######## design 1 ########
==> config.mk <==
export PLATFORM = sky130hd
export DESIGN_NAME = instruction_fetch_queue
export DESIGN_NICKNAME = d
export VERILOG_FILES = /design/src/rtl/instruction_fetch_queue_pkg.sv /design/src/rtl/instr_queue_fifo.sv /design/src/rtl/instruction_fetch_queue.sv
export SDC_FILE = /design/constraint.sdc
export NUM_CORES = 1
export LEC_CHECK = 0
export CORE_MARGIN = 8
export CORE_UTILIZATION = 40
export CTS_CLUSTER_DIAMETER = 200
export CTS_CLUSTER_SIZE = 8
export DETAILED_ROUTE_END_ITERATION = 16
export GPL_TIMING_DRIVEN = 0
export PLACE_DENSITY = 0.66
export SYNTH_ARGS = -nofsm -noshare
export SYNTH_HDL_FRONTEND = slang
export SYNTH_HIERARCHICAL = 1
export SYNTH_SLANG_ARGS = --single-unit
==> constraint.sdc <==
create_clock -name clk_in -period 7.1 [get_ports clk_in]
set_input_delay 1.42 -clock clk_in [delete_from_list [all_inputs] [get_ports clk_in]]
set_output_delay 1.42 -clock clk_in [all_outputs]
set_load 0.01 [all_outputs]
==> src/rtl/instruction_fetch_queue_pkg.sv <==
// ----------------------------------------------------------------------------
// instruction_fetch_queue_pkg
// Shared definitions for the instruction fetch front end: data/address widths,
// the sequential PC step, the default reset PC, the fetch FSM state encoding
// and the {pc, inst} queue entry layout.
// No ports (package).
// ----------------------------------------------------------------------------
package instruction_fetch_queue_pkg;

  localparam int INST_W = 32;
  localparam int ADDR_W = 32;

  localparam logic [ADDR_W-1:0] PC_INC           = 32'd4;
  localparam logic [ADDR_W-1:0] DEFAULT_RESET_PC = 32'h0000_0000;

  typedef enum logic [1:0] {
    ST_IDLE     = 2'd0,
    ST_WAIT_MEM = 2'd1,
    ST_DISCARD  = 2'd2
  } fetch_state_t;

  // 64-bit queue entry: PC in the upper half, instruction in the lower half.
  typedef struct packed {
    logic [ADDR_W-1:0] pc;
    logic [INST_W-1:0] inst;
  } fetch_entry_t;

  // Sequential successor PC; wraps modulo 2^32.
  function automatic logic [ADDR_W-1:0] next_pc(input logic [ADDR_W-1:0] pc);
    return pc + PC_INC;
  endfunction

endpackage

==> src/rtl/instr_queue_fifo.sv <==
// ----------------------------------------------------------------------------
// instr_queue_fifo
// Circular buffer of fetch entries with push, pop and clear.
// Ports:
//   clk        : clock
//   rst        : synchronous active-high reset (pointers and count to zero)
//   en         : global enable; when low nothing changes
//   clear      : empties the queue; overrides push and pop
//   push       : write push_entry at tail
//   pop        : advance head (caller guarantees queue is non-empty)
//   push_entry : entry to write
//   head_entry : entry at head (combinational read)
//   count      : number of valid entries (one bit wider than the pointers)
// ----------------------------------------------------------------------------
module instr_queue_fifo
  import instruction_fetch_queue_pkg::*;
#(
  parameter int DEPTH = 16
) (
  input  logic                   clk,
  input  logic                   rst,
  input  logic                   en,
  input  logic                   clear,
  input  logic                   push,
  input  logic                   pop,
  input  fetch_entry_t           push_entry,
  output fetch_entry_t           head_entry,
  output logic [$clog2(DEPTH):0] count
);

  localparam int PTR_W = $clog2(DEPTH);
  localparam int CNT_W = PTR_W + 1;

  fetch_entry_t     entries [DEPTH];
  logic [PTR_W-1:0] head_ptr;
  logic [PTR_W-1:0] tail_ptr;

  assign head_entry = entries[head_ptr];

  // Entry storage: written at tail on an accepted push, never reset.
  always_ff @(posedge clk) begin
    if (en && push && !clear) begin
      entries[tail_ptr] <= push_entry;
    end
  end

  // Head/tail pointers and occupancy; pointers wrap naturally (DEPTH is 2^n).
  always_ff @(posedge clk) begin
    if (rst) begin
      head_ptr <= {PTR_W{1'b0}};
      tail_ptr <= {PTR_W{1'b0}};
      count    <= {CNT_W{1'b0}};
    end else if (en) begin
      if (clear) begin
        head_ptr <= {PTR_W{1'b0}};
        tail_ptr <= {PTR_W{1'b0}};
        count    <= {CNT_W{1'b0}};
      end else begin
        if (push) begin
          tail_ptr <= tail_ptr + PTR_W'(1);
        end
        if (pop) begin
          head_ptr <= head_ptr + PTR_W'(1);
        end
        case ({push, pop})
          2'b10:   count <= count + CNT_W'(1);
          2'b01:   count <= count - CNT_W'(1);
          default: count <= count;
        endcase
      end
    end
  end

endmodule

==> src/rtl/instruction_fetch_queue.sv <==
// ----------------------------------------------------------------------------
// instruction_fetch_queue
// Fetches 32-bit instructions at sequential PCs (one outstanding request),
// buffers them in program order and presents the head to the issue side.
// A flush empties the queue and redirects fetch; a response that belongs to
// a request issued before the flush is discarded.
// Ports:
//   clk_in, rst_in       : clock, synchronous active-high reset
//   rdy_in               : global enable; low freezes all state
//   mem_req_out          : one-cycle fetch request pulse
//   mem_addr_out         : fetch address (valid with mem_req_out)
//   mem_valid_in         : memory response strobe
//   mem_data_in          : fetched instruction
//   issue_ready_in       : consumer accepts the head entry this cycle
//   inst_valid_out       : head entry valid
//   inst_out, pc_out     : head instruction and its PC (zero when empty)
//   flush_in, flush_pc_in: mispredict flush and redirect PC
// ----------------------------------------------------------------------------
module instruction_fetch_queue
  import instruction_fetch_queue_pkg::*;
#(
  parameter int                QUEUE_DEPTH = 16,
  parameter logic [ADDR_W-1:0] RESET_PC    = DEFAULT_RESET_PC
) (
  input  logic              clk_in,
  input  logic              rst_in,
  input  logic              rdy_in,
  output logic              mem_req_out,
  output logic [ADDR_W-1:0] mem_addr_out,
  input  logic              mem_valid_in,
  input  logic [INST_W-1:0] mem_data_in,
  input  logic              issue_ready_in,
  output logic              inst_valid_out,
  output logic [INST_W-1:0] inst_out,
  output logic [ADDR_W-1:0] pc_out,
  input  logic              flush_in,
  input  logic [ADDR_W-1:0] flush_pc_in
);

  localparam int              CNT_W      = $clog2(QUEUE_DEPTH) + 1;
  localparam logic [CNT_W-1:0] FULL_COUNT = CNT_W'(QUEUE_DEPTH);

  fetch_state_t      state;
  logic [ADDR_W-1:0] fetch_pc;
  logic              mem_req;
  logic [CNT_W-1:0]  count;
  fetch_entry_t      head_entry;
  fetch_entry_t      push_entry;
  logic              queue_valid;
  logic              queue_full;
  logic              do_push;
  logic              do_pop;

  assign queue_valid = (count != {CNT_W{1'b0}});
  assign queue_full  = (count == FULL_COUNT);

  // Flush suppresses both queue operations in its cycle.
  assign do_push = (state == ST_WAIT_MEM) && mem_valid_in && !flush_in;
  assign do_pop  = queue_valid && issue_ready_in && !flush_in;

  assign push_entry.pc   = fetch_pc;
  assign push_entry.inst = mem_data_in;

  instr_queue_fifo #(
    .DEPTH (QUEUE_DEPTH)
  ) u_fifo (
    .clk        (clk_in),
    .rst        (rst_in),
    .en         (rdy_in),
    .clear      (flush_in),
    .push       (do_push),
    .pop        (do_pop),
    .push_entry (push_entry),
    .head_entry (head_entry),
    .count      (count)
  );

  // A pending request pulse is held through a pause and shown once rdy returns.
  assign mem_req_out    = mem_req & rdy_in;
  assign inst_valid_out = queue_valid;
  assign inst_out       = queue_valid ? head_entry.inst : 32'h0000_0000;
  assign pc_out         = queue_valid ? head_entry.pc   : 32'h0000_0000;

  // Fetch FSM, fetch PC and registered request outputs.
  always_ff @(posedge clk_in) begin
    if (rst_in) begin
      state        <= ST_IDLE;
      fetch_pc     <= RESET_PC;
      mem_req      <= 1'b0;
      mem_addr_out <= RESET_PC;
    end else if (rdy_in) begin
      mem_req <= 1'b0;
      if (flush_in) begin
        fetch_pc <= flush_pc_in;
        // A response landing in the flush cycle closes the transaction now;
        // otherwise the in-flight one must be swallowed later.
        case (state)
          ST_WAIT_MEM: state <= mem_valid_in ? ST_IDLE : ST_DISCARD;
          ST_DISCARD:  state <= mem_valid_in ? ST_IDLE : ST_DISCARD;
          default:     state <= state;
        endcase
      end else begin
        case (state)
          ST_IDLE: begin
            if (!queue_full) begin
              state        <= ST_WAIT_MEM;
              mem_req      <= 1'b1;
              mem_addr_out <= fetch_pc;
            end
          end
          ST_WAIT_MEM: begin
            if (mem_valid_in) begin
              fetch_pc <= next_pc(fetch_pc);
              state    <= ST_IDLE;
            end
          end
          ST_DISCARD: begin
            if (mem_valid_in) begin
              state <= ST_IDLE;
            end
          end
          default: state <= ST_IDLE;
        endcase
      end
    end
  end

endmodule

######## design 2 ########
===== config.mk =====
export PLATFORM = sky130hd
export DESIGN_NAME = ex_is_stage_ctrl_flat
export DESIGN_NICKNAME = d
export VERILOG_FILES = /design/src/rtl/ex_is_stage_ctrl_if.sv /design/src/rtl/ex_is_stage_ctrl.sv /design/src/flat_wrapper.sv
export SDC_FILE = /design/constraint.sdc
export NUM_CORES = 1
export LEC_CHECK = 0
export CORE_AREA = 8 8 90 92
export CTS_CLUSTER_SIZE = 8
export DETAILED_ROUTE_END_ITERATION = 6
export DIE_AREA = 0 0 98 100
export PLACE_DENSITY = 0.74
export SLEW_MARGIN = 10
export SYNTH_ARGS = -nofsm -noshare
export SYNTH_HDL_FRONTEND = slang
export SYNTH_SLANG_ARGS = --single-unit
export TNS_END_PERCENT = 5

===== constraint.sdc =====
create_clock -name clk -period 2.3 [get_ports clk]
set_input_delay 0.23 -clock clk [delete_from_list [all_inputs] [get_ports clk]]
set_output_delay 0.23 -clock clk [all_outputs]
set_load 0.005 [all_outputs]

===== src/rtl/ex_is_stage_ctrl_if.sv =====
`default_nettype none
// ============================================================================
// Module  : ex_is_stage_ctrl_if
// Brief   : Handshake and register-control bundle between the EX/IS stage
//           controller, its upstream producer and the EX/IS pipeline register.
// Rev     : 1.0 - initial release
// ============================================================================
interface ex_is_stage_ctrl_if #(
    parameter int NrOfBits = 32
);
    logic                tick;
    logic                in_valid;
    logic [NrOfBits-1:0] in_imm;
    logic                in_multicycle;
    logic                in_kill;
    logic                in_ready;
    logic                out_ready;
    logic                out_valid;
    logic [NrOfBits-1:0] imm_d;
    logic                clock_enable;
    logic                flush;
    logic [15:0]         stall_cnt;

    // Controller side
    modport slave (
        input  tick,
        input  in_valid,
        input  in_imm,
        input  in_multicycle,
        input  in_kill,
        input  out_ready,
        output in_ready,
        output out_valid,
        output imm_d,
        output clock_enable,
        output flush,
        output stall_cnt
    );

    // Environment side (upstream producer + pipeline register)
    modport master (
        output tick,
        output in_valid,
        output in_imm,
        output in_multicycle,
        output in_kill,
        output out_ready,
        input  in_ready,
        input  out_valid,
        input  imm_d,
        input  clock_enable,
        input  flush,
        input  stall_cnt
    );
endinterface
`default_nettype wire


===== src/rtl/ex_is_stage_ctrl.sv =====
`default_nettype none
// ============================================================================
// Module  : ex_is_stage_ctrl
// Brief   : EX/IS stage controller - latches an immediate, stalls for
//           multicycle ops, applies backpressure and drives the EX/IS register
//           ClockEnable / Flush.
// Rev     : 1.0 - initial release
// ============================================================================
module ex_is_stage_ctrl #(
    parameter int NrOfBits   = 32,
    parameter int MulLatency = 3    // legal range 1..15
) (
    input  wire logic          clk,
    input  wire logic          rst_n,
    ex_is_stage_ctrl_if.slave  bus
);

    localparam logic [3:0]  C_CNT_INIT = 4'(MulLatency - 1);
    localparam logic [15:0] C_STALL_MAX = 16'hFFFF;

    typedef enum logic [1:0] {
        S_IDLE  = 2'd0,
        S_WAIT  = 2'd1,
        S_HOLD  = 2'd2,
        S_FLUSH = 2'd3
    } state_t;

    state_t              r_state;
    logic [3:0]          r_cnt;
    logic [NrOfBits-1:0] r_imm;
    logic                r_out_valid;
    logic                r_flush;
    logic [15:0]         r_stall_cnt;

    logic w_kill;
    logic w_in_ready;
    logic w_accept;
    logic w_stall;

    assign w_kill = bus.in_kill & bus.tick;

    // rst_n gates in_ready so upstream never sees a ready while held in reset
    assign w_in_ready = rst_n & ((r_state == S_IDLE) |
                                 ((r_state == S_HOLD) & bus.out_ready));

    assign w_accept = bus.in_valid & w_in_ready & bus.tick & ~w_kill;

    assign w_stall = bus.tick & ((r_state == S_WAIT) |
                                 ((r_state == S_HOLD) & ~bus.out_ready));

    assign bus.in_ready     = w_in_ready;
    assign bus.out_valid    = r_out_valid;
    assign bus.imm_d        = r_imm;
    assign bus.clock_enable = r_out_valid & bus.out_ready & bus.tick & ~w_kill;
    assign bus.flush        = r_flush;
    assign bus.stall_cnt    = r_stall_cnt;

    always_ff @(posedge clk or negedge rst_n) begin
        if (!rst_n) begin
            r_state     <= S_IDLE;
            r_cnt       <= 4'd0;
            r_imm       <= '0;
            r_out_valid <= 1'b0;
            r_flush     <= 1'b0;
            r_stall_cnt <= 16'd0;
        end else begin
            if (w_stall && (r_stall_cnt != C_STALL_MAX)) begin
                r_stall_cnt <= r_stall_cnt + 16'd1;
            end

            if (w_kill) begin
                r_state     <= S_FLUSH;
                r_cnt       <= 4'd0;
                r_imm       <= '0;
                r_out_valid <= 1'b0;
                r_flush     <= 1'b1;
            end else if (w_accept) begin
                // Covers both a fresh accept in IDLE and a back-to-back one in HOLD
                r_imm   <= bus.in_imm;
                r_flush <= 1'b0;
                if (bus.in_multicycle) begin
                    r_state     <= S_WAIT;
                    r_cnt       <= C_CNT_INIT;
                    r_out_valid <= 1'b0;
                end else begin
                    r_state     <= S_HOLD;
                    r_cnt       <= 4'd0;
                    r_out_valid <= 1'b1;
                end
            end else begin
                case (r_state)
                    S_IDLE: begin
                        r_out_valid <= 1'b0;
                        r_flush     <= 1'b0;
                    end
                    S_WAIT: begin
                        if (bus.tick) begin
                            if (r_cnt == 4'd0) begin
                                r_state     <= S_HOLD;
                                r_out_valid <= 1'b1;
                            end else begin
                                r_cnt <= r_cnt - 4'd1;
                            end
                        end
                    end
                    S_HOLD: begin
                        if (bus.tick && bus.out_ready) begin
                            r_state     <= S_IDLE;
                            r_out_valid <= 1'b0;
                        end
                    end
                    S_FLUSH: begin
                        // Flush is a single-cycle register reset pulse, so leave
                        // FLUSH on the next edge even without a Tick
                        r_state <= S_IDLE;
                        r_flush <= 1'b0;
                    end
                    default: begin
                        r_state     <= S_IDLE;
                        r_out_valid <= 1'b0;
                        r_flush     <= 1'b0;
                    end
                endcase
            end
        end
    end

endmodule
`default_nettype wire


===== src/flat_wrapper.sv =====
// flat-port wrapper written by rule: the top's interface ports become plain ports
module ex_is_stage_ctrl_flat 
#(
    parameter int NrOfBits   = 32,
    parameter int MulLatency = 3                        
)
  (clk, rst_n, bus_tick, bus_in_valid, bus_in_imm, bus_in_multicycle, bus_in_kill, bus_out_ready, bus_in_ready, bus_out_valid, bus_imm_d, bus_clock_enable, bus_flush, bus_stall_cnt);
  ex_is_stage_ctrl_if #(.NrOfBits(NrOfBits)) bus_i ();
  input  wire logic clk;
  input  wire logic rst_n;
  input wire logic [$bits(bus_i.tick)-1:0] bus_tick;
  input wire logic [$bits(bus_i.in_valid)-1:0] bus_in_valid;
  input wire logic [$bits(bus_i.in_imm)-1:0] bus_in_imm;
  input wire logic [$bits(bus_i.in_multicycle)-1:0] bus_in_multicycle;
  input wire logic [$bits(bus_i.in_kill)-1:0] bus_in_kill;
  input wire logic [$bits(bus_i.out_ready)-1:0] bus_out_ready;
  output wire logic [$bits(bus_i.in_ready)-1:0] bus_in_ready;
  output wire logic [$bits(bus_i.out_valid)-1:0] bus_out_valid;
  output wire logic [$bits(bus_i.imm_d)-1:0] bus_imm_d;
  output wire logic [$bits(bus_i.clock_enable)-1:0] bus_clock_enable;
  output wire logic [$bits(bus_i.flush)-1:0] bus_flush;
  output wire logic [$bits(bus_i.stall_cnt)-1:0] bus_stall_cnt;
  assign bus_i.tick = bus_tick;
  assign bus_i.in_valid = bus_in_valid;
  assign bus_i.in_imm = bus_in_imm;
  assign bus_i.in_multicycle = bus_in_multicycle;
  assign bus_i.in_kill = bus_in_kill;
  assign bus_i.out_ready = bus_out_ready;
  assign bus_in_ready = bus_i.in_ready;
  assign bus_out_valid = bus_i.out_valid;
  assign bus_imm_d = bus_i.imm_d;
  assign bus_clock_enable = bus_i.clock_enable;
  assign bus_flush = bus_i.flush;
  assign bus_stall_cnt = bus_i.stall_cnt;
  ex_is_stage_ctrl #(.NrOfBits(NrOfBits), .MulLatency(MulLatency)) u_core (.clk(clk), .rst_n(rst_n), .bus(bus_i));
endmodule

######## design 3 ########
**src/rtl/mips_pkg.sv**
```systemverilog
// Shared MIPS front-end definitions: reset PC, PC increment, redirect
// source encoding and PC-stage FSM state encoding.
package mips_pkg;

    localparam logic [31:0] RESET_PC_DEFAULT = 32'h0000_0000;
    localparam logic [31:0] PC_INC           = 32'd4;

    // Redirect source, listed from lowest to highest priority
    typedef enum logic [1:0] {
        REDIR_NONE   = 2'd0,
        REDIR_BRANCH = 2'd1,
        REDIR_JUMP   = 2'd2,
        REDIR_JR     = 2'd3
    } redir_src_e;

    // PC-stage FSM states
    localparam logic [0:0] ST_RUN     = 1'b0;
    localparam logic [0:0] ST_PENDING = 1'b1;

    // Sign-extended, word-scaled branch displacement
    function automatic logic [31:0] branch_offset(input logic [15:0] imm);
        return {{14{imm[15]}}, imm, 2'b00};
    endfunction

endpackage

```
**src/rtl/branch_target_calc.sv**
```systemverilog
// Combinational redirect target selection for the PC stage.
// Priority is JR > J/JAL > taken branch.
module branch_target_calc
    import mips_pkg::*;
(
    input  logic        branch_taken_i,
    input  logic        jump_i,
    input  logic        jump_reg_i,
    input  logic [31:0] branch_base_pc_i,
    input  logic [15:0] branch_imm_i,
    input  logic [25:0] jump_index_i,
    input  logic [31:0] jump_reg_addr_i,
    output logic [31:0] target_o,
    output redir_src_e  src_o,
    output logic        misalign_o
);

    // Pick the highest-priority redirect and form its target address
    always_comb begin
        target_o   = '0;
        src_o      = REDIR_NONE;
        misalign_o = 1'b0;
        if (jump_reg_i) begin
            src_o      = REDIR_JR;
            // Low bits are dropped; the misalignment is reported, not trapped
            target_o   = {jump_reg_addr_i[31:2], 2'b00};
            misalign_o = |jump_reg_addr_i[1:0];
        end else if (jump_i) begin
            src_o    = REDIR_JUMP;
            target_o = {branch_base_pc_i[31:28], jump_index_i, 2'b00};
        end else if (branch_taken_i) begin
            src_o    = REDIR_BRANCH;
            target_o = branch_base_pc_i + branch_offset(branch_imm_i);
        end
    end

endmodule

```
**src/rtl/pc_redirect_unit.sv**
```systemverilog
// Fetch PC register with redirect buffering. A redirect that arrives while
// fetch cannot advance is parked and applied on the next advance; every
// accepted redirect produces exactly one Flush pulse.
module pc_redirect_unit
    import mips_pkg::*;
#(
    parameter int unsigned          ADDR_W   = 32,
    parameter logic [ADDR_W-1:0]    RESET_PC = RESET_PC_DEFAULT
) (
    input  logic              clk,
    input  logic              rst,
    input  logic              Stall,
    input  logic              ImemReady,
    input  logic              BranchTaken,
    input  logic              Jump,
    input  logic              JumpReg,
    input  logic [ADDR_W-1:0] BranchBasePC,
    input  logic [15:0]       BranchImm,
    input  logic [25:0]       JumpIndex,
    input  logic [ADDR_W-1:0] JumpRegAddr,
    output logic [ADDR_W-1:0] PC,
    output logic [ADDR_W-1:0] PCPlus4,
    output logic              Flush,
    output logic              RedirectPending,
    output logic              AddrFault
);

    logic [ADDR_W-1:0] pc_q, pc_d;
    logic [ADDR_W-1:0] pend_q, pend_d;
    logic [0:0]        state_q, state_d;
    logic              flush_q, flush_d;
    logic              fault_q, fault_d;

    logic [31:0] target;
    redir_src_e  src;
    logic        misalign;
    logic        advance;
    logic        req;

    branch_target_calc u_target (
        .branch_taken_i   (BranchTaken),
        .jump_i           (Jump),
        .jump_reg_i       (JumpReg),
        .branch_base_pc_i (BranchBasePC),
        .branch_imm_i     (BranchImm),
        .jump_index_i     (JumpIndex),
        .jump_reg_addr_i  (JumpRegAddr),
        .target_o         (target),
        .src_o            (src),
        .misalign_o       (misalign)
    );

    assign advance = ImemReady & ~Stall;
    assign req     = (src != REDIR_NONE);

    // Next-state logic: sequential fetch, direct redirect, or park/apply pending target
    always_comb begin
        pc_d    = pc_q;
        pend_d  = pend_q;
        state_d = state_q;
        flush_d = 1'b0;
        fault_d = 1'b0;
        case (state_q)
            ST_RUN: begin
                if (req) begin
                    flush_d = 1'b1;
                    fault_d = misalign;
                    if (advance) begin
                        pc_d = target;
                    end else begin
                        pend_d  = target;
                        state_d = ST_PENDING;
                    end
                end else if (advance) begin
                    pc_d = pc_q + PC_INC;
                end
            end
            ST_PENDING: begin
                // New requests here come from a path that is already squashed
                if (advance) begin
                    pc_d    = pend_q;
                    pend_d  = '0;
                    state_d = ST_RUN;
                end
            end
            default: state_d = ST_RUN;
        endcase
    end

    // State registers with synchronous reset
    always_ff @(posedge clk) begin
        if (rst) begin
            pc_q    <= RESET_PC;
            pend_q  <= '0;
            state_q <= ST_RUN;
            flush_q <= 1'b0;
            fault_q <= 1'b0;
        end else begin
            pc_q    <= pc_d;
            pend_q  <= pend_d;
            state_q <= state_d;
            flush_q <= flush_d;
            fault_q <= fault_d;
        end
    end

    assign PC              = pc_q;
    assign PCPlus4         = pc_q + PC_INC;
    assign Flush           = flush_q;
    assign AddrFault       = fault_q;
    assign RedirectPending = (state_q == ST_PENDING);

endmodule

```
**config.mk**
```make
export PLATFORM = sky130hd
export DESIGN_NAME = pc_redirect_unit
export DESIGN_NICKNAME = d
export VERILOG_FILES = /design/src/rtl/mips_pkg.sv /design/src/rtl/branch_target_calc.sv /design/src/rtl/pc_redirect_unit.sv
export SDC_FILE = /design/constraint.sdc
export NUM_CORES = 1
export LEC_CHECK = 0
export ABC_AREA = 1
export ABC_CLOCK_PERIOD_IN_PS = 3200
export CAP_MARGIN = 20
export CORE_MARGIN = 5
export CORE_UTILIZATION = 45
export CTS_CLUSTER_SIZE = 24
export DETAILED_ROUTE_END_ITERATION = 8
export PLACE_DENSITY = 0.76
export SKIP_CTS_REPAIR_TIMING = 1
export SLEW_MARGIN = 30
export SYNTH_ARGS = -nofsm -noshare
export SYNTH_HDL_FRONTEND = slang
export SYNTH_SLANG_ARGS = --single-unit
export TNS_END_PERCENT = 30
```
**constraint.sdc**
```tcl
create_clock -name clk -period 3.2 [get_ports clk]
set_input_delay 0.8 -clock clk [delete_from_list [all_inputs] [get_ports clk]]
set_output_delay 0.8 -clock clk [all_outputs]
set_load 0.02 [all_outputs]
```
Figure 1. PDN straps and rails (design 3).
Pins as bars on the die edge.
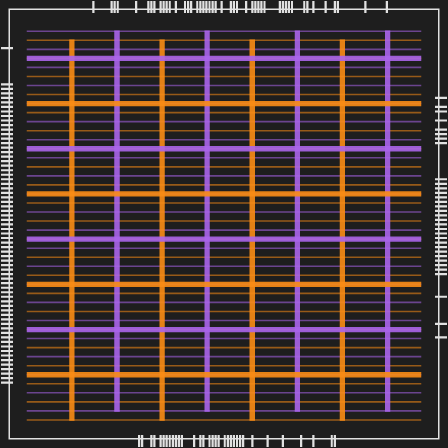
VSS -> orange
VDD -> purple
signal pins = 180
met1 rails = 44
met5 straps = 8
width of the die: 129 um
peak supply drop: 0.257 mV
Core Area: 0.0139 mm2
Die H: 129 um

==> run notes, design 3 <==
yosys + openroad results -> Comb pwr share=33.7%, Critical Path AT=2.40 ns, Area Overhead vs Synth=40.1%, flip-flops=67, most frequent cells in the layout=nand2_1, clkdlybuf4s50_1, inv_1, CP top delay family=simple AND/OR/NAND/NOR gates, initial antenna violation count=1, CTS tree=yes, Data required, critical path=2.40 ns, DRC violations left=0, r2r setup slk=1.16 ns, Comb/total area=48.2%, Power, Total=0.00324 W, WP buf/inv=1, number of nets in the layout=1447, fp util=45.8%, Max-Cap Viols=0, per-cell routed wire length=15.4 um, synthesized area per cell=5.70 um2, Clk. pwr=0.00119 W, worst slew pin tran=0.848 ns, FF-to-FF End=PC[30], Reg2Reg Depth=12, top sig layer=met5, WS Path Type=flop to output port, Overflow after GRT=0, crit-path most repeated cell=nand2_1, Post-Syn Instances=1114, min cycle time layout=3.20 ns, register bit count reported by yosys=67, crit path launch type=flop, outcome=finished clean, Sw Share=32.3%, f_max=313 MHz, Hold Crit Class=flop to flop, WL final=22900 um, Placed Area=0.00849 mm2, final setup vio count=0, leading power group=the clock network, YS warnings=0, dominant logic cell type in the layout=nand2_1, sequential group power=0.000952 W, crit path capture type=output port, Post-synth EDFFs=0, floorplan net count=1258, NetSw=0.00104 W, clk_skew=0.00590 ns, wire length of the first global-routing pass=35900 um, Comb power=0.00109 W, utilization after layout=64.1%, leading cell type by number of instances after synthesis=nand2_1, share of cells above drive strength 1=8.10%, Lkg Pwr=4.59 nW
design 3: worst min-delay path: stages (launching register included):
cell	delay [ns]
dfxtp_1	0.30
nand2_1	0.06
a21oi_1	0.06
design 3: metal layers:
layer	track usage [%]	vias up
met2	44.7	324
met3	5.52	48
met5	0	-
met1	35.3	3453
li1	-	3951
met4	7.91	2
design 3: cells by family after synthesis:
family / share of synthesized area [%]
compound gates: 15.6
xor+xnor: 3.57
fa+ha+maj: 6.23
buf+inv: 11.5
flops: 21.1
simple gates: 41.9
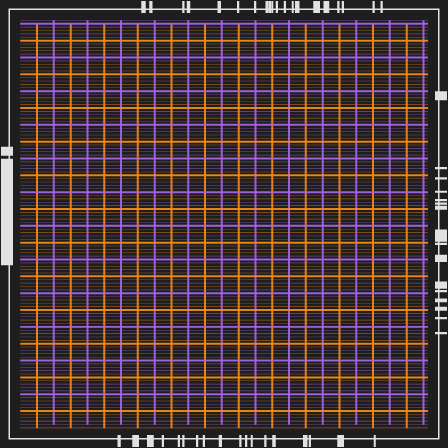
Figure 2: design 1, PDN straps and rails.
Pins as bars on the die edge.
VSS -> orange
VDD -> purple
met4 straps = 24
signal pins = 168
met5 straps = 24
rows = 121
met1 rails = 122

==> run notes, design 1 <==
yosys + openroad results -> leading power group=sequential cells, initial antenna violation count=3, Max-Cap Viols=0, utilization after layout=47.8%, max FFs per register=1024, register bit count reported by yosys=1108, DRT antenna net count=0, busiest grt layer=met2, Setup Buffers After CTS=0, f_max=173 MHz, peak supply drop=0.232 mV, Max Transition Viols Final=0, gr usage total=17.8%, Max clock buf depth=3, Post-synth EDFFs=1024, Seq pwr share=51.1%, worst slew pin tran=1.31 ns, Power, Total=0.0141 W, outcome=finished clean, Die H=346 um, Synth Cell Area=0.0435 mm2, largest register by flop count=u_fifo/entries, Synth top cells by count=edfxtp_1, mux4_2, dfxtp_1, crit path launch type=flop, Clock Latency Late Sink=0.74 ns, CTS clk-pin slew, worst paths=0.05 ns, min cycle time layout=5.77 ns, mux frac, synth=17.6%, io pins=168, vias in the first global route=23300, Critical Path Max Stage Delay=0.77 ns, CTS sink cnt=1108, number of nets in the layout=2447, area leader, netlist=edfxtp_1, fp util=40.1%, Placed Area=0.0474 mm2
design 1: layout make-up:
| type | count | area (um2) |
|---|---|---|
| Sequential cell | 1108 | 32400 |
| Tap cell | 1414 | 1770 |
| Fill cell | 8676 | 56600 |
| Clock buffer | 195 | 4070 |
| Buffer | 120 | 719 |
| Multi-Input combinational cell | 783 | 10300 |
| Antenna cell | 5 | 12.5 |
| Inverter | 15 | 56.3 |
| Clock inverter | 15 | 372 |
| Timing Repair Buffer | 183 | 2090 |
Figure 3. PDN straps and rails (design 2).
Pins as bars on the die edge.
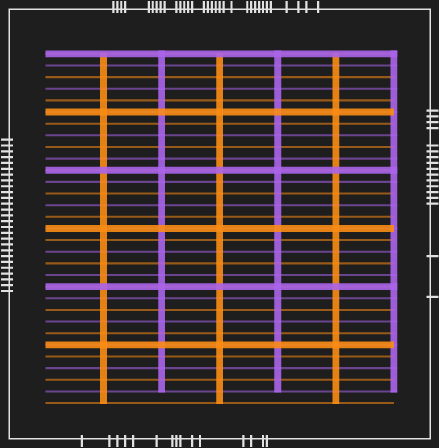
VSS -> orange
VDD -> purple
met5 straps = 6
met4 straps = 6
met1 rails = 31
signal pins = 91

Figure 4. Clock wiring as the flow saved it (design 2).
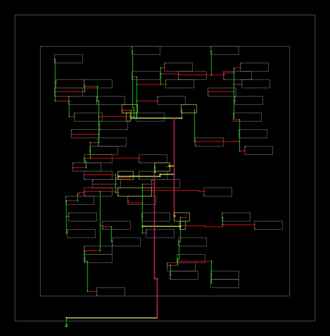
Clock Latency Late Sink: 0.30 ns
Clk. pwr: 0.000632 W
total clock buffers created by CTS: 5

==> run notes, design 2 <==
yosys + openroad results -> outcome=finished clean, FF-to-FF End=u_core.bus.stall_cnt[12], tap cells=80, Lkg Pwr=1.71 nW, min cycle time layout=2.15 ns, worst-path fanout max=5, Reg2Reg Depth=6, Placed Area=0.00365 mm2, vias per inst=5.25, gr usage total=13.8%, Yosys cell types=47, crit path launch type=flop, post-route setup TNS=0 ns, flip-flops=56, combinational gates=144, WL final=6690 um, crit path capture type=output port, register bit count reported by yosys=56, NonClk Buf Share=25.6%, busiest grt layer=met2, dominant logic cell type in the layout=clkdlybuf4s50_1, yosys stat chip area=0.00262 mm2, slowest CP cell=clkdlybuf4s50_1, Data required, critical path=2.07 ns, Inserted Diodes=0, Min Hold Slack=0.351 ns, Post-synth EDFFs=0, area leader, netlist=dfrtp_1, die area=0.00980 mm2, fp util=39.5%, leading cell type by number of instances after synthesis=dfrtp_1, yosys cell count=215, CTS clk-pin slew, worst paths=0.10 ns, Comb gate area=0.00117 mm2, Max-Cap Viols=0, final setup vio count=0, reg2reg start=u_core.r_state[0], Critical Path Max Stage Delay=0.51 ns, Layout clock area frac=2.85%, DRT antenna net count=0, Final HPWL DP=4990 um, floorplan net count=261, PwrDens=794 mW/mm2, Area Overhead vs Synth=43.8%, Power, Total=0.00299 W, CP top delay family=buffers and inverters
design 2: logic make-up after synthesis:
kind of cell | Yosys count | synth area share (%)
compound gates | 60 | 19.9
xor+xnor | 14 | 4.68
fa+ha+maj | 7 | 3.34
buf+inv | 15 | 2.43
flops | 56 | 53.5
mux | 4 | 1.91
simple gates | 59 | 14.3
design 2: where the power goes:
group          switching (W)  internal (W)  leakage [nW]
combinational       0.000466      0.000613         0.900
sequential          0.000146       0.00113         0.754
clock               0.000308      0.000324        0.0552
total               0.000921       0.00207          1.71

==> screenshots <==
Metal 1.
Supply wires on this layer in gray.
shot_01.png
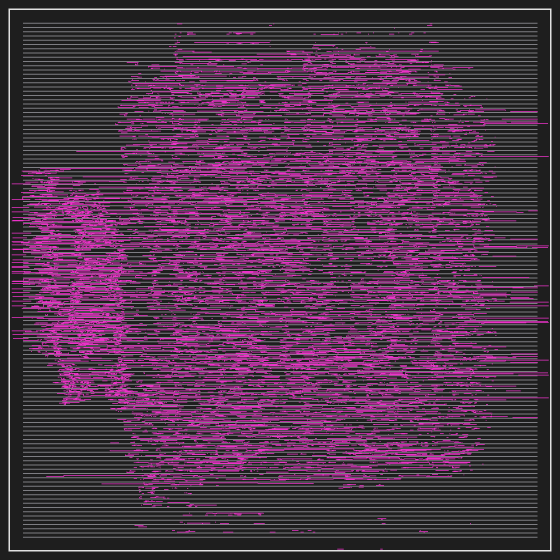
shot_02.png
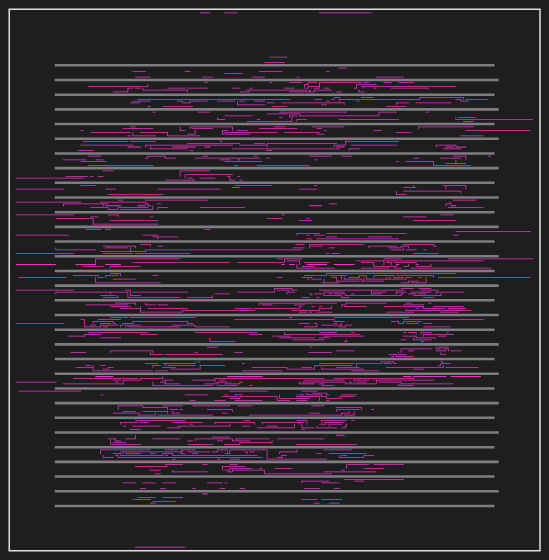
shot_03.png
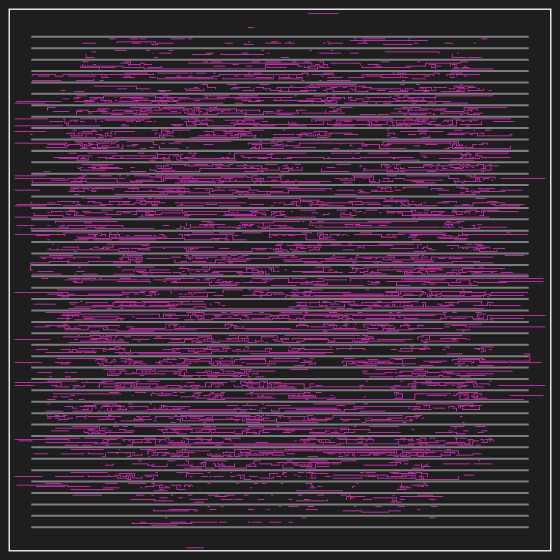
shot_02.png: design 2
shot_03.png: design 3
shot_01.png: design 1


######## design 4 ########
Figure 5. PDN straps and rails (design 4).
Pins as bars on the die edge.
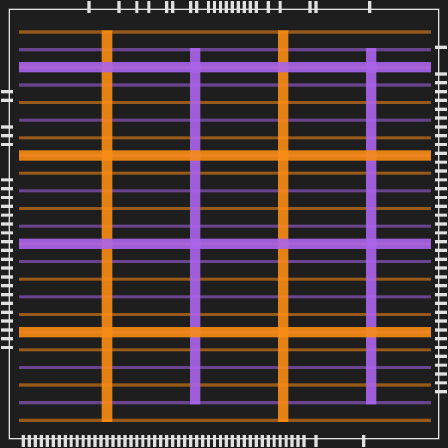

## src/rtl/pc_sequencer_pkg.sv

```systemverilog
// Shared definitions for the program-counter stage: state encoding, word size,
// default reset PC and the address wrap/align helpers.
package pc_sequencer_pkg;

    typedef enum logic [1:0] {
        ST_BOOT = 2'd0,
        ST_RUN  = 2'd1,
        ST_HALT = 2'd2
    } seq_state_e;

    localparam int          WORD_BYTES       = 4;
    localparam logic [31:0] DEFAULT_RESET_PC = 32'h0000_0000;

    // Byte-address mask covering exactly imem_words words of instruction memory.
    function automatic logic [31:0] span_mask(input int imem_words);
        logic [31:0] span;
        span = 32'(imem_words * WORD_BYTES);
        return span - 32'd1;
    endfunction

    function automatic logic [31:0] wrap_addr(input logic [31:0] addr,
                                              input logic [31:0] mask);
        return addr & mask;
    endfunction

    function automatic logic [31:0] align_addr(input logic [31:0] addr,
                                               input logic [31:0] mask);
        return {addr[31:2], 2'b00} & mask;
    endfunction

endpackage

```

## src/rtl/pc_sequencer_if.sv

```systemverilog
// Control and address signals exchanged between the PC sequencer and the
// fetch/decode side of the pipeline.
interface pc_sequencer_if;

    logic        stall;
    logic        redirect;
    logic [31:0] target;
    logic        halt;
    logic [31:0] pc;
    logic [31:0] fetch_pc;
    logic [31:0] pc_plus4;
    logic        instr_valid;
    logic        halted;

    modport master (
        input  stall,
        input  redirect,
        input  target,
        input  halt,
        output pc,
        output fetch_pc,
        output pc_plus4,
        output instr_valid,
        output halted
    );

    modport slave (
        output stall,
        output redirect,
        output target,
        output halt,
        input  pc,
        input  fetch_pc,
        input  pc_plus4,
        input  instr_valid,
        input  halted
    );

endinterface

```

## src/rtl/pc_sequencer.sv

```systemverilog
// Program-counter stage feeding a 1-cycle-latency instruction BRAM; tracks which
// PC the BRAM output belongs to and handles redirect, stall and halt.
module pc_sequencer
    import pc_sequencer_pkg::*;
#(
    parameter int          IMEM_WORDS = 16,
    parameter logic [31:0] RESET_PC   = DEFAULT_RESET_PC
) (
    input  logic              clk,
    input  logic              rst,
    pc_sequencer_if.master    bus
);

    localparam logic [31:0] ADDR_MASK = span_mask(IMEM_WORDS);
    localparam logic [31:0] STEP      = 32'(WORD_BYTES);

    seq_state_e  state_q, state_d;
    logic [31:0] pc_q, pc_d;
    logic [31:0] fetch_pc_q, fetch_pc_d;
    logic        valid_q, valid_d;

    always_ff @(posedge clk or negedge rst) begin
        if (!rst) begin
            state_q    <= ST_BOOT;
            pc_q       <= RESET_PC;
            fetch_pc_q <= RESET_PC;
            valid_q    <= 1'b0;
        end else begin
            state_q    <= state_d;
            pc_q       <= pc_d;
            fetch_pc_q <= fetch_pc_d;
            valid_q    <= valid_d;
        end
    end

    // Control inputs only qualify a real instruction, so each is gated by valid_q.
    always_comb begin
        state_d    = state_q;
        pc_d       = pc_q;
        fetch_pc_d = fetch_pc_q;
        valid_d    = valid_q;
        unique case (state_q)
            ST_BOOT: begin
                fetch_pc_d = pc_q;
                pc_d       = wrap_addr(pc_q + STEP, ADDR_MASK);
                valid_d    = 1'b1;
                state_d    = ST_RUN;
            end
            ST_RUN: begin
                if (valid_q && bus.halt) begin
                    state_d = ST_HALT;
                    valid_d = 1'b0;
                end else if (valid_q && bus.redirect) begin
                    pc_d       = align_addr(bus.target, ADDR_MASK);
                    fetch_pc_d = pc_q;
                    valid_d    = 1'b0;
                end else if (valid_q && bus.stall) begin
                    pc_d       = pc_q;
                    fetch_pc_d = fetch_pc_q;
                    valid_d    = valid_q;
                end else begin
                    fetch_pc_d = pc_q;
                    pc_d       = wrap_addr(pc_q + STEP, ADDR_MASK);
                    valid_d    = 1'b1;
                end
            end
            ST_HALT: begin
                valid_d = 1'b0;
            end
            default: begin
                state_d = ST_BOOT;
                valid_d = 1'b0;
            end
        endcase
    end

    // During a stall the BRAM re-reads the held word so its output stays stable.
    always_comb begin
        if (state_q == ST_RUN && bus.stall && valid_q) begin
            bus.pc = fetch_pc_q;
        end else begin
            bus.pc = pc_q;
        end
    end

    assign bus.fetch_pc    = fetch_pc_q;
    assign bus.pc_plus4    = wrap_addr(fetch_pc_q + STEP, ADDR_MASK);
    assign bus.instr_valid = valid_q && (state_q == ST_RUN);
    assign bus.halted      = (state_q == ST_HALT);

endmodule
```

## src/flat_wrapper.sv

```systemverilog
// flat-port wrapper written by rule: the top's interface ports become plain ports
module pc_sequencer_flat import pc_sequencer_pkg::*;
#(
    parameter int          IMEM_WORDS = 16,
    parameter logic [31:0] RESET_PC   = DEFAULT_RESET_PC
)
  (clk, rst, bus_stall, bus_redirect, bus_target, bus_halt, bus_pc, bus_fetch_pc, bus_pc_plus4, bus_instr_valid, bus_halted);
  pc_sequencer_if bus_i ();
  input  logic clk;
  input  logic rst;
  input wire logic [$bits(bus_i.stall)-1:0] bus_stall;
  input wire logic [$bits(bus_i.redirect)-1:0] bus_redirect;
  input wire logic [$bits(bus_i.target)-1:0] bus_target;
  input wire logic [$bits(bus_i.halt)-1:0] bus_halt;
  output wire logic [$bits(bus_i.pc)-1:0] bus_pc;
  output wire logic [$bits(bus_i.fetch_pc)-1:0] bus_fetch_pc;
  output wire logic [$bits(bus_i.pc_plus4)-1:0] bus_pc_plus4;
  output wire logic [$bits(bus_i.instr_valid)-1:0] bus_instr_valid;
  output wire logic [$bits(bus_i.halted)-1:0] bus_halted;
  assign bus_i.stall = bus_stall;
  assign bus_i.redirect = bus_redirect;
  assign bus_i.target = bus_target;
  assign bus_i.halt = bus_halt;
  assign bus_pc = bus_i.pc;
  assign bus_fetch_pc = bus_i.fetch_pc;
  assign bus_pc_plus4 = bus_i.pc_plus4;
  assign bus_instr_valid = bus_i.instr_valid;
  assign bus_halted = bus_i.halted;
  pc_sequencer #(.IMEM_WORDS(IMEM_WORDS), .RESET_PC(RESET_PC)) u_core (.clk(clk), .rst(rst), .bus(bus_i));
endmodule
```

## config.mk

```make
export PLATFORM = sky130hd
export DESIGN_NAME = pc_sequencer_flat
export DESIGN_NICKNAME = d
export VERILOG_FILES = /design/src/rtl/pc_sequencer_pkg.sv /design/src/rtl/pc_sequencer_if.sv /design/src/rtl/pc_sequencer.sv /design/src/flat_wrapper.sv
export SDC_FILE = /design/constraint.sdc
export NUM_CORES = 1
export LEC_CHECK = 0
export ABC_AREA = 1
export ABC_CLOCK_PERIOD_IN_PS = 2600
export CAP_MARGIN = 10
export CORE_UTILIZATION = 32
export DETAILED_ROUTE_END_ITERATION = 10
export PLACE_DENSITY = 0.92
export SETUP_SLACK_MARGIN = 0.5
export SLEW_MARGIN = 20
export SYNTH_ARGS = -nofsm -noshare
export SYNTH_HDL_FRONTEND = slang
export SYNTH_SLANG_ARGS = --single-unit
```

## constraint.sdc

```tcl
create_clock -name clk -period 2.6 [get_ports clk]
set_clock_uncertainty 0.15 [all_clocks]
set_input_delay 0.52 -clock clk [delete_from_list [all_inputs] [get_ports clk]]
set_output_delay 0.52 -clock clk [all_outputs]
set_load 0.005 [all_outputs]
```

######## design 5 ########
File: src/rtl/ssd_counter_ndigit.sv
// -----------------------------------------------------------------------------
// ssd_counter_ndigit
//
// Multi-digit up/down counter with a multiplexed seven-segment display driver.
// The count advances by one every TICK_DIV enabled clock cycles. In hex mode the
// digits form one binary number. In BCD mode each digit counts 0..9 with
// carry and borrow between digits. A free-running scan counter steps through
// the digits and drives one active-low anode together with that digit's
// active-low segment pattern.
//
// Ports
//   clk       in   sole clock, rising edge
//   rstn      in   synchronous active-low reset
//   en        in   1 = prescaler runs and counting is enabled, 0 = both frozen
//   up        in   1 = count up, 0 = count down
//   dec_mode  in   1 = BCD (radix 10), 0 = hex (radix 16)
//   load      in   synchronous load strobe, overrides a coincident step
//   load_val  in   value to load, digit k at bits [4k+3:4k]
//   digits    out  registered count, digit 0 in the LSBs
//   wrap      out  one-cycle pulse while digits shows a wrapped value
//   an        out  active-low one-hot digit select
//   seg       out  active-low segments, seg[0]=a .. seg[6]=g
// -----------------------------------------------------------------------------
module ssd_counter_ndigit #(
    parameter int N_DIGITS = 8,
    parameter int TICK_DIV = 10_000_000,
    parameter int SCAN_DIV = 100_000
) (
    input  logic                  clk,
    input  logic                  rstn,
    input  logic                  en,
    input  logic                  up,
    input  logic                  dec_mode,
    input  logic                  load,
    input  logic [4*N_DIGITS-1:0] load_val,
    output logic [4*N_DIGITS-1:0] digits,
    output logic                  wrap,
    output logic [N_DIGITS-1:0]   an,
    output logic [6:0]            seg
);

    localparam int W  = 4 * N_DIGITS;
    localparam int PW = $clog2(TICK_DIV);
    localparam int SW = $clog2(SCAN_DIV);
    localparam int IW = (N_DIGITS > 1) ? $clog2(N_DIGITS) : 1;

    localparam logic [PW-1:0]       PRESC_LAST = PW'(TICK_DIV - 1);
    localparam logic [SW-1:0]       SCAN_LAST  = SW'(SCAN_DIV - 1);
    localparam logic [IW-1:0]       IDX_LAST   = IW'(N_DIGITS - 1);
    localparam logic [N_DIGITS-1:0] AN_ONE     = N_DIGITS'(1);
    localparam logic [6:0]          GLYPH_ZERO = 7'b1000000;

    // Active-low hex glyph, bit order gfedcba.
    function automatic logic [6:0] f_glyph(input logic [3:0] nib);
        logic [6:0] g;
        case (nib)
            4'h0:    g = 7'b1000000;
            4'h1:    g = 7'b1111001;
            4'h2:    g = 7'b0100100;
            4'h3:    g = 7'b0110000;
            4'h4:    g = 7'b0011001;
            4'h5:    g = 7'b0010010;
            4'h6:    g = 7'b0000010;
            4'h7:    g = 7'b1111000;
            4'h8:    g = 7'b0000000;
            4'h9:    g = 7'b0010000;
            4'hA:    g = 7'b0001000;
            4'hB:    g = 7'b0000011;
            4'hC:    g = 7'b1000110;
            4'hD:    g = 7'b0100001;
            4'hE:    g = 7'b0000110;
            default: g = 7'b0001110;
        endcase
        return g;
    endfunction

    // ------------------------------------------------------------------
    // State
    // ------------------------------------------------------------------
    logic [PW-1:0]       r_presc;
    logic [W-1:0]        r_digits;
    logic                r_wrap;
    logic [SW-1:0]       r_scan;
    logic [IW-1:0]       r_idx;
    logic [N_DIGITS-1:0] r_an;
    logic [6:0]          r_seg;

    logic                w_step;
    logic [W-1:0]        w_hex_next;
    logic                w_hex_wrap;
    logic [W-1:0]        w_bcd_next;
    logic                w_bcd_wrap;
    logic [W-1:0]        w_load_clamped;
    logic [3:0]          w_sel_nib;

    assign w_step = en && (r_presc == PRESC_LAST);

    // Hex: the whole register is one binary number, wrapping naturally.
    assign w_hex_next = up ? (r_digits + W'(1)) : (r_digits - W'(1));
    assign w_hex_wrap = up ? (&r_digits) : ~(|r_digits);

    // BCD: ripple a carry (up) or borrow (down) from digit 0 upwards.
    // Nibbles above 9 are read as 9. Whatever is still propagating past
    // the top digit means the whole count was all-9 (up) or all-0 (down).
    // NOTE: every signal driven from always_comb gets a default before any
    // conditional assignment, so no path can leave it holding a value (latch).
    always_comb begin : bcd_step
        logic       v_chain;
        logic [3:0] v_nib;
        v_chain    = 1'b1;
        v_nib      = 4'd0;
        w_bcd_next = '0;
        for (int k = 0; k < N_DIGITS; k++) begin
            v_nib = (r_digits[4*k +: 4] > 4'd9) ? 4'd9 : r_digits[4*k +: 4];
            if (!v_chain) begin
                w_bcd_next[4*k +: 4] = v_nib;
            end else if (up) begin
                w_bcd_next[4*k +: 4] = (v_nib == 4'd9) ? 4'd0 : v_nib + 4'd1;
                v_chain              = (v_nib == 4'd9);
            end else begin
                w_bcd_next[4*k +: 4] = (v_nib == 4'd0) ? 4'd9 : v_nib - 4'd1;
                v_chain              = (v_nib == 4'd0);
            end
        end
        w_bcd_wrap = v_chain;
    end

    // Loaded nibbles above 9 are clamped only in BCD mode.
    always_comb begin
        w_load_clamped = load_val;
        if (dec_mode) begin
            for (int k = 0; k < N_DIGITS; k++) begin
                if (load_val[4*k +: 4] > 4'd9) begin
                    w_load_clamped[4*k +: 4] = 4'd9;
                end
            end
        end
    end

    // Nibble currently being displayed.
    always_comb begin
        w_sel_nib = 4'd0;
        for (int k = 0; k < N_DIGITS; k++) begin
            if (r_idx == IW'(k)) begin
                w_sel_nib = r_digits[4*k +: 4];
            end
        end
    end

    // ------------------------------------------------------------------
    // Prescaler and count
    // ------------------------------------------------------------------
    // NOTE: all sequential state uses non-blocking assignments so every
    // register samples pre-edge values regardless of statement order.
    always_ff @(posedge clk) begin
        if (!rstn) begin
            r_presc  <= '0;
            r_digits <= '0;
            r_wrap   <= 1'b0;
        end else if (load) begin
            // Load wins over a step landing in the same cycle.
            r_presc  <= '0;
            r_digits <= w_load_clamped;
            r_wrap   <= 1'b0;
        end else if (w_step) begin
            r_presc  <= '0;
            r_digits <= dec_mode ? w_bcd_next : w_hex_next;
            r_wrap   <= dec_mode ? w_bcd_wrap : w_hex_wrap;
        end else begin
            r_wrap <= 1'b0;
            if (en) begin
                r_presc <= r_presc + PW'(1);
            end
        end
    end

    // ------------------------------------------------------------------
    // Display scan: free-running, unaffected by en and load
    // ------------------------------------------------------------------
    always_ff @(posedge clk) begin
        if (!rstn) begin
            r_scan <= '0;
            r_idx  <= '0;
            r_an   <= ~AN_ONE;
            r_seg  <= GLYPH_ZERO;
        end else begin
            if (r_scan == SCAN_LAST) begin
                r_scan <= '0;
                r_idx  <= (r_idx == IDX_LAST) ? '0 : r_idx + IW'(1);
            end else begin
                r_scan <= r_scan + SW'(1);
            end
            // Outputs lag the index and digits by one cycle.
            r_an  <= ~(AN_ONE << r_idx);
            r_seg <= f_glyph(w_sel_nib);
        end
    end

    assign digits = r_digits;
    assign wrap   = r_wrap;
    assign an     = r_an;
    assign seg    = r_seg;

endmodule

File: config.mk
export PLATFORM = sky130hd
export DESIGN_NAME = ssd_counter_ndigit
export DESIGN_NICKNAME = d
export VERILOG_FILES = /design/src/rtl/ssd_counter_ndigit.sv
export SDC_FILE = /design/constraint.sdc
export NUM_CORES = 1
export LEC_CHECK = 0
export CAP_MARGIN = 20
export CORE_AREA = 2 2 179 181
export DETAILED_ROUTE_END_ITERATION = 10
export DIE_AREA = 0 0 181 183
export PLACE_DENSITY = 0.53
export SYNTH_ARGS = -nofsm -noshare
export SYNTH_HDL_FRONTEND = slang
export SYNTH_SLANG_ARGS = --single-unit
File: constraint.sdc
create_clock -name clk -period 12.66 [get_ports clk]
set_clock_uncertainty 0.05 [all_clocks]
set_input_delay 1.899 -clock clk [delete_from_list [all_inputs] [get_ports clk]]
set_output_delay 1.899 -clock clk [all_outputs]
set_load 0.05 [all_outputs]
######## design 6 ########
`src/rtl/switch_debounce_events.sv`:
```
// 64-bit switch debouncer with per-bit edge events.
// Events leave lowest-index first on a valid/ready stream.
module switch_debounce_events #(
    parameter int TICK_DIV = 1000,
    parameter int STABLE_N = 4
) (
    input  logic        clk,
    input  logic        reset,
    input  logic [15:0] data_0,
    input  logic [15:0] data_1,
    input  logic [15:0] data_2,
    input  logic [15:0] data_3,
    output logic [15:0] stable_0,
    output logic [15:0] stable_1,
    output logic [15:0] stable_2,
    output logic [15:0] stable_3,
    output logic        evt_valid,
    input  logic        evt_ready,
    output logic [5:0]  evt_index,
    output logic        evt_rise,
    output logic        pending_any,
    output logic        evt_dropped,
    input  logic        clr_dropped
);

    localparam logic [15:0] TICK_MAX  = 16'(TICK_DIV - 1);
    localparam logic [3:0]  AGREE_MAX = 4'(STABLE_N - 1);

    logic [15:0] tick_cnt;
    logic        tick;
    logic [63:0] raw;
    logic [63:0] stable;
    logic [3:0]  agree [64];
    logic [63:0] edge_v;
    logic [63:0] pend;
    logic [63:0] pol;
    logic [63:0] pend_nxt;
    logic [63:0] pol_nxt;
    logic [63:0] cons;
    logic [5:0]  sel;
    logic        any_pend;
    logic        out_free;
    logic        load;
    logic        drop;

    assign raw  = {data_3, data_2, data_1, data_0};
    assign tick = (tick_cnt == TICK_MAX);

    always_ff @(posedge clk) begin
        if (reset) begin
            tick_cnt <= '0;
        end else if (tick) begin
            tick_cnt <= '0;
        end else begin
            tick_cnt <= tick_cnt + 16'd1;
        end
    end

    always_comb begin
        edge_v = '0;
        for (int i = 0; i < 64; i++) begin
            edge_v[i] = tick && (raw[i] != stable[i])
                        && (agree[i] == AGREE_MAX);
        end
    end

    // Any agreeing sample restarts the count of differing samples.
    always_ff @(posedge clk) begin
        if (reset) begin
            stable <= '0;
            for (int i = 0; i < 64; i++) begin
                agree[i] <= '0;
            end
        end else if (tick) begin
            for (int i = 0; i < 64; i++) begin
                if (raw[i] == stable[i]) begin
                    agree[i] <= '0;
                end else if (agree[i] == AGREE_MAX) begin
                    stable[i] <= raw[i];
                    agree[i]  <= '0;
                end else begin
                    agree[i] <= agree[i] + 4'd1;
                end
            end
        end
    end

    always_comb begin
        sel = '0;
        for (int i = 63; i >= 0; i--) begin
            if (pend[i]) begin
                sel = 6'(i);
            end
        end
    end

    assign any_pend = |pend;
    assign out_free = !evt_valid || evt_ready;
    assign load     = out_free && any_pend;
    assign cons     = load ? (64'd1 << sel) : 64'd0;

    // A new edge on a bit whose opposite edge is still unreported
    // cancels the pair; a bit being consumed this cycle re-arms instead.
    always_comb begin
        pend_nxt = pend & ~cons;
        pol_nxt  = pol;
        drop     = 1'b0;
        for (int i = 0; i < 64; i++) begin
            if (edge_v[i]) begin
                if (pend[i] && !cons[i]) begin
                    pend_nxt[i] = 1'b0;
                    drop        = 1'b1;
                end else begin
                    pend_nxt[i] = 1'b1;
                    pol_nxt[i]  = raw[i];
                end
            end
        end
    end

    always_ff @(posedge clk) begin
        if (reset) begin
            pend        <= '0;
            pol         <= '0;
            evt_valid   <= 1'b0;
            evt_index   <= '0;
            evt_rise    <= 1'b0;
            evt_dropped <= 1'b0;
        end else begin
            pend <= pend_nxt;
            pol  <= pol_nxt;
            if (out_free) begin
                evt_valid <= any_pend;
                if (any_pend) begin
                    evt_index <= sel;
                    evt_rise  <= pol[sel];
                end
            end
            if (drop) begin
                evt_dropped <= 1'b1;
            end else if (clr_dropped) begin
                evt_dropped <= 1'b0;
            end
        end
    end

    assign pending_any = any_pend;
    assign stable_0    = stable[15:0];
    assign stable_1    = stable[31:16];
    assign stable_2    = stable[47:32];
    assign stable_3    = stable[63:48];

endmodule

```
`config.mk`:
```
export PLATFORM = sky130hd
export DESIGN_NAME = switch_debounce_events
export DESIGN_NICKNAME = d
export VERILOG_FILES = /design/src/rtl/switch_debounce_events.sv
export SDC_FILE = /design/constraint.sdc
export NUM_CORES = 1
export LEC_CHECK = 0
export ABC_CLOCK_PERIOD_IN_PS = 13200
export CORE_ASPECT_RATIO = 0.7
export CORE_MARGIN = 2
export CORE_UTILIZATION = 60
export DETAILED_ROUTE_END_ITERATION = 16
export PLACE_DENSITY = 0.87
export SLEW_MARGIN = 20
export SYNTH_ARGS = -nofsm -noshare
export SYNTH_HDL_FRONTEND = slang
export SYNTH_SLANG_ARGS = --single-unit
export TNS_END_PERCENT = 5
```
`constraint.sdc`:
```
create_clock -name clk -period 13.2 [get_ports clk]
set_input_delay 2.64 -clock clk [delete_from_list [all_inputs] [get_ports clk]]
set_output_delay 2.64 -clock clk [all_outputs]
set_load 0.05 [all_outputs]
```
Figure 6. Metal 1 (design 6).
Supply wires on this layer in gray.
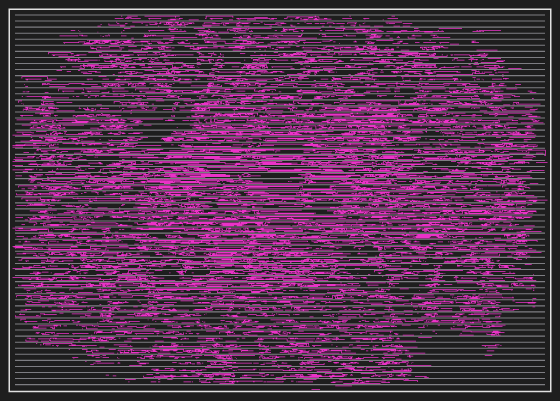
nets with wire on the layer = 2590
wire length on this layer = 27.3 mm
met1 Resource Use GR: 41.9%
WL final: 63800 um

Figure 7. Logic cells by family (design 6).
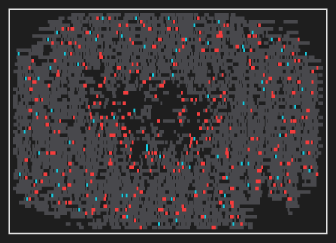
NAND gates -> red  # cells 311, most used nand2_1, where all over the die
inverters -> cyan  # cells 81, most used inv_1, where all over the die
dominant logic cell type in the layout: nor2_1
Comb/total area: 41.1%
Cell Count, Final, Fillers Out: 3081

==> run notes, design 6 <==
yosys + openroad results -> Min Hold Slack=0.473 ns, FF-to-FF End=evt_dropped, sequential share of cell area=43.8%, 1st-iter DRT viols=1879, Pre-antenna DRT Iters=6, Critical Path AT=3.43 ns, largest net degree at the start of global routing=93, Max-Cap Viols=0, FP Rows=61, worst slew pin tran=1.14 ns, DRC violations left=0, min cycle time layout=6.07 ns, Int Pwr=0.00247 W, Post-Syn Instances=2367, Placed Area=0.0258 mm2, final worst-path cycle share=46.0%, WS Path Type=flop to output port, leading power group=sequential cells, floorplan net count=2565, die area=0.0414 mm2, Setup crit start=pend[39], Repair and plain buffers=161, crit path capture type=output port, Comb gate area=0.0113 mm2, vias=18600, number of nets in the layout=2708, outcome=finished clean, vias in the first global route=18300, Biggest Area Class=flip-flops and latches, CTS tree=yes, met1 WL=27300 um, reg2reg start=pend[23], flip-flops=473, filler instances=2864, total clock buffers created by CTS=45, worst setup margin=7.13 ns, Clock Latency Late Sink=0.56 ns, synthesized area per cell=10.1 um2, inverters=81, GR Util met3=6.89%, Clk. pwr=0.00138 W
## design 6: kinds of logic (layout without fill, tap and decap cells)
kind of cell	count (synthesis)	in the layout
multiplexers	169	169
flip-flops	473	473
XOR/XNOR	206	206
buffers and inverters	146	325
AND/OR/NAND/NOR	1051	1051
adder cells (fa/ha/maj)	130	130
AND-OR/OR-AND	192	192
## design 6: state kept, by name, indices dropped and copies added, names as in the netlist
name         cells
agree          256
pend            64
pol             64
stable          64
tick_cnt        16
evt_index        6
evt_dropped      1
evt_rise         1
evt_valid        1
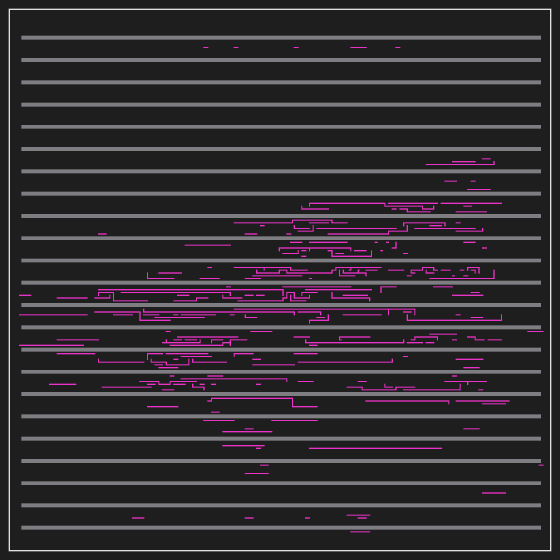
Figure 8: design 4, metal 1.
Supply wires on this layer in gray.
share of all routed wire = 38%
nets with wire on the layer = 116

Figure 9. Register map, names as in the netlist (design 4).
Other sequential cells in the stronger gray, the rest of the logic in the fainter gray.
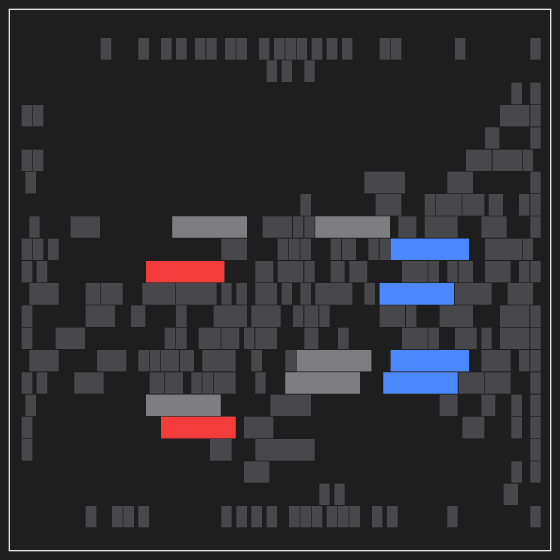
`u_core.bus.fetch_pc` -> blue  # flops 4, where right middle
`u_core.state_q` -> red  # flops 2
not colored = 5

Notes on Figure 5 above:
VSS -> orange
VDD -> purple
met5 straps = 4
met4 straps = 4
met1 rails = 23
signal pins = 135
rows = 22

==> run notes, design 4 <==
yosys + openroad results -> area fraction in compound gates=6.50%, Post-Synth Adder-Cell Area=1.91%, Clock Latency Late Sink=0.24 ns, DRT antenna net count=0, utilization after layout=36.8%, outcome=finished clean, yosys xor share=2.01%, CTS sink cnt=11, worst path cell trace=inv_2 > nor2_1 > clkdlybuf4s50_1, Cell Count, Final, Fillers Out=249, dominant logic cell type in the layout=conb_1, simple share=15.1%, Synth top cells by count=buf_4, nand2_1, dfrtp_1, Max-Cap Viols=0, Data required, critical path=1.93 ns
[design 4: report_power, final]
| group | leakage (nW) | internal [W] | switching, W |
|---|---|---|---|
| logic | 0.625 | 0.0000103 | 0.0000349 |
| registers | 0.133 | 0.000172 | 0 |
| clock network | 0.0228 | 0.000108 | 0.0000668 |
[design 4: flip-flops by register name (all words and copies together) (netlist names)]
register,count
u_core.state_q,2
u_core.pc_q,4
u_core.bus.fetch_pc,4
u_core.valid_q,1
[design 4: final cells by class]
class,instances,area [um2]
timing repair buffer,30,259
tap,48,60.1
clock buffer,4,45.0
sequential,11,279
inverter,12,45.0
fill,419,2400
multi-input combinational,144,711
Figure 10. Register map, names as in the netlist (design 5).
Other sequential cells in the stronger gray, the rest of the logic in the fainter gray.
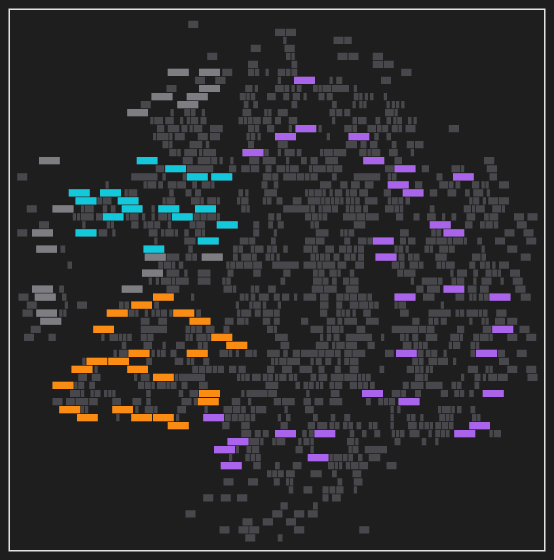
`digits` -> purple  # flops 32
`r_presc` -> orange  # flops 24
`r_scan` -> cyan  # flops 17
not colored = 19

==> run notes, design 5 <==
yosys + openroad results -> vias in the first global route=7801, worst path cell trace=buf_2 > inv_1 > buf_4 > ha_1 > a21oi_1 > o31ai_1 > a31oi_1 > o21ai_1 > a2111oi_0 > nor2_1 > xnor2_1 > a211oi_1, H-tree depth=3, Int Pwr=0.000538 W, total clock buffers created by CTS=9, Max Transition Viols Final=0, Worst Hold Depth=1, unrepaired setup endpoints after global routing=false, Lkg Pwr=3.38 nW, tool warnings=34, sequential group power=0.000329 W, comb area leader=AND-OR/OR-AND gates, Overflow after GRT=0, Cell Count, Final, Fillers Out=1547, simple share=26.3%, floorplan net count=1191, reg2reg start=r_idx[2], worst setup margin=7.54 ns, Clk. pwr=0.000280 W, Comb power=0.000254 W, met1 Resource Use GR=22.5%, outcome=finished clean, leading power group=sequential cells, Pre-antenna DRT Iters=5, worst-path fanout max=33, Critical Path AT=5.35 ns, WP depth=12, Min Hold Slack=0.413 ns, dominant logic cell type in the layout=nor2_1, dpl cells=1531, Hold Vio Cnt, Final=0, gr usage total=16.6%, Inserted Diodes=0, vias=8380, Sw Share=37.6%, Critical Path End=digits[19], Post-CTS Resized=0, DR WL met3=1500 um, crit path launch type=primary input, mux frac, synth=2.32%, Data required, critical path=12.89 ns, register bit count reported by yosys=92, YS warnings=0, CTS tree=yes, initial antenna violation count=0, WP buf/inv=3, min cycle time layout=5.12 ns, share of flip-flops with an asynchronous set or reset=0%, share of cells above drive strength 1=5.68%, WS Path Type=primary input to flop, wire length of the first global-routing pass=43700 um, hold-fix buffers at CTS=0, Setup crit start=up
==> design 5: synth_stat cells, drive strengths merged, types with 16 or more instances <==
cell type  number  area (um2)
nor2          132         495
nand2         117         439
dfxtp          92        1840
a21oi          88         452
o21ai          68         340
clkbuf         60         225
ha             43         538
xnor2          42         368
nand3          40         200
xor2           33         289
inv            27         101
nor3           26         130
nand4          23         144
a31oi          22         138
buf            21         110
and3           18         113
a211oi         16         125
==> design 5: layout make-up <==
type	instances	share of cell area, %
multi-input cells	908	60.8
inverters	28	1.11
flip-flops and latches	92	19.5
clock buffers	9	2.38
well taps	402	5.32
repair buffers	101	10.2
clock inverters	7	0.688

######## design 7 ########
Figure 11. PDN straps and rails (design 7).
Pins as bars on the die edge.
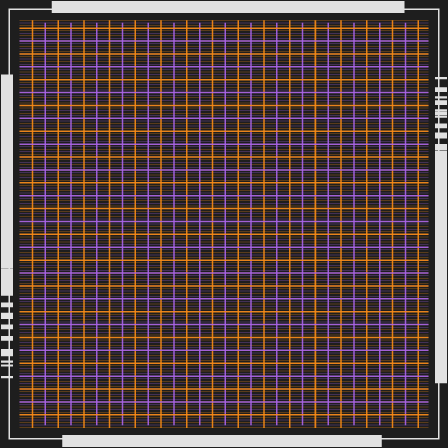

`src/rtl/qdma_stm_h2c_hdr_ins.sv`:
```
// H2C streaming header-insertion stage.
// Input beats are buffered in a small FIFO. A two-state FSM optionally emits one
// header beat per packet, built from the packet's qid and first-beat metadata,
// ahead of the payload. Output is a single registered AXI-Stream slot whose
// tdest is taken from qid. Wrapping packet and header counters sit on the output.
module qdma_stm_h2c_hdr_ins #(
    parameter int DATA_WIDTH = 512,
    parameter int QID_BITS   = 11,
    parameter int MDATA_BITS = 32,
    parameter int TDEST_BITS = 16,
    parameter int FIFO_DEPTH = 4
) (
    input  logic                          clk,
    input  logic                          rst,
    input  logic [DATA_WIDTH-1:0]         in_axis_tdata,
    input  logic [QID_BITS-1:0]           in_axis_tqid,
    input  logic [MDATA_BITS-1:0]         in_axis_tmdata,
    input  logic                          in_axis_tlast,
    input  logic                          in_axis_tvalid,
    output logic                          in_axis_tready,
    input  logic                          cfg_hdr_en,
    output logic [DATA_WIDTH-1:0]         out_axis_tdata,
    output logic [TDEST_BITS-1:0]         out_axis_tdest,
    output logic                          out_axis_tuser,
    output logic                          out_axis_tlast,
    output logic                          out_axis_tvalid,
    input  logic                          out_axis_tready,
    input  logic                          stat_clr,
    output logic [31:0]                   stat_pkt_cnt,
    output logic [31:0]                   stat_hdr_cnt,
    output logic [$clog2(FIFO_DEPTH):0]   fifo_cnt
);

    localparam int AW = $clog2(FIFO_DEPTH);
    localparam int CW = AW + 1;

    typedef enum logic {SOP, PLD} state_t;

    // Header beat: qid in [15:0], flow_id and tdest (qid[5:0]) in the next two
    // bytes, metadata zero-extended into [79:32]; all remaining bits zero.
    function automatic logic [DATA_WIDTH-1:0] build_hdr(input logic [QID_BITS-1:0]   qid,
                                                        input logic [MDATA_BITS-1:0] mdata);
        logic [DATA_WIDTH-1:0] h;
        logic [5:0]            qid6;
        qid6     = 6'(qid);
        h        = '0;
        h[15:0]  = 16'(qid);
        h[23:16] = {2'b00, qid6};
        h[31:24] = {2'b00, qid6};
        h[79:32] = 48'(mdata);
        return h;
    endfunction

    function automatic logic [TDEST_BITS-1:0] qid_to_tdest(input logic [QID_BITS-1:0] qid);
        return TDEST_BITS'(6'(qid));
    endfunction

    // FIFO storage and control
    logic [DATA_WIDTH-1:0] mem_data  [FIFO_DEPTH];
    logic [QID_BITS-1:0]   mem_qid   [FIFO_DEPTH];
    logic [MDATA_BITS-1:0] mem_mdata [FIFO_DEPTH];
    logic                  mem_last  [FIFO_DEPTH];
    logic [AW-1:0]         wr_ptr;
    logic [AW-1:0]         rd_ptr;
    logic [CW-1:0]         cnt;
    logic                  push;
    logic                  pop;

    // FIFO head (stage p0)
    logic                  head_vld_p0;
    logic [DATA_WIDTH-1:0] head_data_p0;
    logic [QID_BITS-1:0]   head_qid_p0;
    logic [MDATA_BITS-1:0] head_mdata_p0;
    logic                  head_last_p0;

    // Output slot (stage p1)
    logic                  vld_p1;
    logic [DATA_WIDTH-1:0] data_p1;
    logic [TDEST_BITS-1:0] dest_p1;
    logic                  user_p1;
    logic                  last_p1;

    state_t                state_q;
    state_t                state_d;
    logic                  load;
    logic [DATA_WIDTH-1:0] nxt_data;
    logic                  nxt_user;
    logic                  nxt_last;
    logic                  slot_free;
    logic                  xfer;
    logic [31:0]           pkt_cnt_q;
    logic [31:0]           hdr_cnt_q;

    // Ready depends only on registered occupancy, so a same-cycle pop never bypasses it.
    assign in_axis_tready = (cnt < CW'(FIFO_DEPTH));
    assign push           = in_axis_tvalid && in_axis_tready;
    assign fifo_cnt       = cnt;

    assign head_vld_p0    = (cnt != '0);
    assign head_data_p0   = mem_data[rd_ptr];
    assign head_qid_p0    = mem_qid[rd_ptr];
    assign head_mdata_p0  = mem_mdata[rd_ptr];
    assign head_last_p0   = mem_last[rd_ptr];

    assign slot_free      = !vld_p1 || out_axis_tready;
    assign xfer           = vld_p1 && out_axis_tready;

    // FIFO payload write; storage needs no reset because the pointers define validity.
    always_ff @(posedge clk) begin
        if (push) begin
            mem_data[wr_ptr]  <= in_axis_tdata;
            mem_qid[wr_ptr]   <= in_axis_tqid;
            mem_mdata[wr_ptr] <= in_axis_tmdata;
            mem_last[wr_ptr]  <= in_axis_tlast;
        end
    end

    // FIFO pointers and occupancy.
    always_ff @(posedge clk or posedge rst) begin
        if (rst) begin
            wr_ptr <= '0;
            rd_ptr <= '0;
            cnt    <= '0;
        end else begin
            if (push) wr_ptr <= wr_ptr + AW'(1);
            if (pop)  rd_ptr <= rd_ptr + AW'(1);
            unique case ({push, pop})
                2'b10:   cnt <= cnt + CW'(1);
                2'b01:   cnt <= cnt - CW'(1);
                default: cnt <= cnt;
            endcase
        end
    end

    // FSM state register.
    always_ff @(posedge clk or posedge rst) begin
        if (rst) state_q <= SOP;
        else     state_q <= state_d;
    end

    // Next state and output-slot load decision; cfg_hdr_en only matters at SOP.
    always_comb begin
        state_d  = state_q;
        load     = 1'b0;
        pop      = 1'b0;
        nxt_data = head_data_p0;
        nxt_user = 1'b0;
        nxt_last = head_last_p0;
        if (slot_free && head_vld_p0) begin
            load = 1'b1;
            unique case (state_q)
                SOP: begin
                    if (cfg_hdr_en) begin
                        nxt_data = build_hdr(head_qid_p0, head_mdata_p0);
                        nxt_user = 1'b1;
                        nxt_last = 1'b0;
                        state_d  = PLD;
                    end else begin
                        pop     = 1'b1;
                        state_d = head_last_p0 ? SOP : PLD;
                    end
                end
                PLD: begin
                    pop = 1'b1;
                    if (head_last_p0) state_d = SOP;
                end
                default: state_d = SOP;
            endcase
        end
    end

    // Output register: loads whenever the slot is free, holds while stalled.
    always_ff @(posedge clk or posedge rst) begin
        if (rst) begin
            vld_p1  <= 1'b0;
            data_p1 <= '0;
            dest_p1 <= '0;
            user_p1 <= 1'b0;
            last_p1 <= 1'b0;
        end else if (slot_free) begin
            vld_p1 <= load;
            if (load) begin
                data_p1 <= nxt_data;
                dest_p1 <= qid_to_tdest(head_qid_p0);
                user_p1 <= nxt_user;
                last_p1 <= nxt_last;
            end
        end
    end

    // Statistics counters; clear wins over a coincident increment, both wrap.
    always_ff @(posedge clk or posedge rst) begin
        if (rst) begin
            pkt_cnt_q <= '0;
            hdr_cnt_q <= '0;
        end else if (stat_clr) begin
            pkt_cnt_q <= '0;
            hdr_cnt_q <= '0;
        end else begin
            if (xfer && last_p1) pkt_cnt_q <= pkt_cnt_q + 32'd1;
            if (xfer && user_p1) hdr_cnt_q <= hdr_cnt_q + 32'd1;
        end
    end

    assign out_axis_tvalid = vld_p1;
    assign out_axis_tdata  = data_p1;
    assign out_axis_tdest  = dest_p1;
    assign out_axis_tuser  = user_p1;
    assign out_axis_tlast  = last_p1;
    assign stat_pkt_cnt    = pkt_cnt_q;
    assign stat_hdr_cnt    = hdr_cnt_q;

endmodule

```
`config.mk`:
```
export PLATFORM = sky130hd
export DESIGN_NAME = qdma_stm_h2c_hdr_ins
export DESIGN_NICKNAME = d
export VERILOG_FILES = /design/src/rtl/qdma_stm_h2c_hdr_ins.sv
export SDC_FILE = /design/constraint.sdc
export NUM_CORES = 2
export LEC_CHECK = 0
export CAP_MARGIN = 20
export CORE_MARGIN = 10
export CORE_UTILIZATION = 55
export CTS_BUF_LIST = sky130_fd_sc_hd__clkbuf_16
export DETAILED_ROUTE_END_ITERATION = 10
export MAX_ROUTING_LAYER = met4
export PLACE_DENSITY = 0.78
export SLEW_MARGIN = 10
export SYNTH_ARGS = -nofsm -noshare
export SYNTH_HDL_FRONTEND = slang
export SYNTH_SLANG_ARGS = --single-unit
export TNS_END_PERCENT = 20
```
`constraint.sdc`:
```
create_clock -name clk -period 58.2 [get_ports clk]
set_input_delay 11.64 -clock clk [delete_from_list [all_inputs] [get_ports clk]]
set_output_delay 11.64 -clock clk [all_outputs]
set_load 0.1 [all_outputs]
```
######## design 8 ########
===== src/rtl/gemm_tile_controller_pkg.sv =====
// Shared state encodings and core-matched timing defaults for the GEMM tile controller.
// The debug readout uses these same encodings.
package gemm_tile_controller_pkg;

  localparam logic [2:0] ST_IDLE    = 3'd0;
  localparam logic [2:0] ST_LOAD_W  = 3'd1;
  localparam logic [2:0] ST_COMPUTE = 3'd2;
  localparam logic [2:0] ST_DRAIN   = 3'd3;
  localparam logic [2:0] ST_DONE    = 3'd4;

  // These must track the core pipeline so load/drain windows line up with it.
  localparam int DEFAULT_LOAD_CYCLES = 24;
  localparam int DEFAULT_LATENCY     = 28;

  // Width of the shared load/drain phase counter, which counts 0..max-1.
  function automatic int phase_cnt_w(input int a, input int b);
    int m;
    m = (a > b) ? a : b;
    return (m < 2) ? 1 : $clog2(m);
  endfunction

endpackage


===== src/rtl/gemm_tile_controller_tile_index_counter.sv =====
// Nested n/k tile index counter: k is the inner index, n advances when k wraps.
// Provides first/last flags so address generators can reuse the same sequencing.
module tile_index_counter #(
  parameter int W = 8
) (
  input  logic         clk,
  input  logic         rst_n,
  input  logic         clr_i,
  input  logic         adv_i,
  input  logic [W-1:0] n_max_i,
  input  logic [W-1:0] k_max_i,
  output logic [W-1:0] n_idx_o,
  output logic [W-1:0] k_idx_o,
  output logic         k_first_o,
  output logic         k_last_o,
  output logic         all_last_o
);

  logic [W-1:0] n_q, n_d;
  logic [W-1:0] k_q, k_d;

  assign k_first_o  = (k_q == '0);
  assign k_last_o   = (k_q == k_max_i);
  assign all_last_o = k_last_o && (n_q == n_max_i);

  always_comb begin
    n_d = n_q;
    k_d = k_q;
    if (clr_i) begin
      n_d = '0;
      k_d = '0;
    end else if (adv_i) begin
      if (k_last_o) begin
        k_d = '0;
        n_d = (n_q == n_max_i) ? '0 : n_q + W'(1);
      end else begin
        k_d = k_q + W'(1);
      end
    end
  end

  always_ff @(posedge clk or negedge rst_n) begin
    if (!rst_n) begin
      n_q <= '0;
      k_q <= '0;
    end else begin
      n_q <= n_d;
      k_q <= k_d;
    end
  end

  assign n_idx_o = n_q;
  assign k_idx_o = k_q;

endmodule


===== src/rtl/gemm_tile_controller.sv =====
// Tiled GEMM global controller: one LOAD_W/COMPUTE/DRAIN pass per (n,k) tile pair.
// Optional performance counters are built only when PERF_CNT_EN is defined.
module gemm_tile_controller
  import gemm_tile_controller_pkg::*;
#(
  parameter int LOAD_CYCLES = DEFAULT_LOAD_CYCLES,
  parameter int LATENCY     = DEFAULT_LATENCY,
  parameter int SEQ_W       = 16,
  parameter int TILE_W      = 8
) (
  input  logic              clk,
  input  logic              rst_n,
  input  logic              ap_start,
  input  logic              ap_abort,
  input  logic [SEQ_W-1:0]  cfg_seq_len,
  input  logic [TILE_W-1:0] cfg_n_tiles,
  input  logic [TILE_W-1:0] cfg_k_tiles,
  input  logic              in_stall,
  output logic              ap_done,
  output logic              ap_idle,
  output logic              ap_err,
  output logic [2:0]        current_state_dbg,
  output logic              ctrl_weight_load_en,
  output logic              ctrl_input_stream_en,
  output logic              ctrl_drain_en,
  output logic              ctrl_acc_first,
  output logic              ctrl_acc_last,
  output logic [TILE_W-1:0] tile_n_idx,
  output logic [TILE_W-1:0] tile_k_idx,
  output logic [31:0]       perf_busy_cycles,
  output logic [31:0]       perf_stall_cycles
);

  localparam int PH_W = phase_cnt_w(LOAD_CYCLES, LATENCY);

  logic [2:0]        state_q, state_d;
  logic [PH_W-1:0]   ph_q, ph_d;
  logic [SEQ_W-1:0]  seq_q, seq_d, seq_max_q, seq_max_d;
  logic [TILE_W-1:0] n_max_q, n_max_d, k_max_q, k_max_d;
  logic              err_q, err_d;
  logic              start_ok, cfg_zero, tile_clr, tile_adv;
  logic              k_first, k_last, all_last, streaming;

  assign start_ok  = (state_q == ST_IDLE) && ap_start;
  assign cfg_zero  = (cfg_seq_len == '0) || (cfg_n_tiles == '0) || (cfg_k_tiles == '0);
  assign streaming = (state_q == ST_COMPUTE) && !in_stall;

  tile_index_counter #(.W(TILE_W)) u_tile_idx (
    .clk        (clk),
    .rst_n      (rst_n),
    .clr_i      (tile_clr),
    .adv_i      (tile_adv),
    .n_max_i    (n_max_q),
    .k_max_i    (k_max_q),
    .n_idx_o    (tile_n_idx),
    .k_idx_o    (tile_k_idx),
    .k_first_o  (k_first),
    .k_last_o   (k_last),
    .all_last_o (all_last)
  );

  always_comb begin
    state_d   = state_q;
    ph_d      = ph_q;
    seq_d     = seq_q;
    seq_max_d = seq_max_q;
    n_max_d   = n_max_q;
    k_max_d   = k_max_q;
    err_d     = err_q;
    tile_clr  = 1'b0;
    tile_adv  = 1'b0;
    case (state_q)
      ST_IDLE: begin
        if (start_ok) begin
          // Latched maxima of a zero config wrap, but that job never leaves DONE.
          seq_max_d = cfg_seq_len - SEQ_W'(1);
          n_max_d   = cfg_n_tiles - TILE_W'(1);
          k_max_d   = cfg_k_tiles - TILE_W'(1);
          err_d     = cfg_zero;
          tile_clr  = 1'b1;
          ph_d      = '0;
          state_d   = cfg_zero ? ST_DONE : ST_LOAD_W;
        end
      end
      ST_LOAD_W: begin
        if (ph_q == PH_W'(LOAD_CYCLES - 1)) begin
          ph_d    = '0;
          seq_d   = '0;
          state_d = ST_COMPUTE;
        end else begin
          ph_d = ph_q + PH_W'(1);
        end
      end
      ST_COMPUTE: begin
        if (!in_stall) begin
          if (seq_q == seq_max_q) begin
            ph_d    = '0;
            state_d = ST_DRAIN;
          end else begin
            seq_d = seq_q + SEQ_W'(1);
          end
        end
      end
      ST_DRAIN: begin
        if (ph_q == PH_W'(LATENCY - 1)) begin
          ph_d = '0;
          if (all_last) begin
            state_d = ST_DONE;
          end else begin
            tile_adv = 1'b1;
            state_d  = ST_LOAD_W;
          end
        end else begin
          ph_d = ph_q + PH_W'(1);
        end
      end
      ST_DONE:  state_d = ST_IDLE;
      default:  state_d = ST_IDLE;
    endcase
    if (ap_abort && (state_q != ST_IDLE)) begin
      state_d  = ST_IDLE;
      ph_d     = '0;
      tile_adv = 1'b0;
    end
  end

  // Strobes decode the current state, so they trail the state register by one cycle.
  always_ff @(posedge clk or negedge rst_n) begin
    if (!rst_n) begin
      state_q              <= ST_IDLE;
      ph_q                 <= '0;
      seq_q                <= '0;
      seq_max_q            <= '0;
      n_max_q              <= '0;
      k_max_q              <= '0;
      err_q                <= 1'b0;
      ap_done              <= 1'b0;
      ap_idle              <= 1'b1;
      ctrl_weight_load_en  <= 1'b0;
      ctrl_input_stream_en <= 1'b0;
      ctrl_drain_en        <= 1'b0;
      ctrl_acc_first       <= 1'b0;
      ctrl_acc_last        <= 1'b0;
    end else begin
      state_q              <= state_d;
      ph_q                 <= ph_d;
      seq_q                <= seq_d;
      seq_max_q            <= seq_max_d;
      n_max_q              <= n_max_d;
      k_max_q              <= k_max_d;
      err_q                <= err_d;
      ap_done              <= (state_q == ST_DONE);
      ap_idle              <= (state_q == ST_IDLE);
      ctrl_weight_load_en  <= (state_q == ST_LOAD_W);
      ctrl_input_stream_en <= streaming;
      ctrl_drain_en        <= (state_q == ST_DRAIN);
      ctrl_acc_first       <= streaming && k_first;
      ctrl_acc_last        <= streaming && k_last;
    end
  end

  assign ap_err            = err_q;
  assign current_state_dbg = state_q;

`ifdef PERF_CNT_EN
  logic [1:0] perf_inc;
  assign perf_inc = {(state_q == ST_COMPUTE) && in_stall, state_q != ST_IDLE};

  for (genvar gi = 0; gi < 2; gi++) begin : g_perf
    logic [31:0] cnt_q;
    always_ff @(posedge clk or negedge rst_n) begin
      if (!rst_n) begin
        cnt_q <= '0;
      end else if (start_ok) begin
        cnt_q <= '0;
      end else if (perf_inc[gi] && (cnt_q != '1)) begin
        cnt_q <= cnt_q + 32'd1;
      end
    end
  end

  assign perf_busy_cycles  = g_perf[0].cnt_q;
  assign perf_stall_cycles = g_perf[1].cnt_q;
`else
  assign perf_busy_cycles  = '0;
  assign perf_stall_cycles = '0;
`endif

endmodule


===== config.mk =====
export PLATFORM = sky130hd
export DESIGN_NAME = gemm_tile_controller
export DESIGN_NICKNAME = d
export VERILOG_FILES = /design/src/rtl/gemm_tile_controller_pkg.sv /design/src/rtl/gemm_tile_controller_tile_index_counter.sv /design/src/rtl/gemm_tile_controller.sv
export SDC_FILE = /design/constraint.sdc
export NUM_CORES = 1
export LEC_CHECK = 0
export ABC_AREA = 1
export CORE_UTILIZATION = 58
export DETAILED_ROUTE_END_ITERATION = 12
export DONT_BUFFER_PORTS = 1
export PLACE_DENSITY = 0.76
export SYNTH_ARGS = -nofsm -noshare
export SYNTH_HDL_FRONTEND = slang
export SYNTH_SLANG_ARGS = --single-unit

===== constraint.sdc =====
create_clock -name clk -period 1.5 [get_ports clk]
set_clock_uncertainty 0.1 [all_clocks]
set_input_delay 0.15 -clock clk [delete_from_list [all_inputs] [get_ports clk]]
set_output_delay 0.15 -clock clk [all_outputs]
set_load 0.02 [all_outputs]

######## design 9 ########
==> config.mk <==
export PLATFORM = sky130hd
export DESIGN_NAME = id_ex_stage
export DESIGN_NICKNAME = d
export VERILOG_FILES = /design/src/rtl/id_ex_stage.sv
export SDC_FILE = /design/constraint.sdc
export NUM_CORES = 1
export LEC_CHECK = 0
export ABC_AREA = 0
export CAP_MARGIN = 20
export CORE_MARGIN = 3
export CORE_UTILIZATION = 44
export CTS_BUF_LIST = sky130_fd_sc_hd__clkbuf_4
export CTS_CLUSTER_DIAMETER = 40
export DETAILED_ROUTE_END_ITERATION = 16
export PLACE_DENSITY_LB_ADDON = 0.15
export SYNTH_ARGS = -nofsm -noshare
export SYNTH_HDL_FRONTEND = slang
export SYNTH_SLANG_ARGS = --single-unit
==> constraint.sdc <==
create_clock -name clk -period 2.89 [get_ports clk]
set_input_delay 0.4335 -clock clk [delete_from_list [all_inputs] [get_ports clk]]
set_output_delay 0.4335 -clock clk [all_outputs]
set_load 0.1 [all_outputs]
==> src/rtl/id_ex_stage.sv <==
// ID/EX pipeline register: captures decoded fields, forwards operands from
// EX/MEM and MEM/WB, and requests a one-cycle decode stall on load-use.
module id_ex_stage #(
    parameter int XLEN = 32,
    parameter int RAW  = 5
) (
    input  logic            clk,
    input  logic            rst_n,
    input  logic            d_valid,
    input  logic [XLEN-1:0] d_pc,
    input  logic [RAW-1:0]  d_rs1,
    input  logic [RAW-1:0]  d_rs2,
    input  logic            d_use_rs1,
    input  logic            d_use_rs2,
    input  logic [XLEN-1:0] d_rs1_val,
    input  logic [XLEN-1:0] d_rs2_val,
    input  logic [XLEN-1:0] d_imm,
    input  logic            d_asel,
    input  logic            d_bsel,
    input  logic [3:0]      d_alusel,
    input  logic [RAW-1:0]  d_rd,
    input  logic            d_wen,
    input  logic            d_mem_read,
    input  logic            stall,
    input  logic            flush,
    input  logic [RAW-1:0]  mem_rd,
    input  logic            mem_wen,
    input  logic [XLEN-1:0] mem_data,
    input  logic [RAW-1:0]  wb_rd,
    input  logic            wb_wen,
    input  logic [XLEN-1:0] wb_data,
    output logic [XLEN-1:0] A,
    output logic [XLEN-1:0] B,
    output logic [3:0]      ALUSel,
    output logic            ex_valid,
    output logic [XLEN-1:0] ex_pc,
    output logic [RAW-1:0]  ex_rd,
    output logic            ex_wen,
    output logic            ex_mem_read,
    output logic [XLEN-1:0] ex_store_data,
    output logic            hazard_stall
);

    logic            valid_q;
    logic [XLEN-1:0] pc_q;
    logic [RAW-1:0]  rs1_q;
    logic [RAW-1:0]  rs2_q;
    logic [XLEN-1:0] rs1_val_q;
    logic [XLEN-1:0] rs2_val_q;
    logic [XLEN-1:0] imm_q;
    logic            asel_q;
    logic            bsel_q;
    logic [3:0]      alusel_q;
    logic [RAW-1:0]  rd_q;
    logic            wen_q;
    logic            mem_read_q;

    logic            load_bubble;
    logic            capture;
    logic [XLEN-1:0] fwd_rs1;
    logic [XLEN-1:0] fwd_rs2;

    always_comb begin
        hazard_stall = d_valid && valid_q && mem_read_q && (rd_q != '0) &&
                       ((d_use_rs1 && (d_rs1 == rd_q)) ||
                        (d_use_rs2 && (d_rs2 == rd_q)));
    end

    // Flush beats stall; a load-use bubble only loads when not frozen.
    assign load_bubble = flush || (!stall && hazard_stall);
    assign capture     = !flush && !stall && !hazard_stall;

    always_ff @(posedge clk or negedge rst_n) begin
        if (!rst_n) begin
            valid_q    <= 1'b0;
            pc_q       <= '0;
            rs1_q      <= '0;
            rs2_q      <= '0;
            rs1_val_q  <= '0;
            rs2_val_q  <= '0;
            imm_q      <= '0;
            asel_q     <= 1'b0;
            bsel_q     <= 1'b0;
            alusel_q   <= '0;
            rd_q       <= '0;
            wen_q      <= 1'b0;
            mem_read_q <= 1'b0;
        end else if (load_bubble) begin
            valid_q    <= 1'b0;
            pc_q       <= '0;
            rs1_q      <= '0;
            rs2_q      <= '0;
            rs1_val_q  <= '0;
            rs2_val_q  <= '0;
            imm_q      <= '0;
            asel_q     <= 1'b0;
            bsel_q     <= 1'b0;
            alusel_q   <= '0;
            rd_q       <= '0;
            wen_q      <= 1'b0;
            mem_read_q <= 1'b0;
        end else if (capture) begin
            valid_q    <= d_valid;
            pc_q       <= d_pc;
            rs1_q      <= d_rs1;
            rs2_q      <= d_rs2;
            rs1_val_q  <= d_rs1_val;
            rs2_val_q  <= d_rs2_val;
            imm_q      <= d_imm;
            asel_q     <= d_asel;
            bsel_q     <= d_bsel;
            alusel_q   <= d_alusel;
            rd_q       <= d_rd;
            wen_q      <= d_wen;
            mem_read_q <= d_mem_read;
        end
    end

    // EX/MEM is younger than MEM/WB, so it wins; x0 is never forwarded.
    always_comb begin
        if (mem_wen && (mem_rd == rs1_q) && (rs1_q != '0))
            fwd_rs1 = mem_data;
        else if (wb_wen && (wb_rd == rs1_q) && (rs1_q != '0))
            fwd_rs1 = wb_data;
        else
            fwd_rs1 = rs1_val_q;

        if (mem_wen && (mem_rd == rs2_q) && (rs2_q != '0))
            fwd_rs2 = mem_data;
        else if (wb_wen && (wb_rd == rs2_q) && (rs2_q != '0))
            fwd_rs2 = wb_data;
        else
            fwd_rs2 = rs2_val_q;
    end

    always_comb begin
        A             = '0;
        B             = '0;
        ex_store_data = '0;
        if (valid_q) begin
            A             = asel_q ? pc_q : fwd_rs1;
            B             = bsel_q ? imm_q : fwd_rs2;
            ex_store_data = fwd_rs2;
        end
    end

    assign ALUSel      = alusel_q;
    assign ex_valid    = valid_q;
    assign ex_pc       = pc_q;
    assign ex_rd       = rd_q;
    assign ex_wen      = wen_q && valid_q;
    assign ex_mem_read = mem_read_q && valid_q;

endmodule

Figure 12. Register map, names as in the netlist (design 7).
Other sequential cells in the stronger gray, the rest of the logic in the fainter gray.
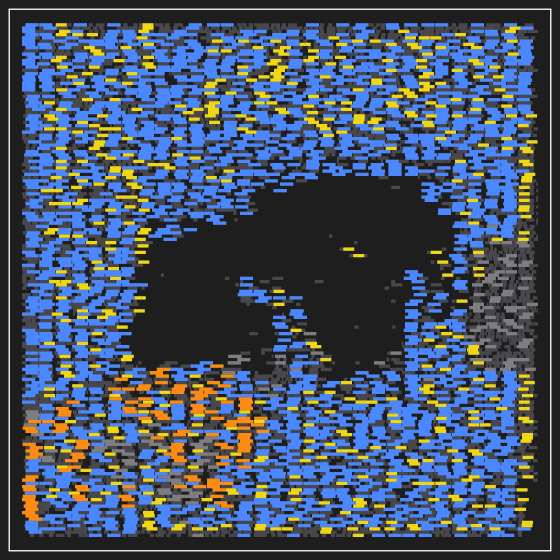
`out_axis_tdata` -> yellow  # flops 512, where all over the die
`mem_data` -> blue  # flops 2048, where all over the die
`mem_mdata` -> orange  # flops 128
not colored = 129
sequential group power: 0.00283 W
utilization after layout: 67.9%

Figure 13. Clock wiring as the flow saved it (design 7).
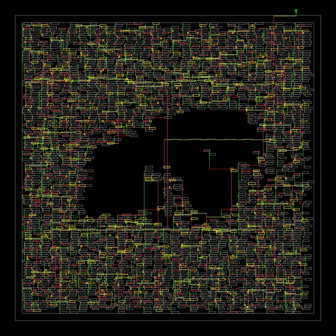
clk_skew: 0.0695 ns
Clk. pwr: 0.00176 W

## Picture notes: Figure 11
VSS -> orange
VDD -> purple
signal pins = 1161
met5 straps = 31

==> run notes, design 7 <==
yosys + openroad results -> outcome=complete, but fails checks, failing checks=max-slew violations, crit path launch type=primary input, Max Transition Viols Final=12, NonClk Buf Share=9.71%, Hold Vio Cnt, Final=0, area leader, netlist=edfxtp_1, Max-Cap Viols=0, 1st-iter DRT viols=5565, Setup Buffers After CTS=0, peak supply drop=0.0650 mV, yosys stat chip area=0.102 mm2, met1 WL=98400 um, vias in the first global route=55200, per-cell routed wire length=31.7 um, WL final=277000 um, post-route setup TNS=0 ns, simple share=1.71%, top sig layer=met4, comb area leader=multiplexers, Biggest Area Class=flip-flops and latches, Max clock buf depth=4, CP top delay family=buffers and inverters, GRT met2 Usage=42.6%, tool warnings=63, GR Util met3=5.87%, Critical Path Max Stage Delay=0.89 ns, most frequent cells in the layout=edfxtp_1, clkdlybuf4s50_1, dfrtp_1, worst slew pin tran=1.50 ns, DRC violations left=0, Die H=452 um, final worst-path cycle share=26.3%, die area=0.204 mm2, Layout clock area frac=7.13%, Reg2Reg Depth=5, Final HPWL DP=172000 um, Hold Crit Start=out_axis_tdest[0], Area Overhead vs Synth=22.8%, register bit count reported by yosys=2817, Post-Syn Instances=4665, # port buffers=1150, largest register by flop count=mem_data, filler instances=11200, FF-to-FF End=mem_data[2][10], combinational gates=1558, CTS clk-pin slew, worst paths=0.06 ns, Power, Total=0.00761 W, Final GP Congestion=0.874, WP depth=6, min cycle time layout=15.32 ns, DR WL met3=21800 um, worst path cell trace=clkdlybuf4s50_1 > nor2b_1 > and2_4 > buf_4 > buf_4 > buf_4, Lkg Pwr=43.6 nW, Critical Path AT=15.85 ns, WS Path Type=primary input to flop, biggest area cells=edfxtp_1, dfrtp_1, mux4_2, a22o_1, buf_2, flip-flops=2817, reg2reg start=fifo_cnt[2], Worst Hold Depth=2, FP Rows=158, Hold Crit Class=flop to flop, Repair and plain buffers=1225, gr usage total=27.2%, share of flip-flops with an asynchronous set or reset=21.1%, PwrDens=60.4 mW/mm2, Synth Cell Area=0.102 mm2
-- design 7: report_power, final --
group	leakage, nW	total [W]	internal [W]	switching (W)
Combinational	11.3	0.00301	0.000896	0.00211
Clock	4.70	0.00176	0.00102	0.000741
Sequential	27.6	0.00283	0.00259	0.000241
Total	43.6	0.00761	0.00451	0.00309
-- design 7: stage by stage --
stage,util [%],cells,hold WS (ns),setup WS [ns]
floorplan,-,4674,0.478,29.96
global placement,62.8,8088,0.476,41.84
detailed placement,62.9,8093,0.481,41.84
CTS,67.7,8606,0.495,42.81
global route,67.9,8734,0.517,42.65
finish,67.9,8738,0.492,42.88
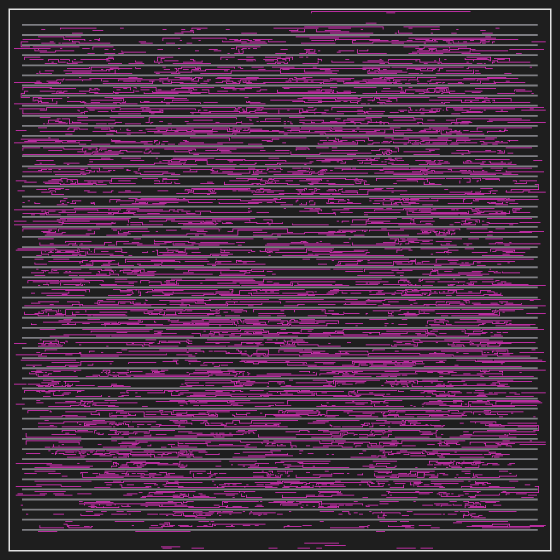
Figure 14: design 9, metal 1.
Supply wires on this layer in gray.
main direction = horizontal
longest straight run = 55.2 um
nets with wire on the layer = 1297
wire length on this layer = 15600 um
share of all routed wire = 34%

==> run notes, design 9 <==
yosys + openroad results -> Synth Cell Area=0.00856 mm2, outcome=complete, but fails checks, Overflow after GRT=0, final setup vio count=96, WP depth=10, hold-fix buffers at CTS=1, Lkg Pwr=6.27 nW, crit path capture type=output port, Seq. cell area=0.00381 mm2, Power, Total=0.00594 W, largest net degree at the start of global routing=87, Placed Area=0.0151 mm2, Biggest Area Class=logic gates, crit path launch type=flop, die area=0.0212 mm2, worst setup margin=-0.536 ns, tool warnings=29, worst path cell trace=buf_4 > buf_6 > xnor2_1 > nand4_1 > nor3_4 > buf_12 > clkbuf_16 > mux2i_2 > o221ai_4 > buf_12, Int Pwr=0.00375 W, peak supply drop=0.254 mV, Synth top cells by count=nand2_1, dfrtp_1, a32o_1, reg2reg start=ex_rd[2], worst slew pin tran=1.13 ns, DRT antenna net count=0, NonClk Buf Share=35.0%, Layout clock area frac=1.93%, failing checks=negative setup slack, met1 Resource Use GR=44.8%, Sw Share=36.9%
## design 9: cell families after synthesis
kind of cell | after synthesis | synth area share [%]
AND/OR/NAND/NOR | 220 | 11.7
multiplexers | 64 | 7.49
XOR/XNOR | 30 | 3.07
AND-OR/OR-AND | 280 | 26.5
buffers and inverters | 137 | 6.80
flip-flops | 152 | 44.5
## design 9: worst reg2reg max path: cells and delay by family (launching register included)
family,cells,cell delay (ns)
compound gates,2,0.61
simple gates,1,0.58
flops,1,0.48
buf+inv,2,0.38
Figure 15. Register map, names as in the netlist (design 8).
Other sequential cells in the stronger gray, the rest of the logic in the fainter gray.
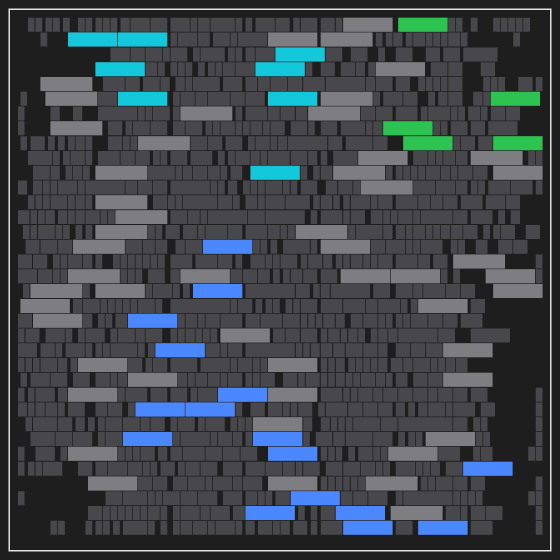
`k_max_q` -> cyan  # flops 8
`seq_max_q` -> blue  # flops 16
`ph_q` -> green  # flops 5, where top right
not colored = 51

==> run notes, design 8 <==
yosys + openroad results -> outcome=complete, but fails checks, failing checks=negative hold slack, negative setup slack, Min Hold Slack=-0.650 ns, crit path launch type=flop, filler instances=400, dominant logic cell type in the layout=nand2_1, Setup crit start=seq_q[11], tool warnings=35, WL final=21600 um, area fraction in compound gates=6.38%, yosys xor share=7.18%, sequential area share after synthesis=36.5%, Critical Path End=seq_q[0], Setup Buffers After CTS=17, Comb gate area=0.00335 mm2, sequential group power=0.00342 W, Area Overhead vs Synth=42.7%, Critical Path Max Stage Delay=0.48 ns, most used flip-flop cell=dfrtp_1, Hold Vio Cnt, Final=81, Post-CTS Resized=70, Data required, critical path=1.66 ns, Sw Share=46.4%, FP Rows=35, die area=0.00986 mm2, area leader, netlist=dfrtp_1, Post-synth EDFFs=0, worst setup margin=-0.516 ns, post-route setup TNS=-19.51 ns, worst path cell trace=inv_2 > nand2_2 > nand2_2 > nor2_2 > nand2_2 > nor2_2 > nand2_2 > nand2_4 > nand2_8 > buf_12 > nand3_2 > o21ai_1, number of nets in the layout=1018, Overflow after GRT=0, initial antenna violation count=0, biggest area cells=dfrtp_1, nand2_1, buf_4, inv_1, xor2_1, H-tree depth=3, Yosys cell types=37, Core Area=0.00920 mm2, Reg2Reg Depth=12, met1 WL=7010 um, Post-Place Worst Slack=-0.309 ns, comb area leader=simple AND/OR/NAND/NOR gates, dpl cells=1004, GRT met2 Usage=61.4%, simple share=30.5%, mux frac, synth=0%, Die H=99.3 um, Top cell area share=36.0%, Inserted Diodes=0, final setup vio count=74, Routed met2 length=9840 um, Post-Synth Adder-Cell Area=2.51%, r2r setup slk=-0.52 ns, Seq pwr share=28.3%, DRT antenna net count=0, post-route cell area=0.00783 mm2, yosys stat chip area=0.00549 mm2, WP depth=12
design 8: final cells by class:
class | instances | share of cell area, %
Multi-Input combinational cell | 588 | 42.7
Sequential cell | 80 | 25.9
Timing Repair Buffer | 195 | 22.3
Inverter | 96 | 4.76
Tap cell | 111 | 1.77
Clock buffer | 9 | 1.58
Clock inverter | 7 | 0.975
design 8: registers in the layout, summed over array words and instances, names as in the netlist, 3 cells and up:
register            flops
ph_q                    5
seq_q                  16
u_tile_idx.k_idx_o      8
seq_max_q              16
u_tile_idx.n_idx_o      8
n_max_q                 8
k_max_q                 8
current_state_dbg       3

######## design 10 ########
Figure 16. Register map, names as in the netlist (design 10).
Other sequential cells in the stronger gray, the rest of the logic in the fainter gray.
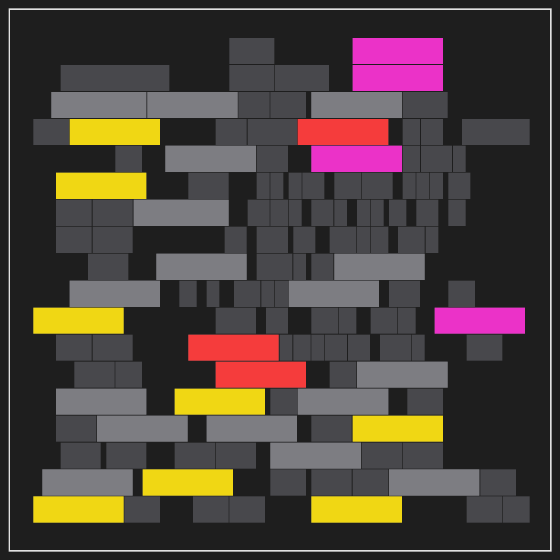

<file path="config.mk">
export PLATFORM = sky130hd
export DESIGN_NAME = uart_rx_core
export DESIGN_NICKNAME = d
export VERILOG_FILES = /design/src/rtl/uart_rx_core.sv
export SDC_FILE = /design/constraint.sdc
export NUM_CORES = 1
export LEC_CHECK = 0
export CORE_MARGIN = 2
export CORE_UTILIZATION = 55
export CTS_BUF_LIST = sky130_fd_sc_hd__clkbuf_4 sky130_fd_sc_hd__clkbuf_8
export DETAILED_ROUTE_END_ITERATION = 7
export PLACE_DENSITY = 0.76
export REMOVE_ABC_BUFFERS = 1
export SYNTH_ARGS = -nofsm -noshare
export SYNTH_HDL_FRONTEND = slang
export SYNTH_SLANG_ARGS = --single-unit
export TNS_END_PERCENT = 1
</file>
<file path="constraint.sdc">
create_clock -name clk -period 5.9 [get_ports clk]
set_clock_uncertainty 0.1 [all_clocks]
set_input_delay 0.59 -clock clk [delete_from_list [all_inputs] [get_ports clk]]
set_output_delay 0.59 -clock clk [all_outputs]
set_load 0.02 [all_outputs]
</file>
<file path="src/rtl/uart_rx_core.sv">
// uart_rx_core: 8N1 UART receiver clocked by the system clock.
// The asynchronous rx line is synchronized with two flops. A down-counting bit
// timer finds the centre of each bit, and each frame is delivered with a
// one-cycle data_ready strobe.
// Optional feature: define UART_RX_PARITY_EN to add an even-parity bit after
// the data bits and a parity_error output.
//
// state     | meaning
// IDLE      | line idle, waiting for rx_s low
// START     | timing to start-bit centre; a high sample there means a glitch
// DATA      | sampling DATA_BITS data bits, LSB first
// PARITY    | sampling the even-parity bit (UART_RX_PARITY_EN only)
// STOP      | timing to stop-bit centre and sampling it
// DONE      | publishing data_out / data_ready / error flags
// WAIT_HIGH | stop bit was 0; hold off until the line returns high
module uart_rx_core #(
  parameter int CLKS_PER_BIT = 16,
  parameter int DATA_BITS    = 8
) (
  input  logic                 clk,
  input  logic                 reset,
  input  logic                 rx,
  output logic [DATA_BITS-1:0] data_out,
  output logic                 data_ready,
  output logic                 frame_error,
`ifdef UART_RX_PARITY_EN
  output logic                 parity_error,
`endif
  output logic                 busy
);

  localparam int TW = $clog2(CLKS_PER_BIT);
  localparam int BW = $clog2(DATA_BITS);
  localparam logic [TW-1:0] BIT_LOAD = TW'(CLKS_PER_BIT - 1);
  // The cycle in IDLE that detects rx_s low already counts as the first
  // cycle of the half bit. The remaining wait is therefore CLKS_PER_BIT/2-1
  // cycles, and the timer is loaded with one less than that.
  localparam logic [TW-1:0] HALF_LOAD = TW'(CLKS_PER_BIT / 2 - 2);
  localparam logic [BW-1:0] LAST_BIT  = BW'(DATA_BITS - 1);

  typedef enum logic [2:0] {
    IDLE,
    START,
    DATA,
`ifdef UART_RX_PARITY_EN
    PARITY,
`endif
    STOP,
    DONE,
    WAIT_HIGH
  } state_t;

  state_t               state;
  logic                 rx_meta;
  logic                 rx_s;
  logic [TW-1:0]        timer;
  logic [BW-1:0]        bit_idx;
  logic [DATA_BITS-1:0] shreg;
  logic                 stop_bit;
`ifdef UART_RX_PARITY_EN
  logic                 par_bit;
`endif

  // Two-flop synchronizer for the asynchronous rx pin; idles high.
  always_ff @(posedge clk or negedge reset) begin
    if (!reset) begin
      rx_meta <= 1'b1;
      rx_s    <= 1'b1;
    end else begin
      rx_meta <= rx;
      rx_s    <= rx_meta;
    end
  end

  // Frame FSM with bit timer, shift register and registered outputs.
  always_ff @(posedge clk or negedge reset) begin
    if (!reset) begin
      state        <= IDLE;
      timer        <= '0;
      bit_idx      <= '0;
      shreg        <= '0;
      stop_bit     <= 1'b0;
      data_out     <= '0;
      data_ready   <= 1'b0;
      frame_error  <= 1'b0;
      busy         <= 1'b0;
`ifdef UART_RX_PARITY_EN
      par_bit      <= 1'b0;
      parity_error <= 1'b0;
`endif
    end else begin
      data_ready   <= 1'b0;
      frame_error  <= 1'b0;
`ifdef UART_RX_PARITY_EN
      parity_error <= 1'b0;
`endif
      case (state)
        IDLE: begin
          busy <= 1'b0;
          if (!rx_s) begin
            state   <= START;
            busy    <= 1'b1;
            timer   <= HALF_LOAD;
            bit_idx <= '0;
          end
        end
        START: begin
          if (timer != '0) begin
            timer <= timer - 1'b1;
          end else if (rx_s) begin
            state <= IDLE;
            busy  <= 1'b0;
          end else begin
            state   <= DATA;
            timer   <= BIT_LOAD;
            bit_idx <= '0;
          end
        end
        DATA: begin
          if (timer != '0) begin
            timer <= timer - 1'b1;
          end else begin
            shreg <= {rx_s, shreg[DATA_BITS-1:1]};
            timer <= BIT_LOAD;
            if (bit_idx == LAST_BIT) begin
`ifdef UART_RX_PARITY_EN
              state <= PARITY;
`else
              state <= STOP;
`endif
            end else begin
              bit_idx <= bit_idx + 1'b1;
            end
          end
        end
`ifdef UART_RX_PARITY_EN
        PARITY: begin
          if (timer != '0) begin
            timer <= timer - 1'b1;
          end else begin
            par_bit <= rx_s;
            timer   <= BIT_LOAD;
            state   <= STOP;
          end
        end
`endif
        STOP: begin
          if (timer != '0) begin
            timer <= timer - 1'b1;
          end else begin
            stop_bit <= rx_s;
            state    <= DONE;
          end
        end
        DONE: begin
          data_out     <= shreg;
          data_ready   <= 1'b1;
          frame_error  <= ~stop_bit;
`ifdef UART_RX_PARITY_EN
          parity_error <= (^shreg) ^ par_bit;
`endif
          if (stop_bit) begin
            state <= IDLE;
            busy  <= 1'b0;
          end else begin
            state <= WAIT_HIGH;
          end
        end
        WAIT_HIGH: begin
          if (rx_s) begin
            state <= IDLE;
            busy  <= 1'b0;
          end
        end
        default: begin
          state <= IDLE;
          busy  <= 1'b0;
        end
      endcase
    end
  end

endmodule

</file>
######## design 11 ########
`config.mk`:
```
export PLATFORM = sky130hd
export DESIGN_NAME = bits_stream_flat
export DESIGN_NICKNAME = d
export VERILOG_FILES = /design/src/rtl/bits_stream_if.sv /design/src/rtl/bits_stream.sv /design/src/flat_wrapper.sv
export SDC_FILE = /design/constraint.sdc
export NUM_CORES = 1
export LEC_CHECK = 0
export CAP_MARGIN = 5
export CORE_ASPECT_RATIO = 1.5
export CORE_MARGIN = 2
export CORE_UTILIZATION = 61
export CTS_CLUSTER_DIAMETER = 50
export CTS_CLUSTER_SIZE = 12
export DETAILED_ROUTE_END_ITERATION = 7
export MAX_ROUTING_LAYER = met4
export PLACE_DENSITY = 0.86
export SLEW_MARGIN = 20
export SYNTH_ARGS = -nofsm -noshare
export SYNTH_HDL_FRONTEND = slang
export SYNTH_SLANG_ARGS = --single-unit
```
`constraint.sdc`:
```
create_clock -name clk -period 8 [get_ports clk]
set_clock_uncertainty 0.1 [all_clocks]
set_input_delay 1.6 -clock clk [delete_from_list [all_inputs] [get_ports clk]]
set_output_delay 1.6 -clock clk [all_outputs]
set_load 0.01 [all_outputs]
```
`src/rtl/bits_stream_if.sv`:
```
// bits_stream_if: word input and serialized output bundle for bits_stream.
// The producer side uses master, the serializer uses slave.
interface bits_stream_if #(
   parameter int WIDTH = 32,
   parameter int DEPTH = 4
);
   logic [WIDTH-1:0]       in_data;
   logic                   in_nd;
   logic [WIDTH-1:0]       out_data;
   logic                   out_nd;
   logic                   error;
   logic [$clog2(DEPTH):0] fifo_level;

   modport master (
      output in_data,
      output in_nd,
      input  out_data,
      input  out_nd,
      input  error,
      input  fifo_level
   );

   modport slave (
      input  in_data,
      input  in_nd,
      output out_data,
      output out_nd,
      output error,
      output fifo_level
   );
endinterface

```
`src/rtl/bits_stream.sv`:
```
// bits_stream: buffers WIDTH-bit words in a DEPTH-entry FIFO and emits each as (position, chunk)
// pairs, LSB chunk first. Define BITS_STREAM_SKIP_ZERO_EN to suppress all-zero chunks.
module bits_stream #(
   parameter int          WIDTH     = 32,
   parameter int          CHUNK     = 1,
   parameter int          DEPTH     = 4,
   parameter logic [31:0] ERRORCODE = 32'hDEADBEEF
) (
   input  logic         clk,
   input  logic         reset,
   bits_stream_if.slave bus
);
   localparam int NCHUNK = WIDTH / CHUNK;
   localparam int KW     = $clog2(NCHUNK) + 1;
   localparam int AW     = $clog2(DEPTH);
   localparam int LW     = $clog2(DEPTH) + 1;

   typedef enum logic [1:0] {IDLE, POS, VAL, ERR} state_t;

   logic [WIDTH-1:0] r_mem [DEPTH];
   logic [AW-1:0]    r_wr_ptr;
   logic [AW-1:0]    r_rd_ptr;
   logic [LW-1:0]    r_level;
   logic [WIDTH-1:0] r_work;
   logic [KW-1:0]    r_k;
   state_t           r_state;
   logic             r_pending;
   logic             r_error;
   logic             r_out_nd;
   logic [WIDTH-1:0] r_out_data;

   logic             w_last;
   logic             w_skip_cur;
   logic             w_show_first;
   logic             w_show_next;
   logic             w_word_end;
   logic             w_between;
   logic             w_pop;
   logic             w_push;
   logic             w_drop;
   logic [CHUNK-1:0] w_cur_chunk;

   assign w_last      = (r_k == KW'(NCHUNK - 1));
   assign w_cur_chunk = CHUNK'(r_work >> (CHUNK * 32'(r_k)));

`ifdef BITS_STREAM_SKIP_ZERO_EN
   // Zero chunks are decided one cycle ahead because out_nd is registered.
   assign w_skip_cur   = (w_cur_chunk == '0);
   assign w_show_first = |r_mem[r_rd_ptr][CHUNK-1:0];
   assign w_show_next  = |CHUNK'(r_work >> (CHUNK * (32'(r_k) + 32'd1)));
`else
   assign w_skip_cur   = 1'b0;
   assign w_show_first = 1'b1;
   assign w_show_next  = 1'b1;
`endif

   assign w_word_end = w_last && ((r_state == VAL) || ((r_state == POS) && w_skip_cur));
   assign w_between  = (r_state == IDLE) || (r_state == ERR) || w_word_end;
   assign w_pop      = w_between && !r_pending && (r_level != '0);
   assign w_push     = bus.in_nd && ((r_level != LW'(DEPTH)) || w_pop);
   assign w_drop     = bus.in_nd && !w_push;

   always_ff @(posedge clk) begin
      if (w_push) begin
         r_mem[r_wr_ptr] <= bus.in_data;
      end
   end

   always_ff @(posedge clk) begin
      if (reset) begin
         r_wr_ptr <= '0;
         r_rd_ptr <= '0;
         r_level  <= '0;
      end else begin
         if (w_push) begin
            r_wr_ptr <= r_wr_ptr + AW'(1);
         end
         if (w_pop) begin
            r_rd_ptr <= r_rd_ptr + AW'(1);
         end
         case ({w_push, w_pop})
            2'b10:   r_level <= r_level + LW'(1);
            2'b01:   r_level <= r_level - LW'(1);
            default: r_level <= r_level;
         endcase
      end
   end

   // The state register names what out_data shows this cycle; outputs are loaded on entry.
   always_ff @(posedge clk) begin
      if (reset) begin
         r_state    <= IDLE;
         r_k        <= '0;
         r_work     <= '0;
         r_pending  <= 1'b0;
         r_error    <= 1'b0;
         r_out_nd   <= 1'b0;
         r_out_data <= '0;
      end else begin
         r_out_nd <= 1'b0;
         if (w_between) begin
            if (w_pop) begin
               r_state <= POS;
               r_k     <= '0;
               r_work  <= r_mem[r_rd_ptr];
               if (w_show_first) begin
                  r_out_data <= '0;
                  r_out_nd   <= 1'b1;
               end
            end else if (r_pending && !w_word_end) begin
               r_state    <= ERR;
               r_pending  <= 1'b0;
               r_out_data <= WIDTH'(ERRORCODE);
               r_out_nd   <= 1'b1;
            end else begin
               r_state <= IDLE;
            end
         end else begin
            case (r_state)
               POS: begin
                  if (w_skip_cur) begin
                     r_k <= r_k + KW'(1);
                     if (w_show_next) begin
                        r_out_data <= WIDTH'(r_k + KW'(1));
                        r_out_nd   <= 1'b1;
                     end
                  end else begin
                     r_state    <= VAL;
                     r_out_data <= WIDTH'(w_cur_chunk);
                     r_out_nd   <= 1'b1;
                  end
               end
               VAL: begin
                  r_state <= POS;
                  r_k     <= r_k + KW'(1);
                  if (w_show_next) begin
                     r_out_data <= WIDTH'(r_k + KW'(1));
                     r_out_nd   <= 1'b1;
                  end
               end
               default: r_state <= IDLE;
            endcase
         end
         // A drop in the same cycle as entering ERR still earns its own marker.
         if (w_drop) begin
            r_pending <= 1'b1;
            r_error   <= 1'b1;
         end
      end
   end

   assign bus.out_data   = r_out_data;
   assign bus.out_nd     = r_out_nd;
   assign bus.error      = r_error;
   assign bus.fifo_level = r_level;
endmodule
```
`src/flat_wrapper.sv`:
```
// flat-port wrapper written by rule: the top's interface ports become plain ports
module bits_stream_flat 
#(
   parameter int          WIDTH     = 32,
   parameter int          CHUNK     = 1,
   parameter int          DEPTH     = 4,
   parameter logic [31:0] ERRORCODE = 32'hDEADBEEF
)
  (clk, reset, bus_in_data, bus_in_nd, bus_out_data, bus_out_nd, bus_error, bus_fifo_level);
  bits_stream_if #(.WIDTH(WIDTH), .DEPTH(DEPTH)) bus_i ();
  input  logic clk;
  input  logic reset;
  input wire logic [$bits(bus_i.in_data)-1:0] bus_in_data;
  input wire logic [$bits(bus_i.in_nd)-1:0] bus_in_nd;
  output wire logic [$bits(bus_i.out_data)-1:0] bus_out_data;
  output wire logic [$bits(bus_i.out_nd)-1:0] bus_out_nd;
  output wire logic [$bits(bus_i.error)-1:0] bus_error;
  output wire logic [$bits(bus_i.fifo_level)-1:0] bus_fifo_level;
  assign bus_i.in_data = bus_in_data;
  assign bus_i.in_nd = bus_in_nd;
  assign bus_out_data = bus_i.out_data;
  assign bus_out_nd = bus_i.out_nd;
  assign bus_error = bus_i.error;
  assign bus_fifo_level = bus_i.fifo_level;
  bits_stream #(.WIDTH(WIDTH), .CHUNK(CHUNK), .DEPTH(DEPTH), .ERRORCODE(ERRORCODE)) u_core (.clk(clk), .reset(reset), .bus(bus_i));
endmodule
```

==> gallery <==
Metal 1.
Supply wires on this layer in gray.
panel A
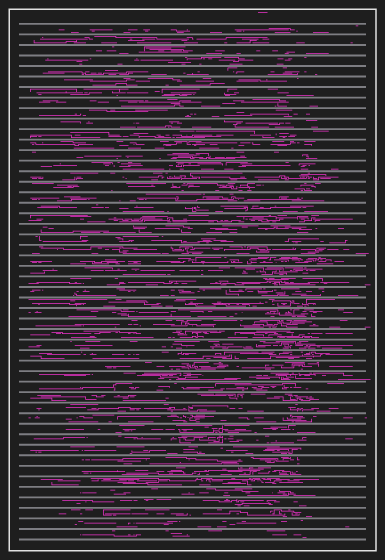
panel B
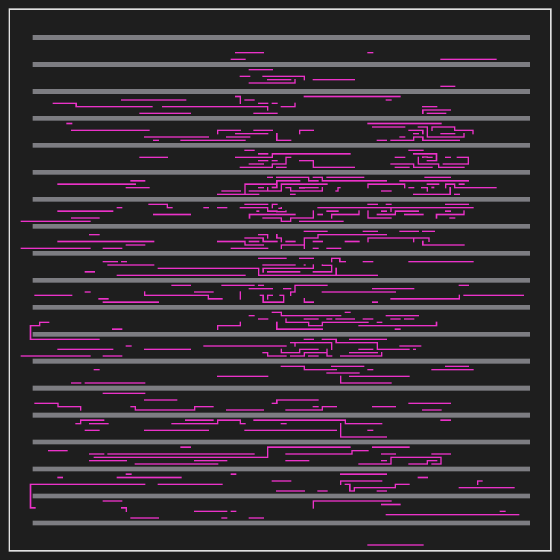
| from | picture |
|---|---|
| design 11 | panel A |
| design 10 | panel B |

Key to panel B:
main direction = horizontal
nets with wire on the layer = 123
longest straight run = 17.5 um

Figure 17. Logic cells by family (design 10).
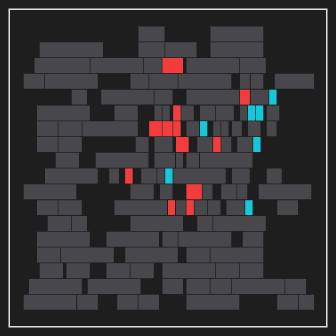
NAND gates -> red  # cells 12, most used nand2_1
inverters -> cyan  # cells 7, most used inv_1

Notes on Figure 16 above:
`data_out` -> yellow  # flops 8
`timer` -> magenta  # flops 4, where top right
`state` -> red  # flops 3
not colored = 17
Seq. cell area: 803 um2
sequential group power: 0.000305 W
sequential share of cell area: 48.8%
utilization after layout: 67.1%

==> run notes, design 10 <==
yosys + openroad results -> Data required, critical path=6.01 ns, crit path capture type=flop, FP Rows=18, Post-synth EDFFs=0, outcome=finished clean, Hold Crit Start=rx_meta, vias in the first global route=958, Max Transition Viols Final=0, Max clock buf depth=2, f_max=476 MHz, PwrDens=375 mW/mm2, WP buf/inv=1, NonClk Buf Share=8.81%, Placed Area=0.00157 mm2, fp util=57.0%, Hold Crit Class=flop to flop, 1st-iter DRT viols=42, most frequent cells in the layout=dfrtp_1, mux2_2, clkdlybuf4s50_1, Yosys cell types=35, Slew HR=69.6%, Int Pwr=0.000419 W, Critical Path AT=2.21 ns, Critical Path End=bit_idx[0], area leader, netlist=dfrtp_1, total clock buffers created by CTS=5, FF-to-FF End=bit_idx[0], Comb/total area=33.7%, inverters=7, biggest area cells=dfrtp_1, mux2_2, dfstp_2, ha_1, a31oi_1, Area Overhead vs Synth=17.6%, crit path launch type=flop, Post-Syn Instances=113, Min Hold Slack=0.267 ns, r2r setup slk=3.80 ns, final worst-path cycle share=35.6%, Hold Vio Cnt, Final=0, post-route setup TNS=0 ns, share of flip-flops with an asynchronous set or reset=100%, tool warnings=25, Inserted Diodes=0, number of nets in the layout=137, yosys cell count=113, initial antenna violation count=0, Post-CTS Resized=0, Clock Latency Late Sink=0.32 ns, reg2reg start=timer[0], WL final=2360 um, top flop regs=data_out: 8 flops, shreg: 8 flops, timer: 4 flops, Power, Total=0.000617 W, Layout clock area frac=4.86%, Repair and plain buffers=15, Die H=54.5 um, Clk pwr share=26.5%, leading cell type by number of instances after synthesis=dfrtp_1, Clk. pwr=0.000163 W, vias per inst=5.83, most used flip-flop cell=dfrtp_1, WP depth=6, Core Area=0.00245 mm2, Biggest Area Class=flip-flops and latches, gr usage total=20.5%, dominant logic cell type in the layout=dfrtp_1, filler instances=171, Synth top cells by count=dfrtp_1, mux2_2, inv_1, nor2_1, nand2_1, width of the die=54.5 um, worst path cell trace=inv_1 > ha_1 > nor3b_4 > and4b_4 > o32ai_1 > mux2_4, largest net degree at the start of global routing=33
design 10: kinds of logic (layout without fill, tap and decap cells):
| kind of cell | count (synthesis) | after routing | share of synthesized area (%) |
|---|---|---|---|
| simple gates | 27 | 27 | 11.4 |
| flops | 32 | 32 | 57.4 |
| fa+ha+maj | 3 | 3 | 2.68 |
| buf+inv | 11 | 30 | 3.04 |
| mux | 18 | 18 | 14.7 |
| compound gates | 22 | 22 | 10.9 |
design 10: routing by layer:
metal  routed length [um]  up-vias  GRT usage, %
li1                     -      442             -
met1                 1060      456          26.0
met2                 1120       39          31.3
met3                  132        7          6.56
met4                   53        0          10.8
met5                    0        -             0
Figure 18. PDN straps and rails (design 11).
Pins as bars on the die edge.
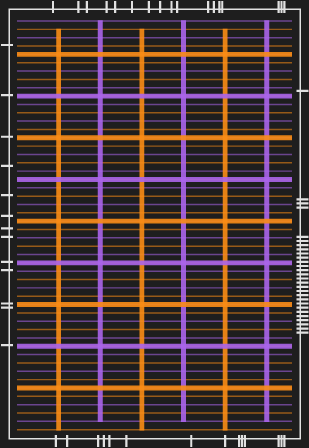
VDD -> purple
VSS -> orange
signal pins = 72
met1 rails = 50
met4 straps = 6
met5 straps = 9
Die H: 140 um
peak supply drop: 0.246 mV
width of the die: 94.4 um
Core Area: 0.0120 mm2

Figure 19. Clock wiring as the flow saved it (design 11).
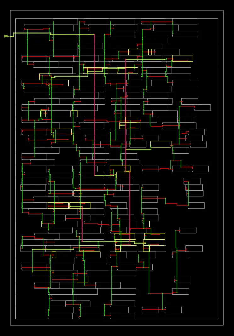
Clock Latency Late Sink: 0.42 ns
CLK BUF: 24
total clock buffers created by CTS: 17
flip-flops: 186
CTS sink cnt: 186

==> run notes, design 11 <==
yosys + openroad results -> Post-Syn Instances=513, Seq. cell area=0.00501 mm2, Critical Path End=bus_out_data[15], Sw Share=30.8%, r2r setup slk=4.58 ns, Final GP Congestion=0.901, Hold Vio Cnt, Final=0, vias per inst=5.91, CP top delay family=flip-flops, Root Driver=clkbuf_16, simple share=7.75%, yosys stat chip area=0.00748 mm2, share of cells above drive strength 1=15.0%, WP depth=1, tap cells=153, yosys xor share=1.05%, Post-Place Worst Slack=4.34 ns, Placed Area=0.00807 mm2, gr usage total=22.6%, top sig layer=met4, die area=0.0132 mm2, Top cell area share=51.4%, met1 WL=5180 um, Area Overhead vs Synth=15.4%, Comb pwr share=27.4%, # port buffers=64, outcome=finished clean, Setup Buffers After CTS=0
design 11: cell usage after synthesis, types with 4 or more instances:
library cell / n
ha_1: 8
xnor2_1: 5
nand3b_1: 4
a21oi_1: 45
o21ai_1: 4
nor3_1: 10
clkbuf_1: 17
nand2_1: 72
xor2_1: 4
dfxtp_1: 58
edfxtp_1: 128
and3_1: 7
mux4_2: 40
mux2i_1: 5
nor2_1: 25
buf_2: 5
inv_1: 8
buf_4: 29
design 11: worst min-delay path: stages, from the launching register on:
cell,delay [ns]
dfxtp_1,0.31
inv_1,0.05
a21oi_1,0.05


==> screenshots <==
Register map, names as in the netlist.
Other sequential cells in the stronger gray, the rest of the logic in the fainter gray.
image #1
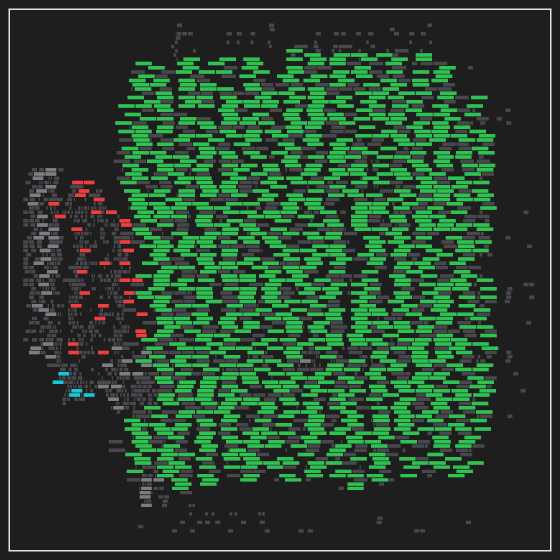
image #2
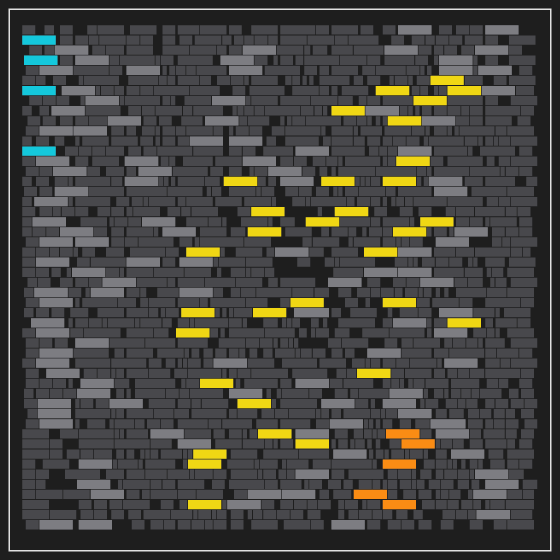
image #3
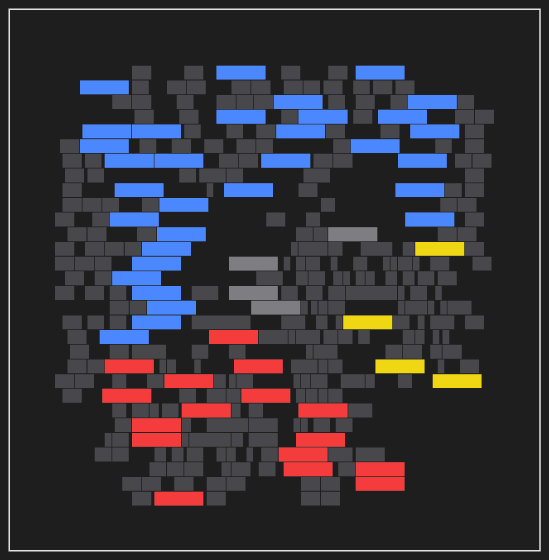
image #4
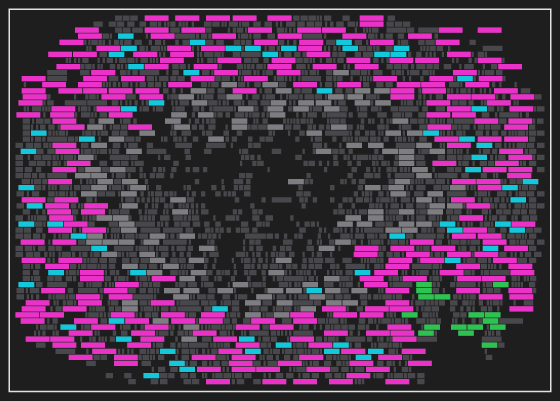
image #5
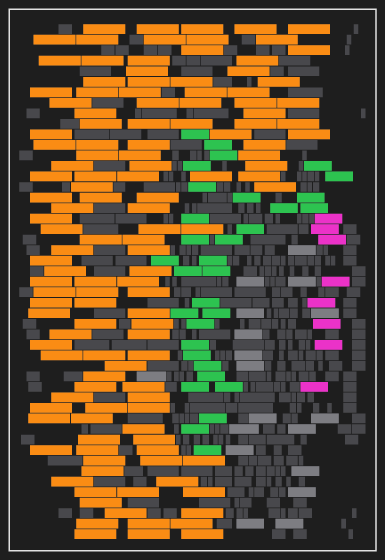
Image #4 comes from design 6.
Image #2 comes from design 9.
Image #3 comes from design 2.
Image #1 comes from design 1.
Image #5 comes from design 11.


==> screenshots <==
PDN straps and rails.
Pins as bars on the die edge.
picture 1
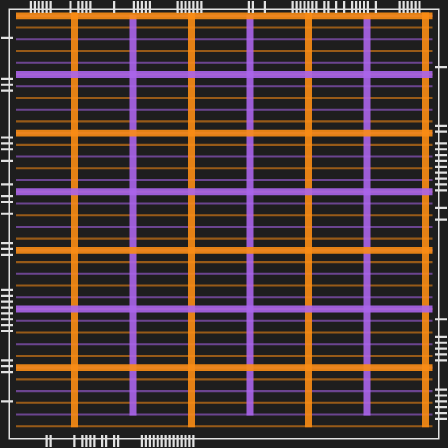
picture 2
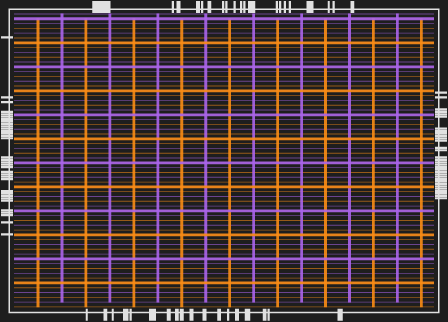
picture 3
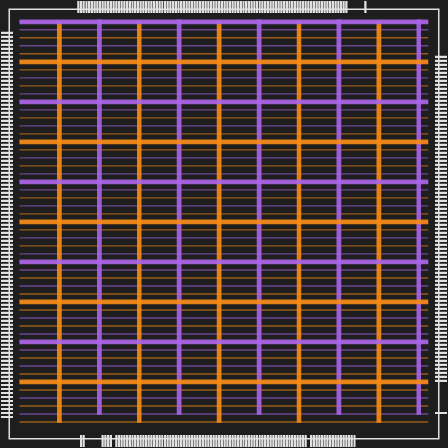
picture 4
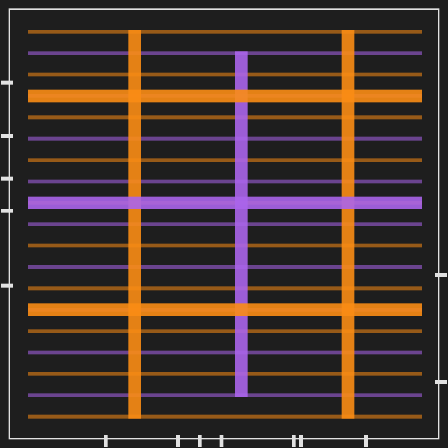
picture 5
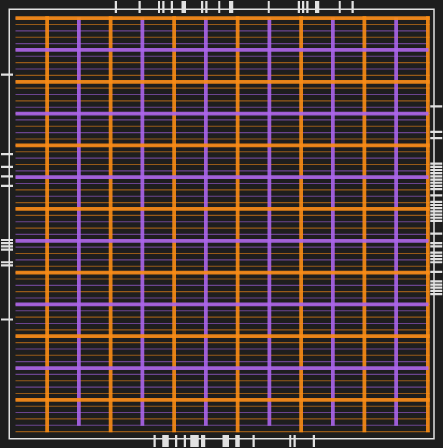
- picture 1 = design 8
- picture 4 = design 10
- picture 2 = design 6
- picture 5 = design 5
- picture 3 = design 9
Of these, largest die: picture 2
Of these, smallest die: picture 4

Key to picture 2:
VSS -> orange
VDD -> purple
met5 straps = 12
met1 rails = 62
met4 straps = 17
rows = 61
signal pins = 142

Power and IR drop assume default switching activity.
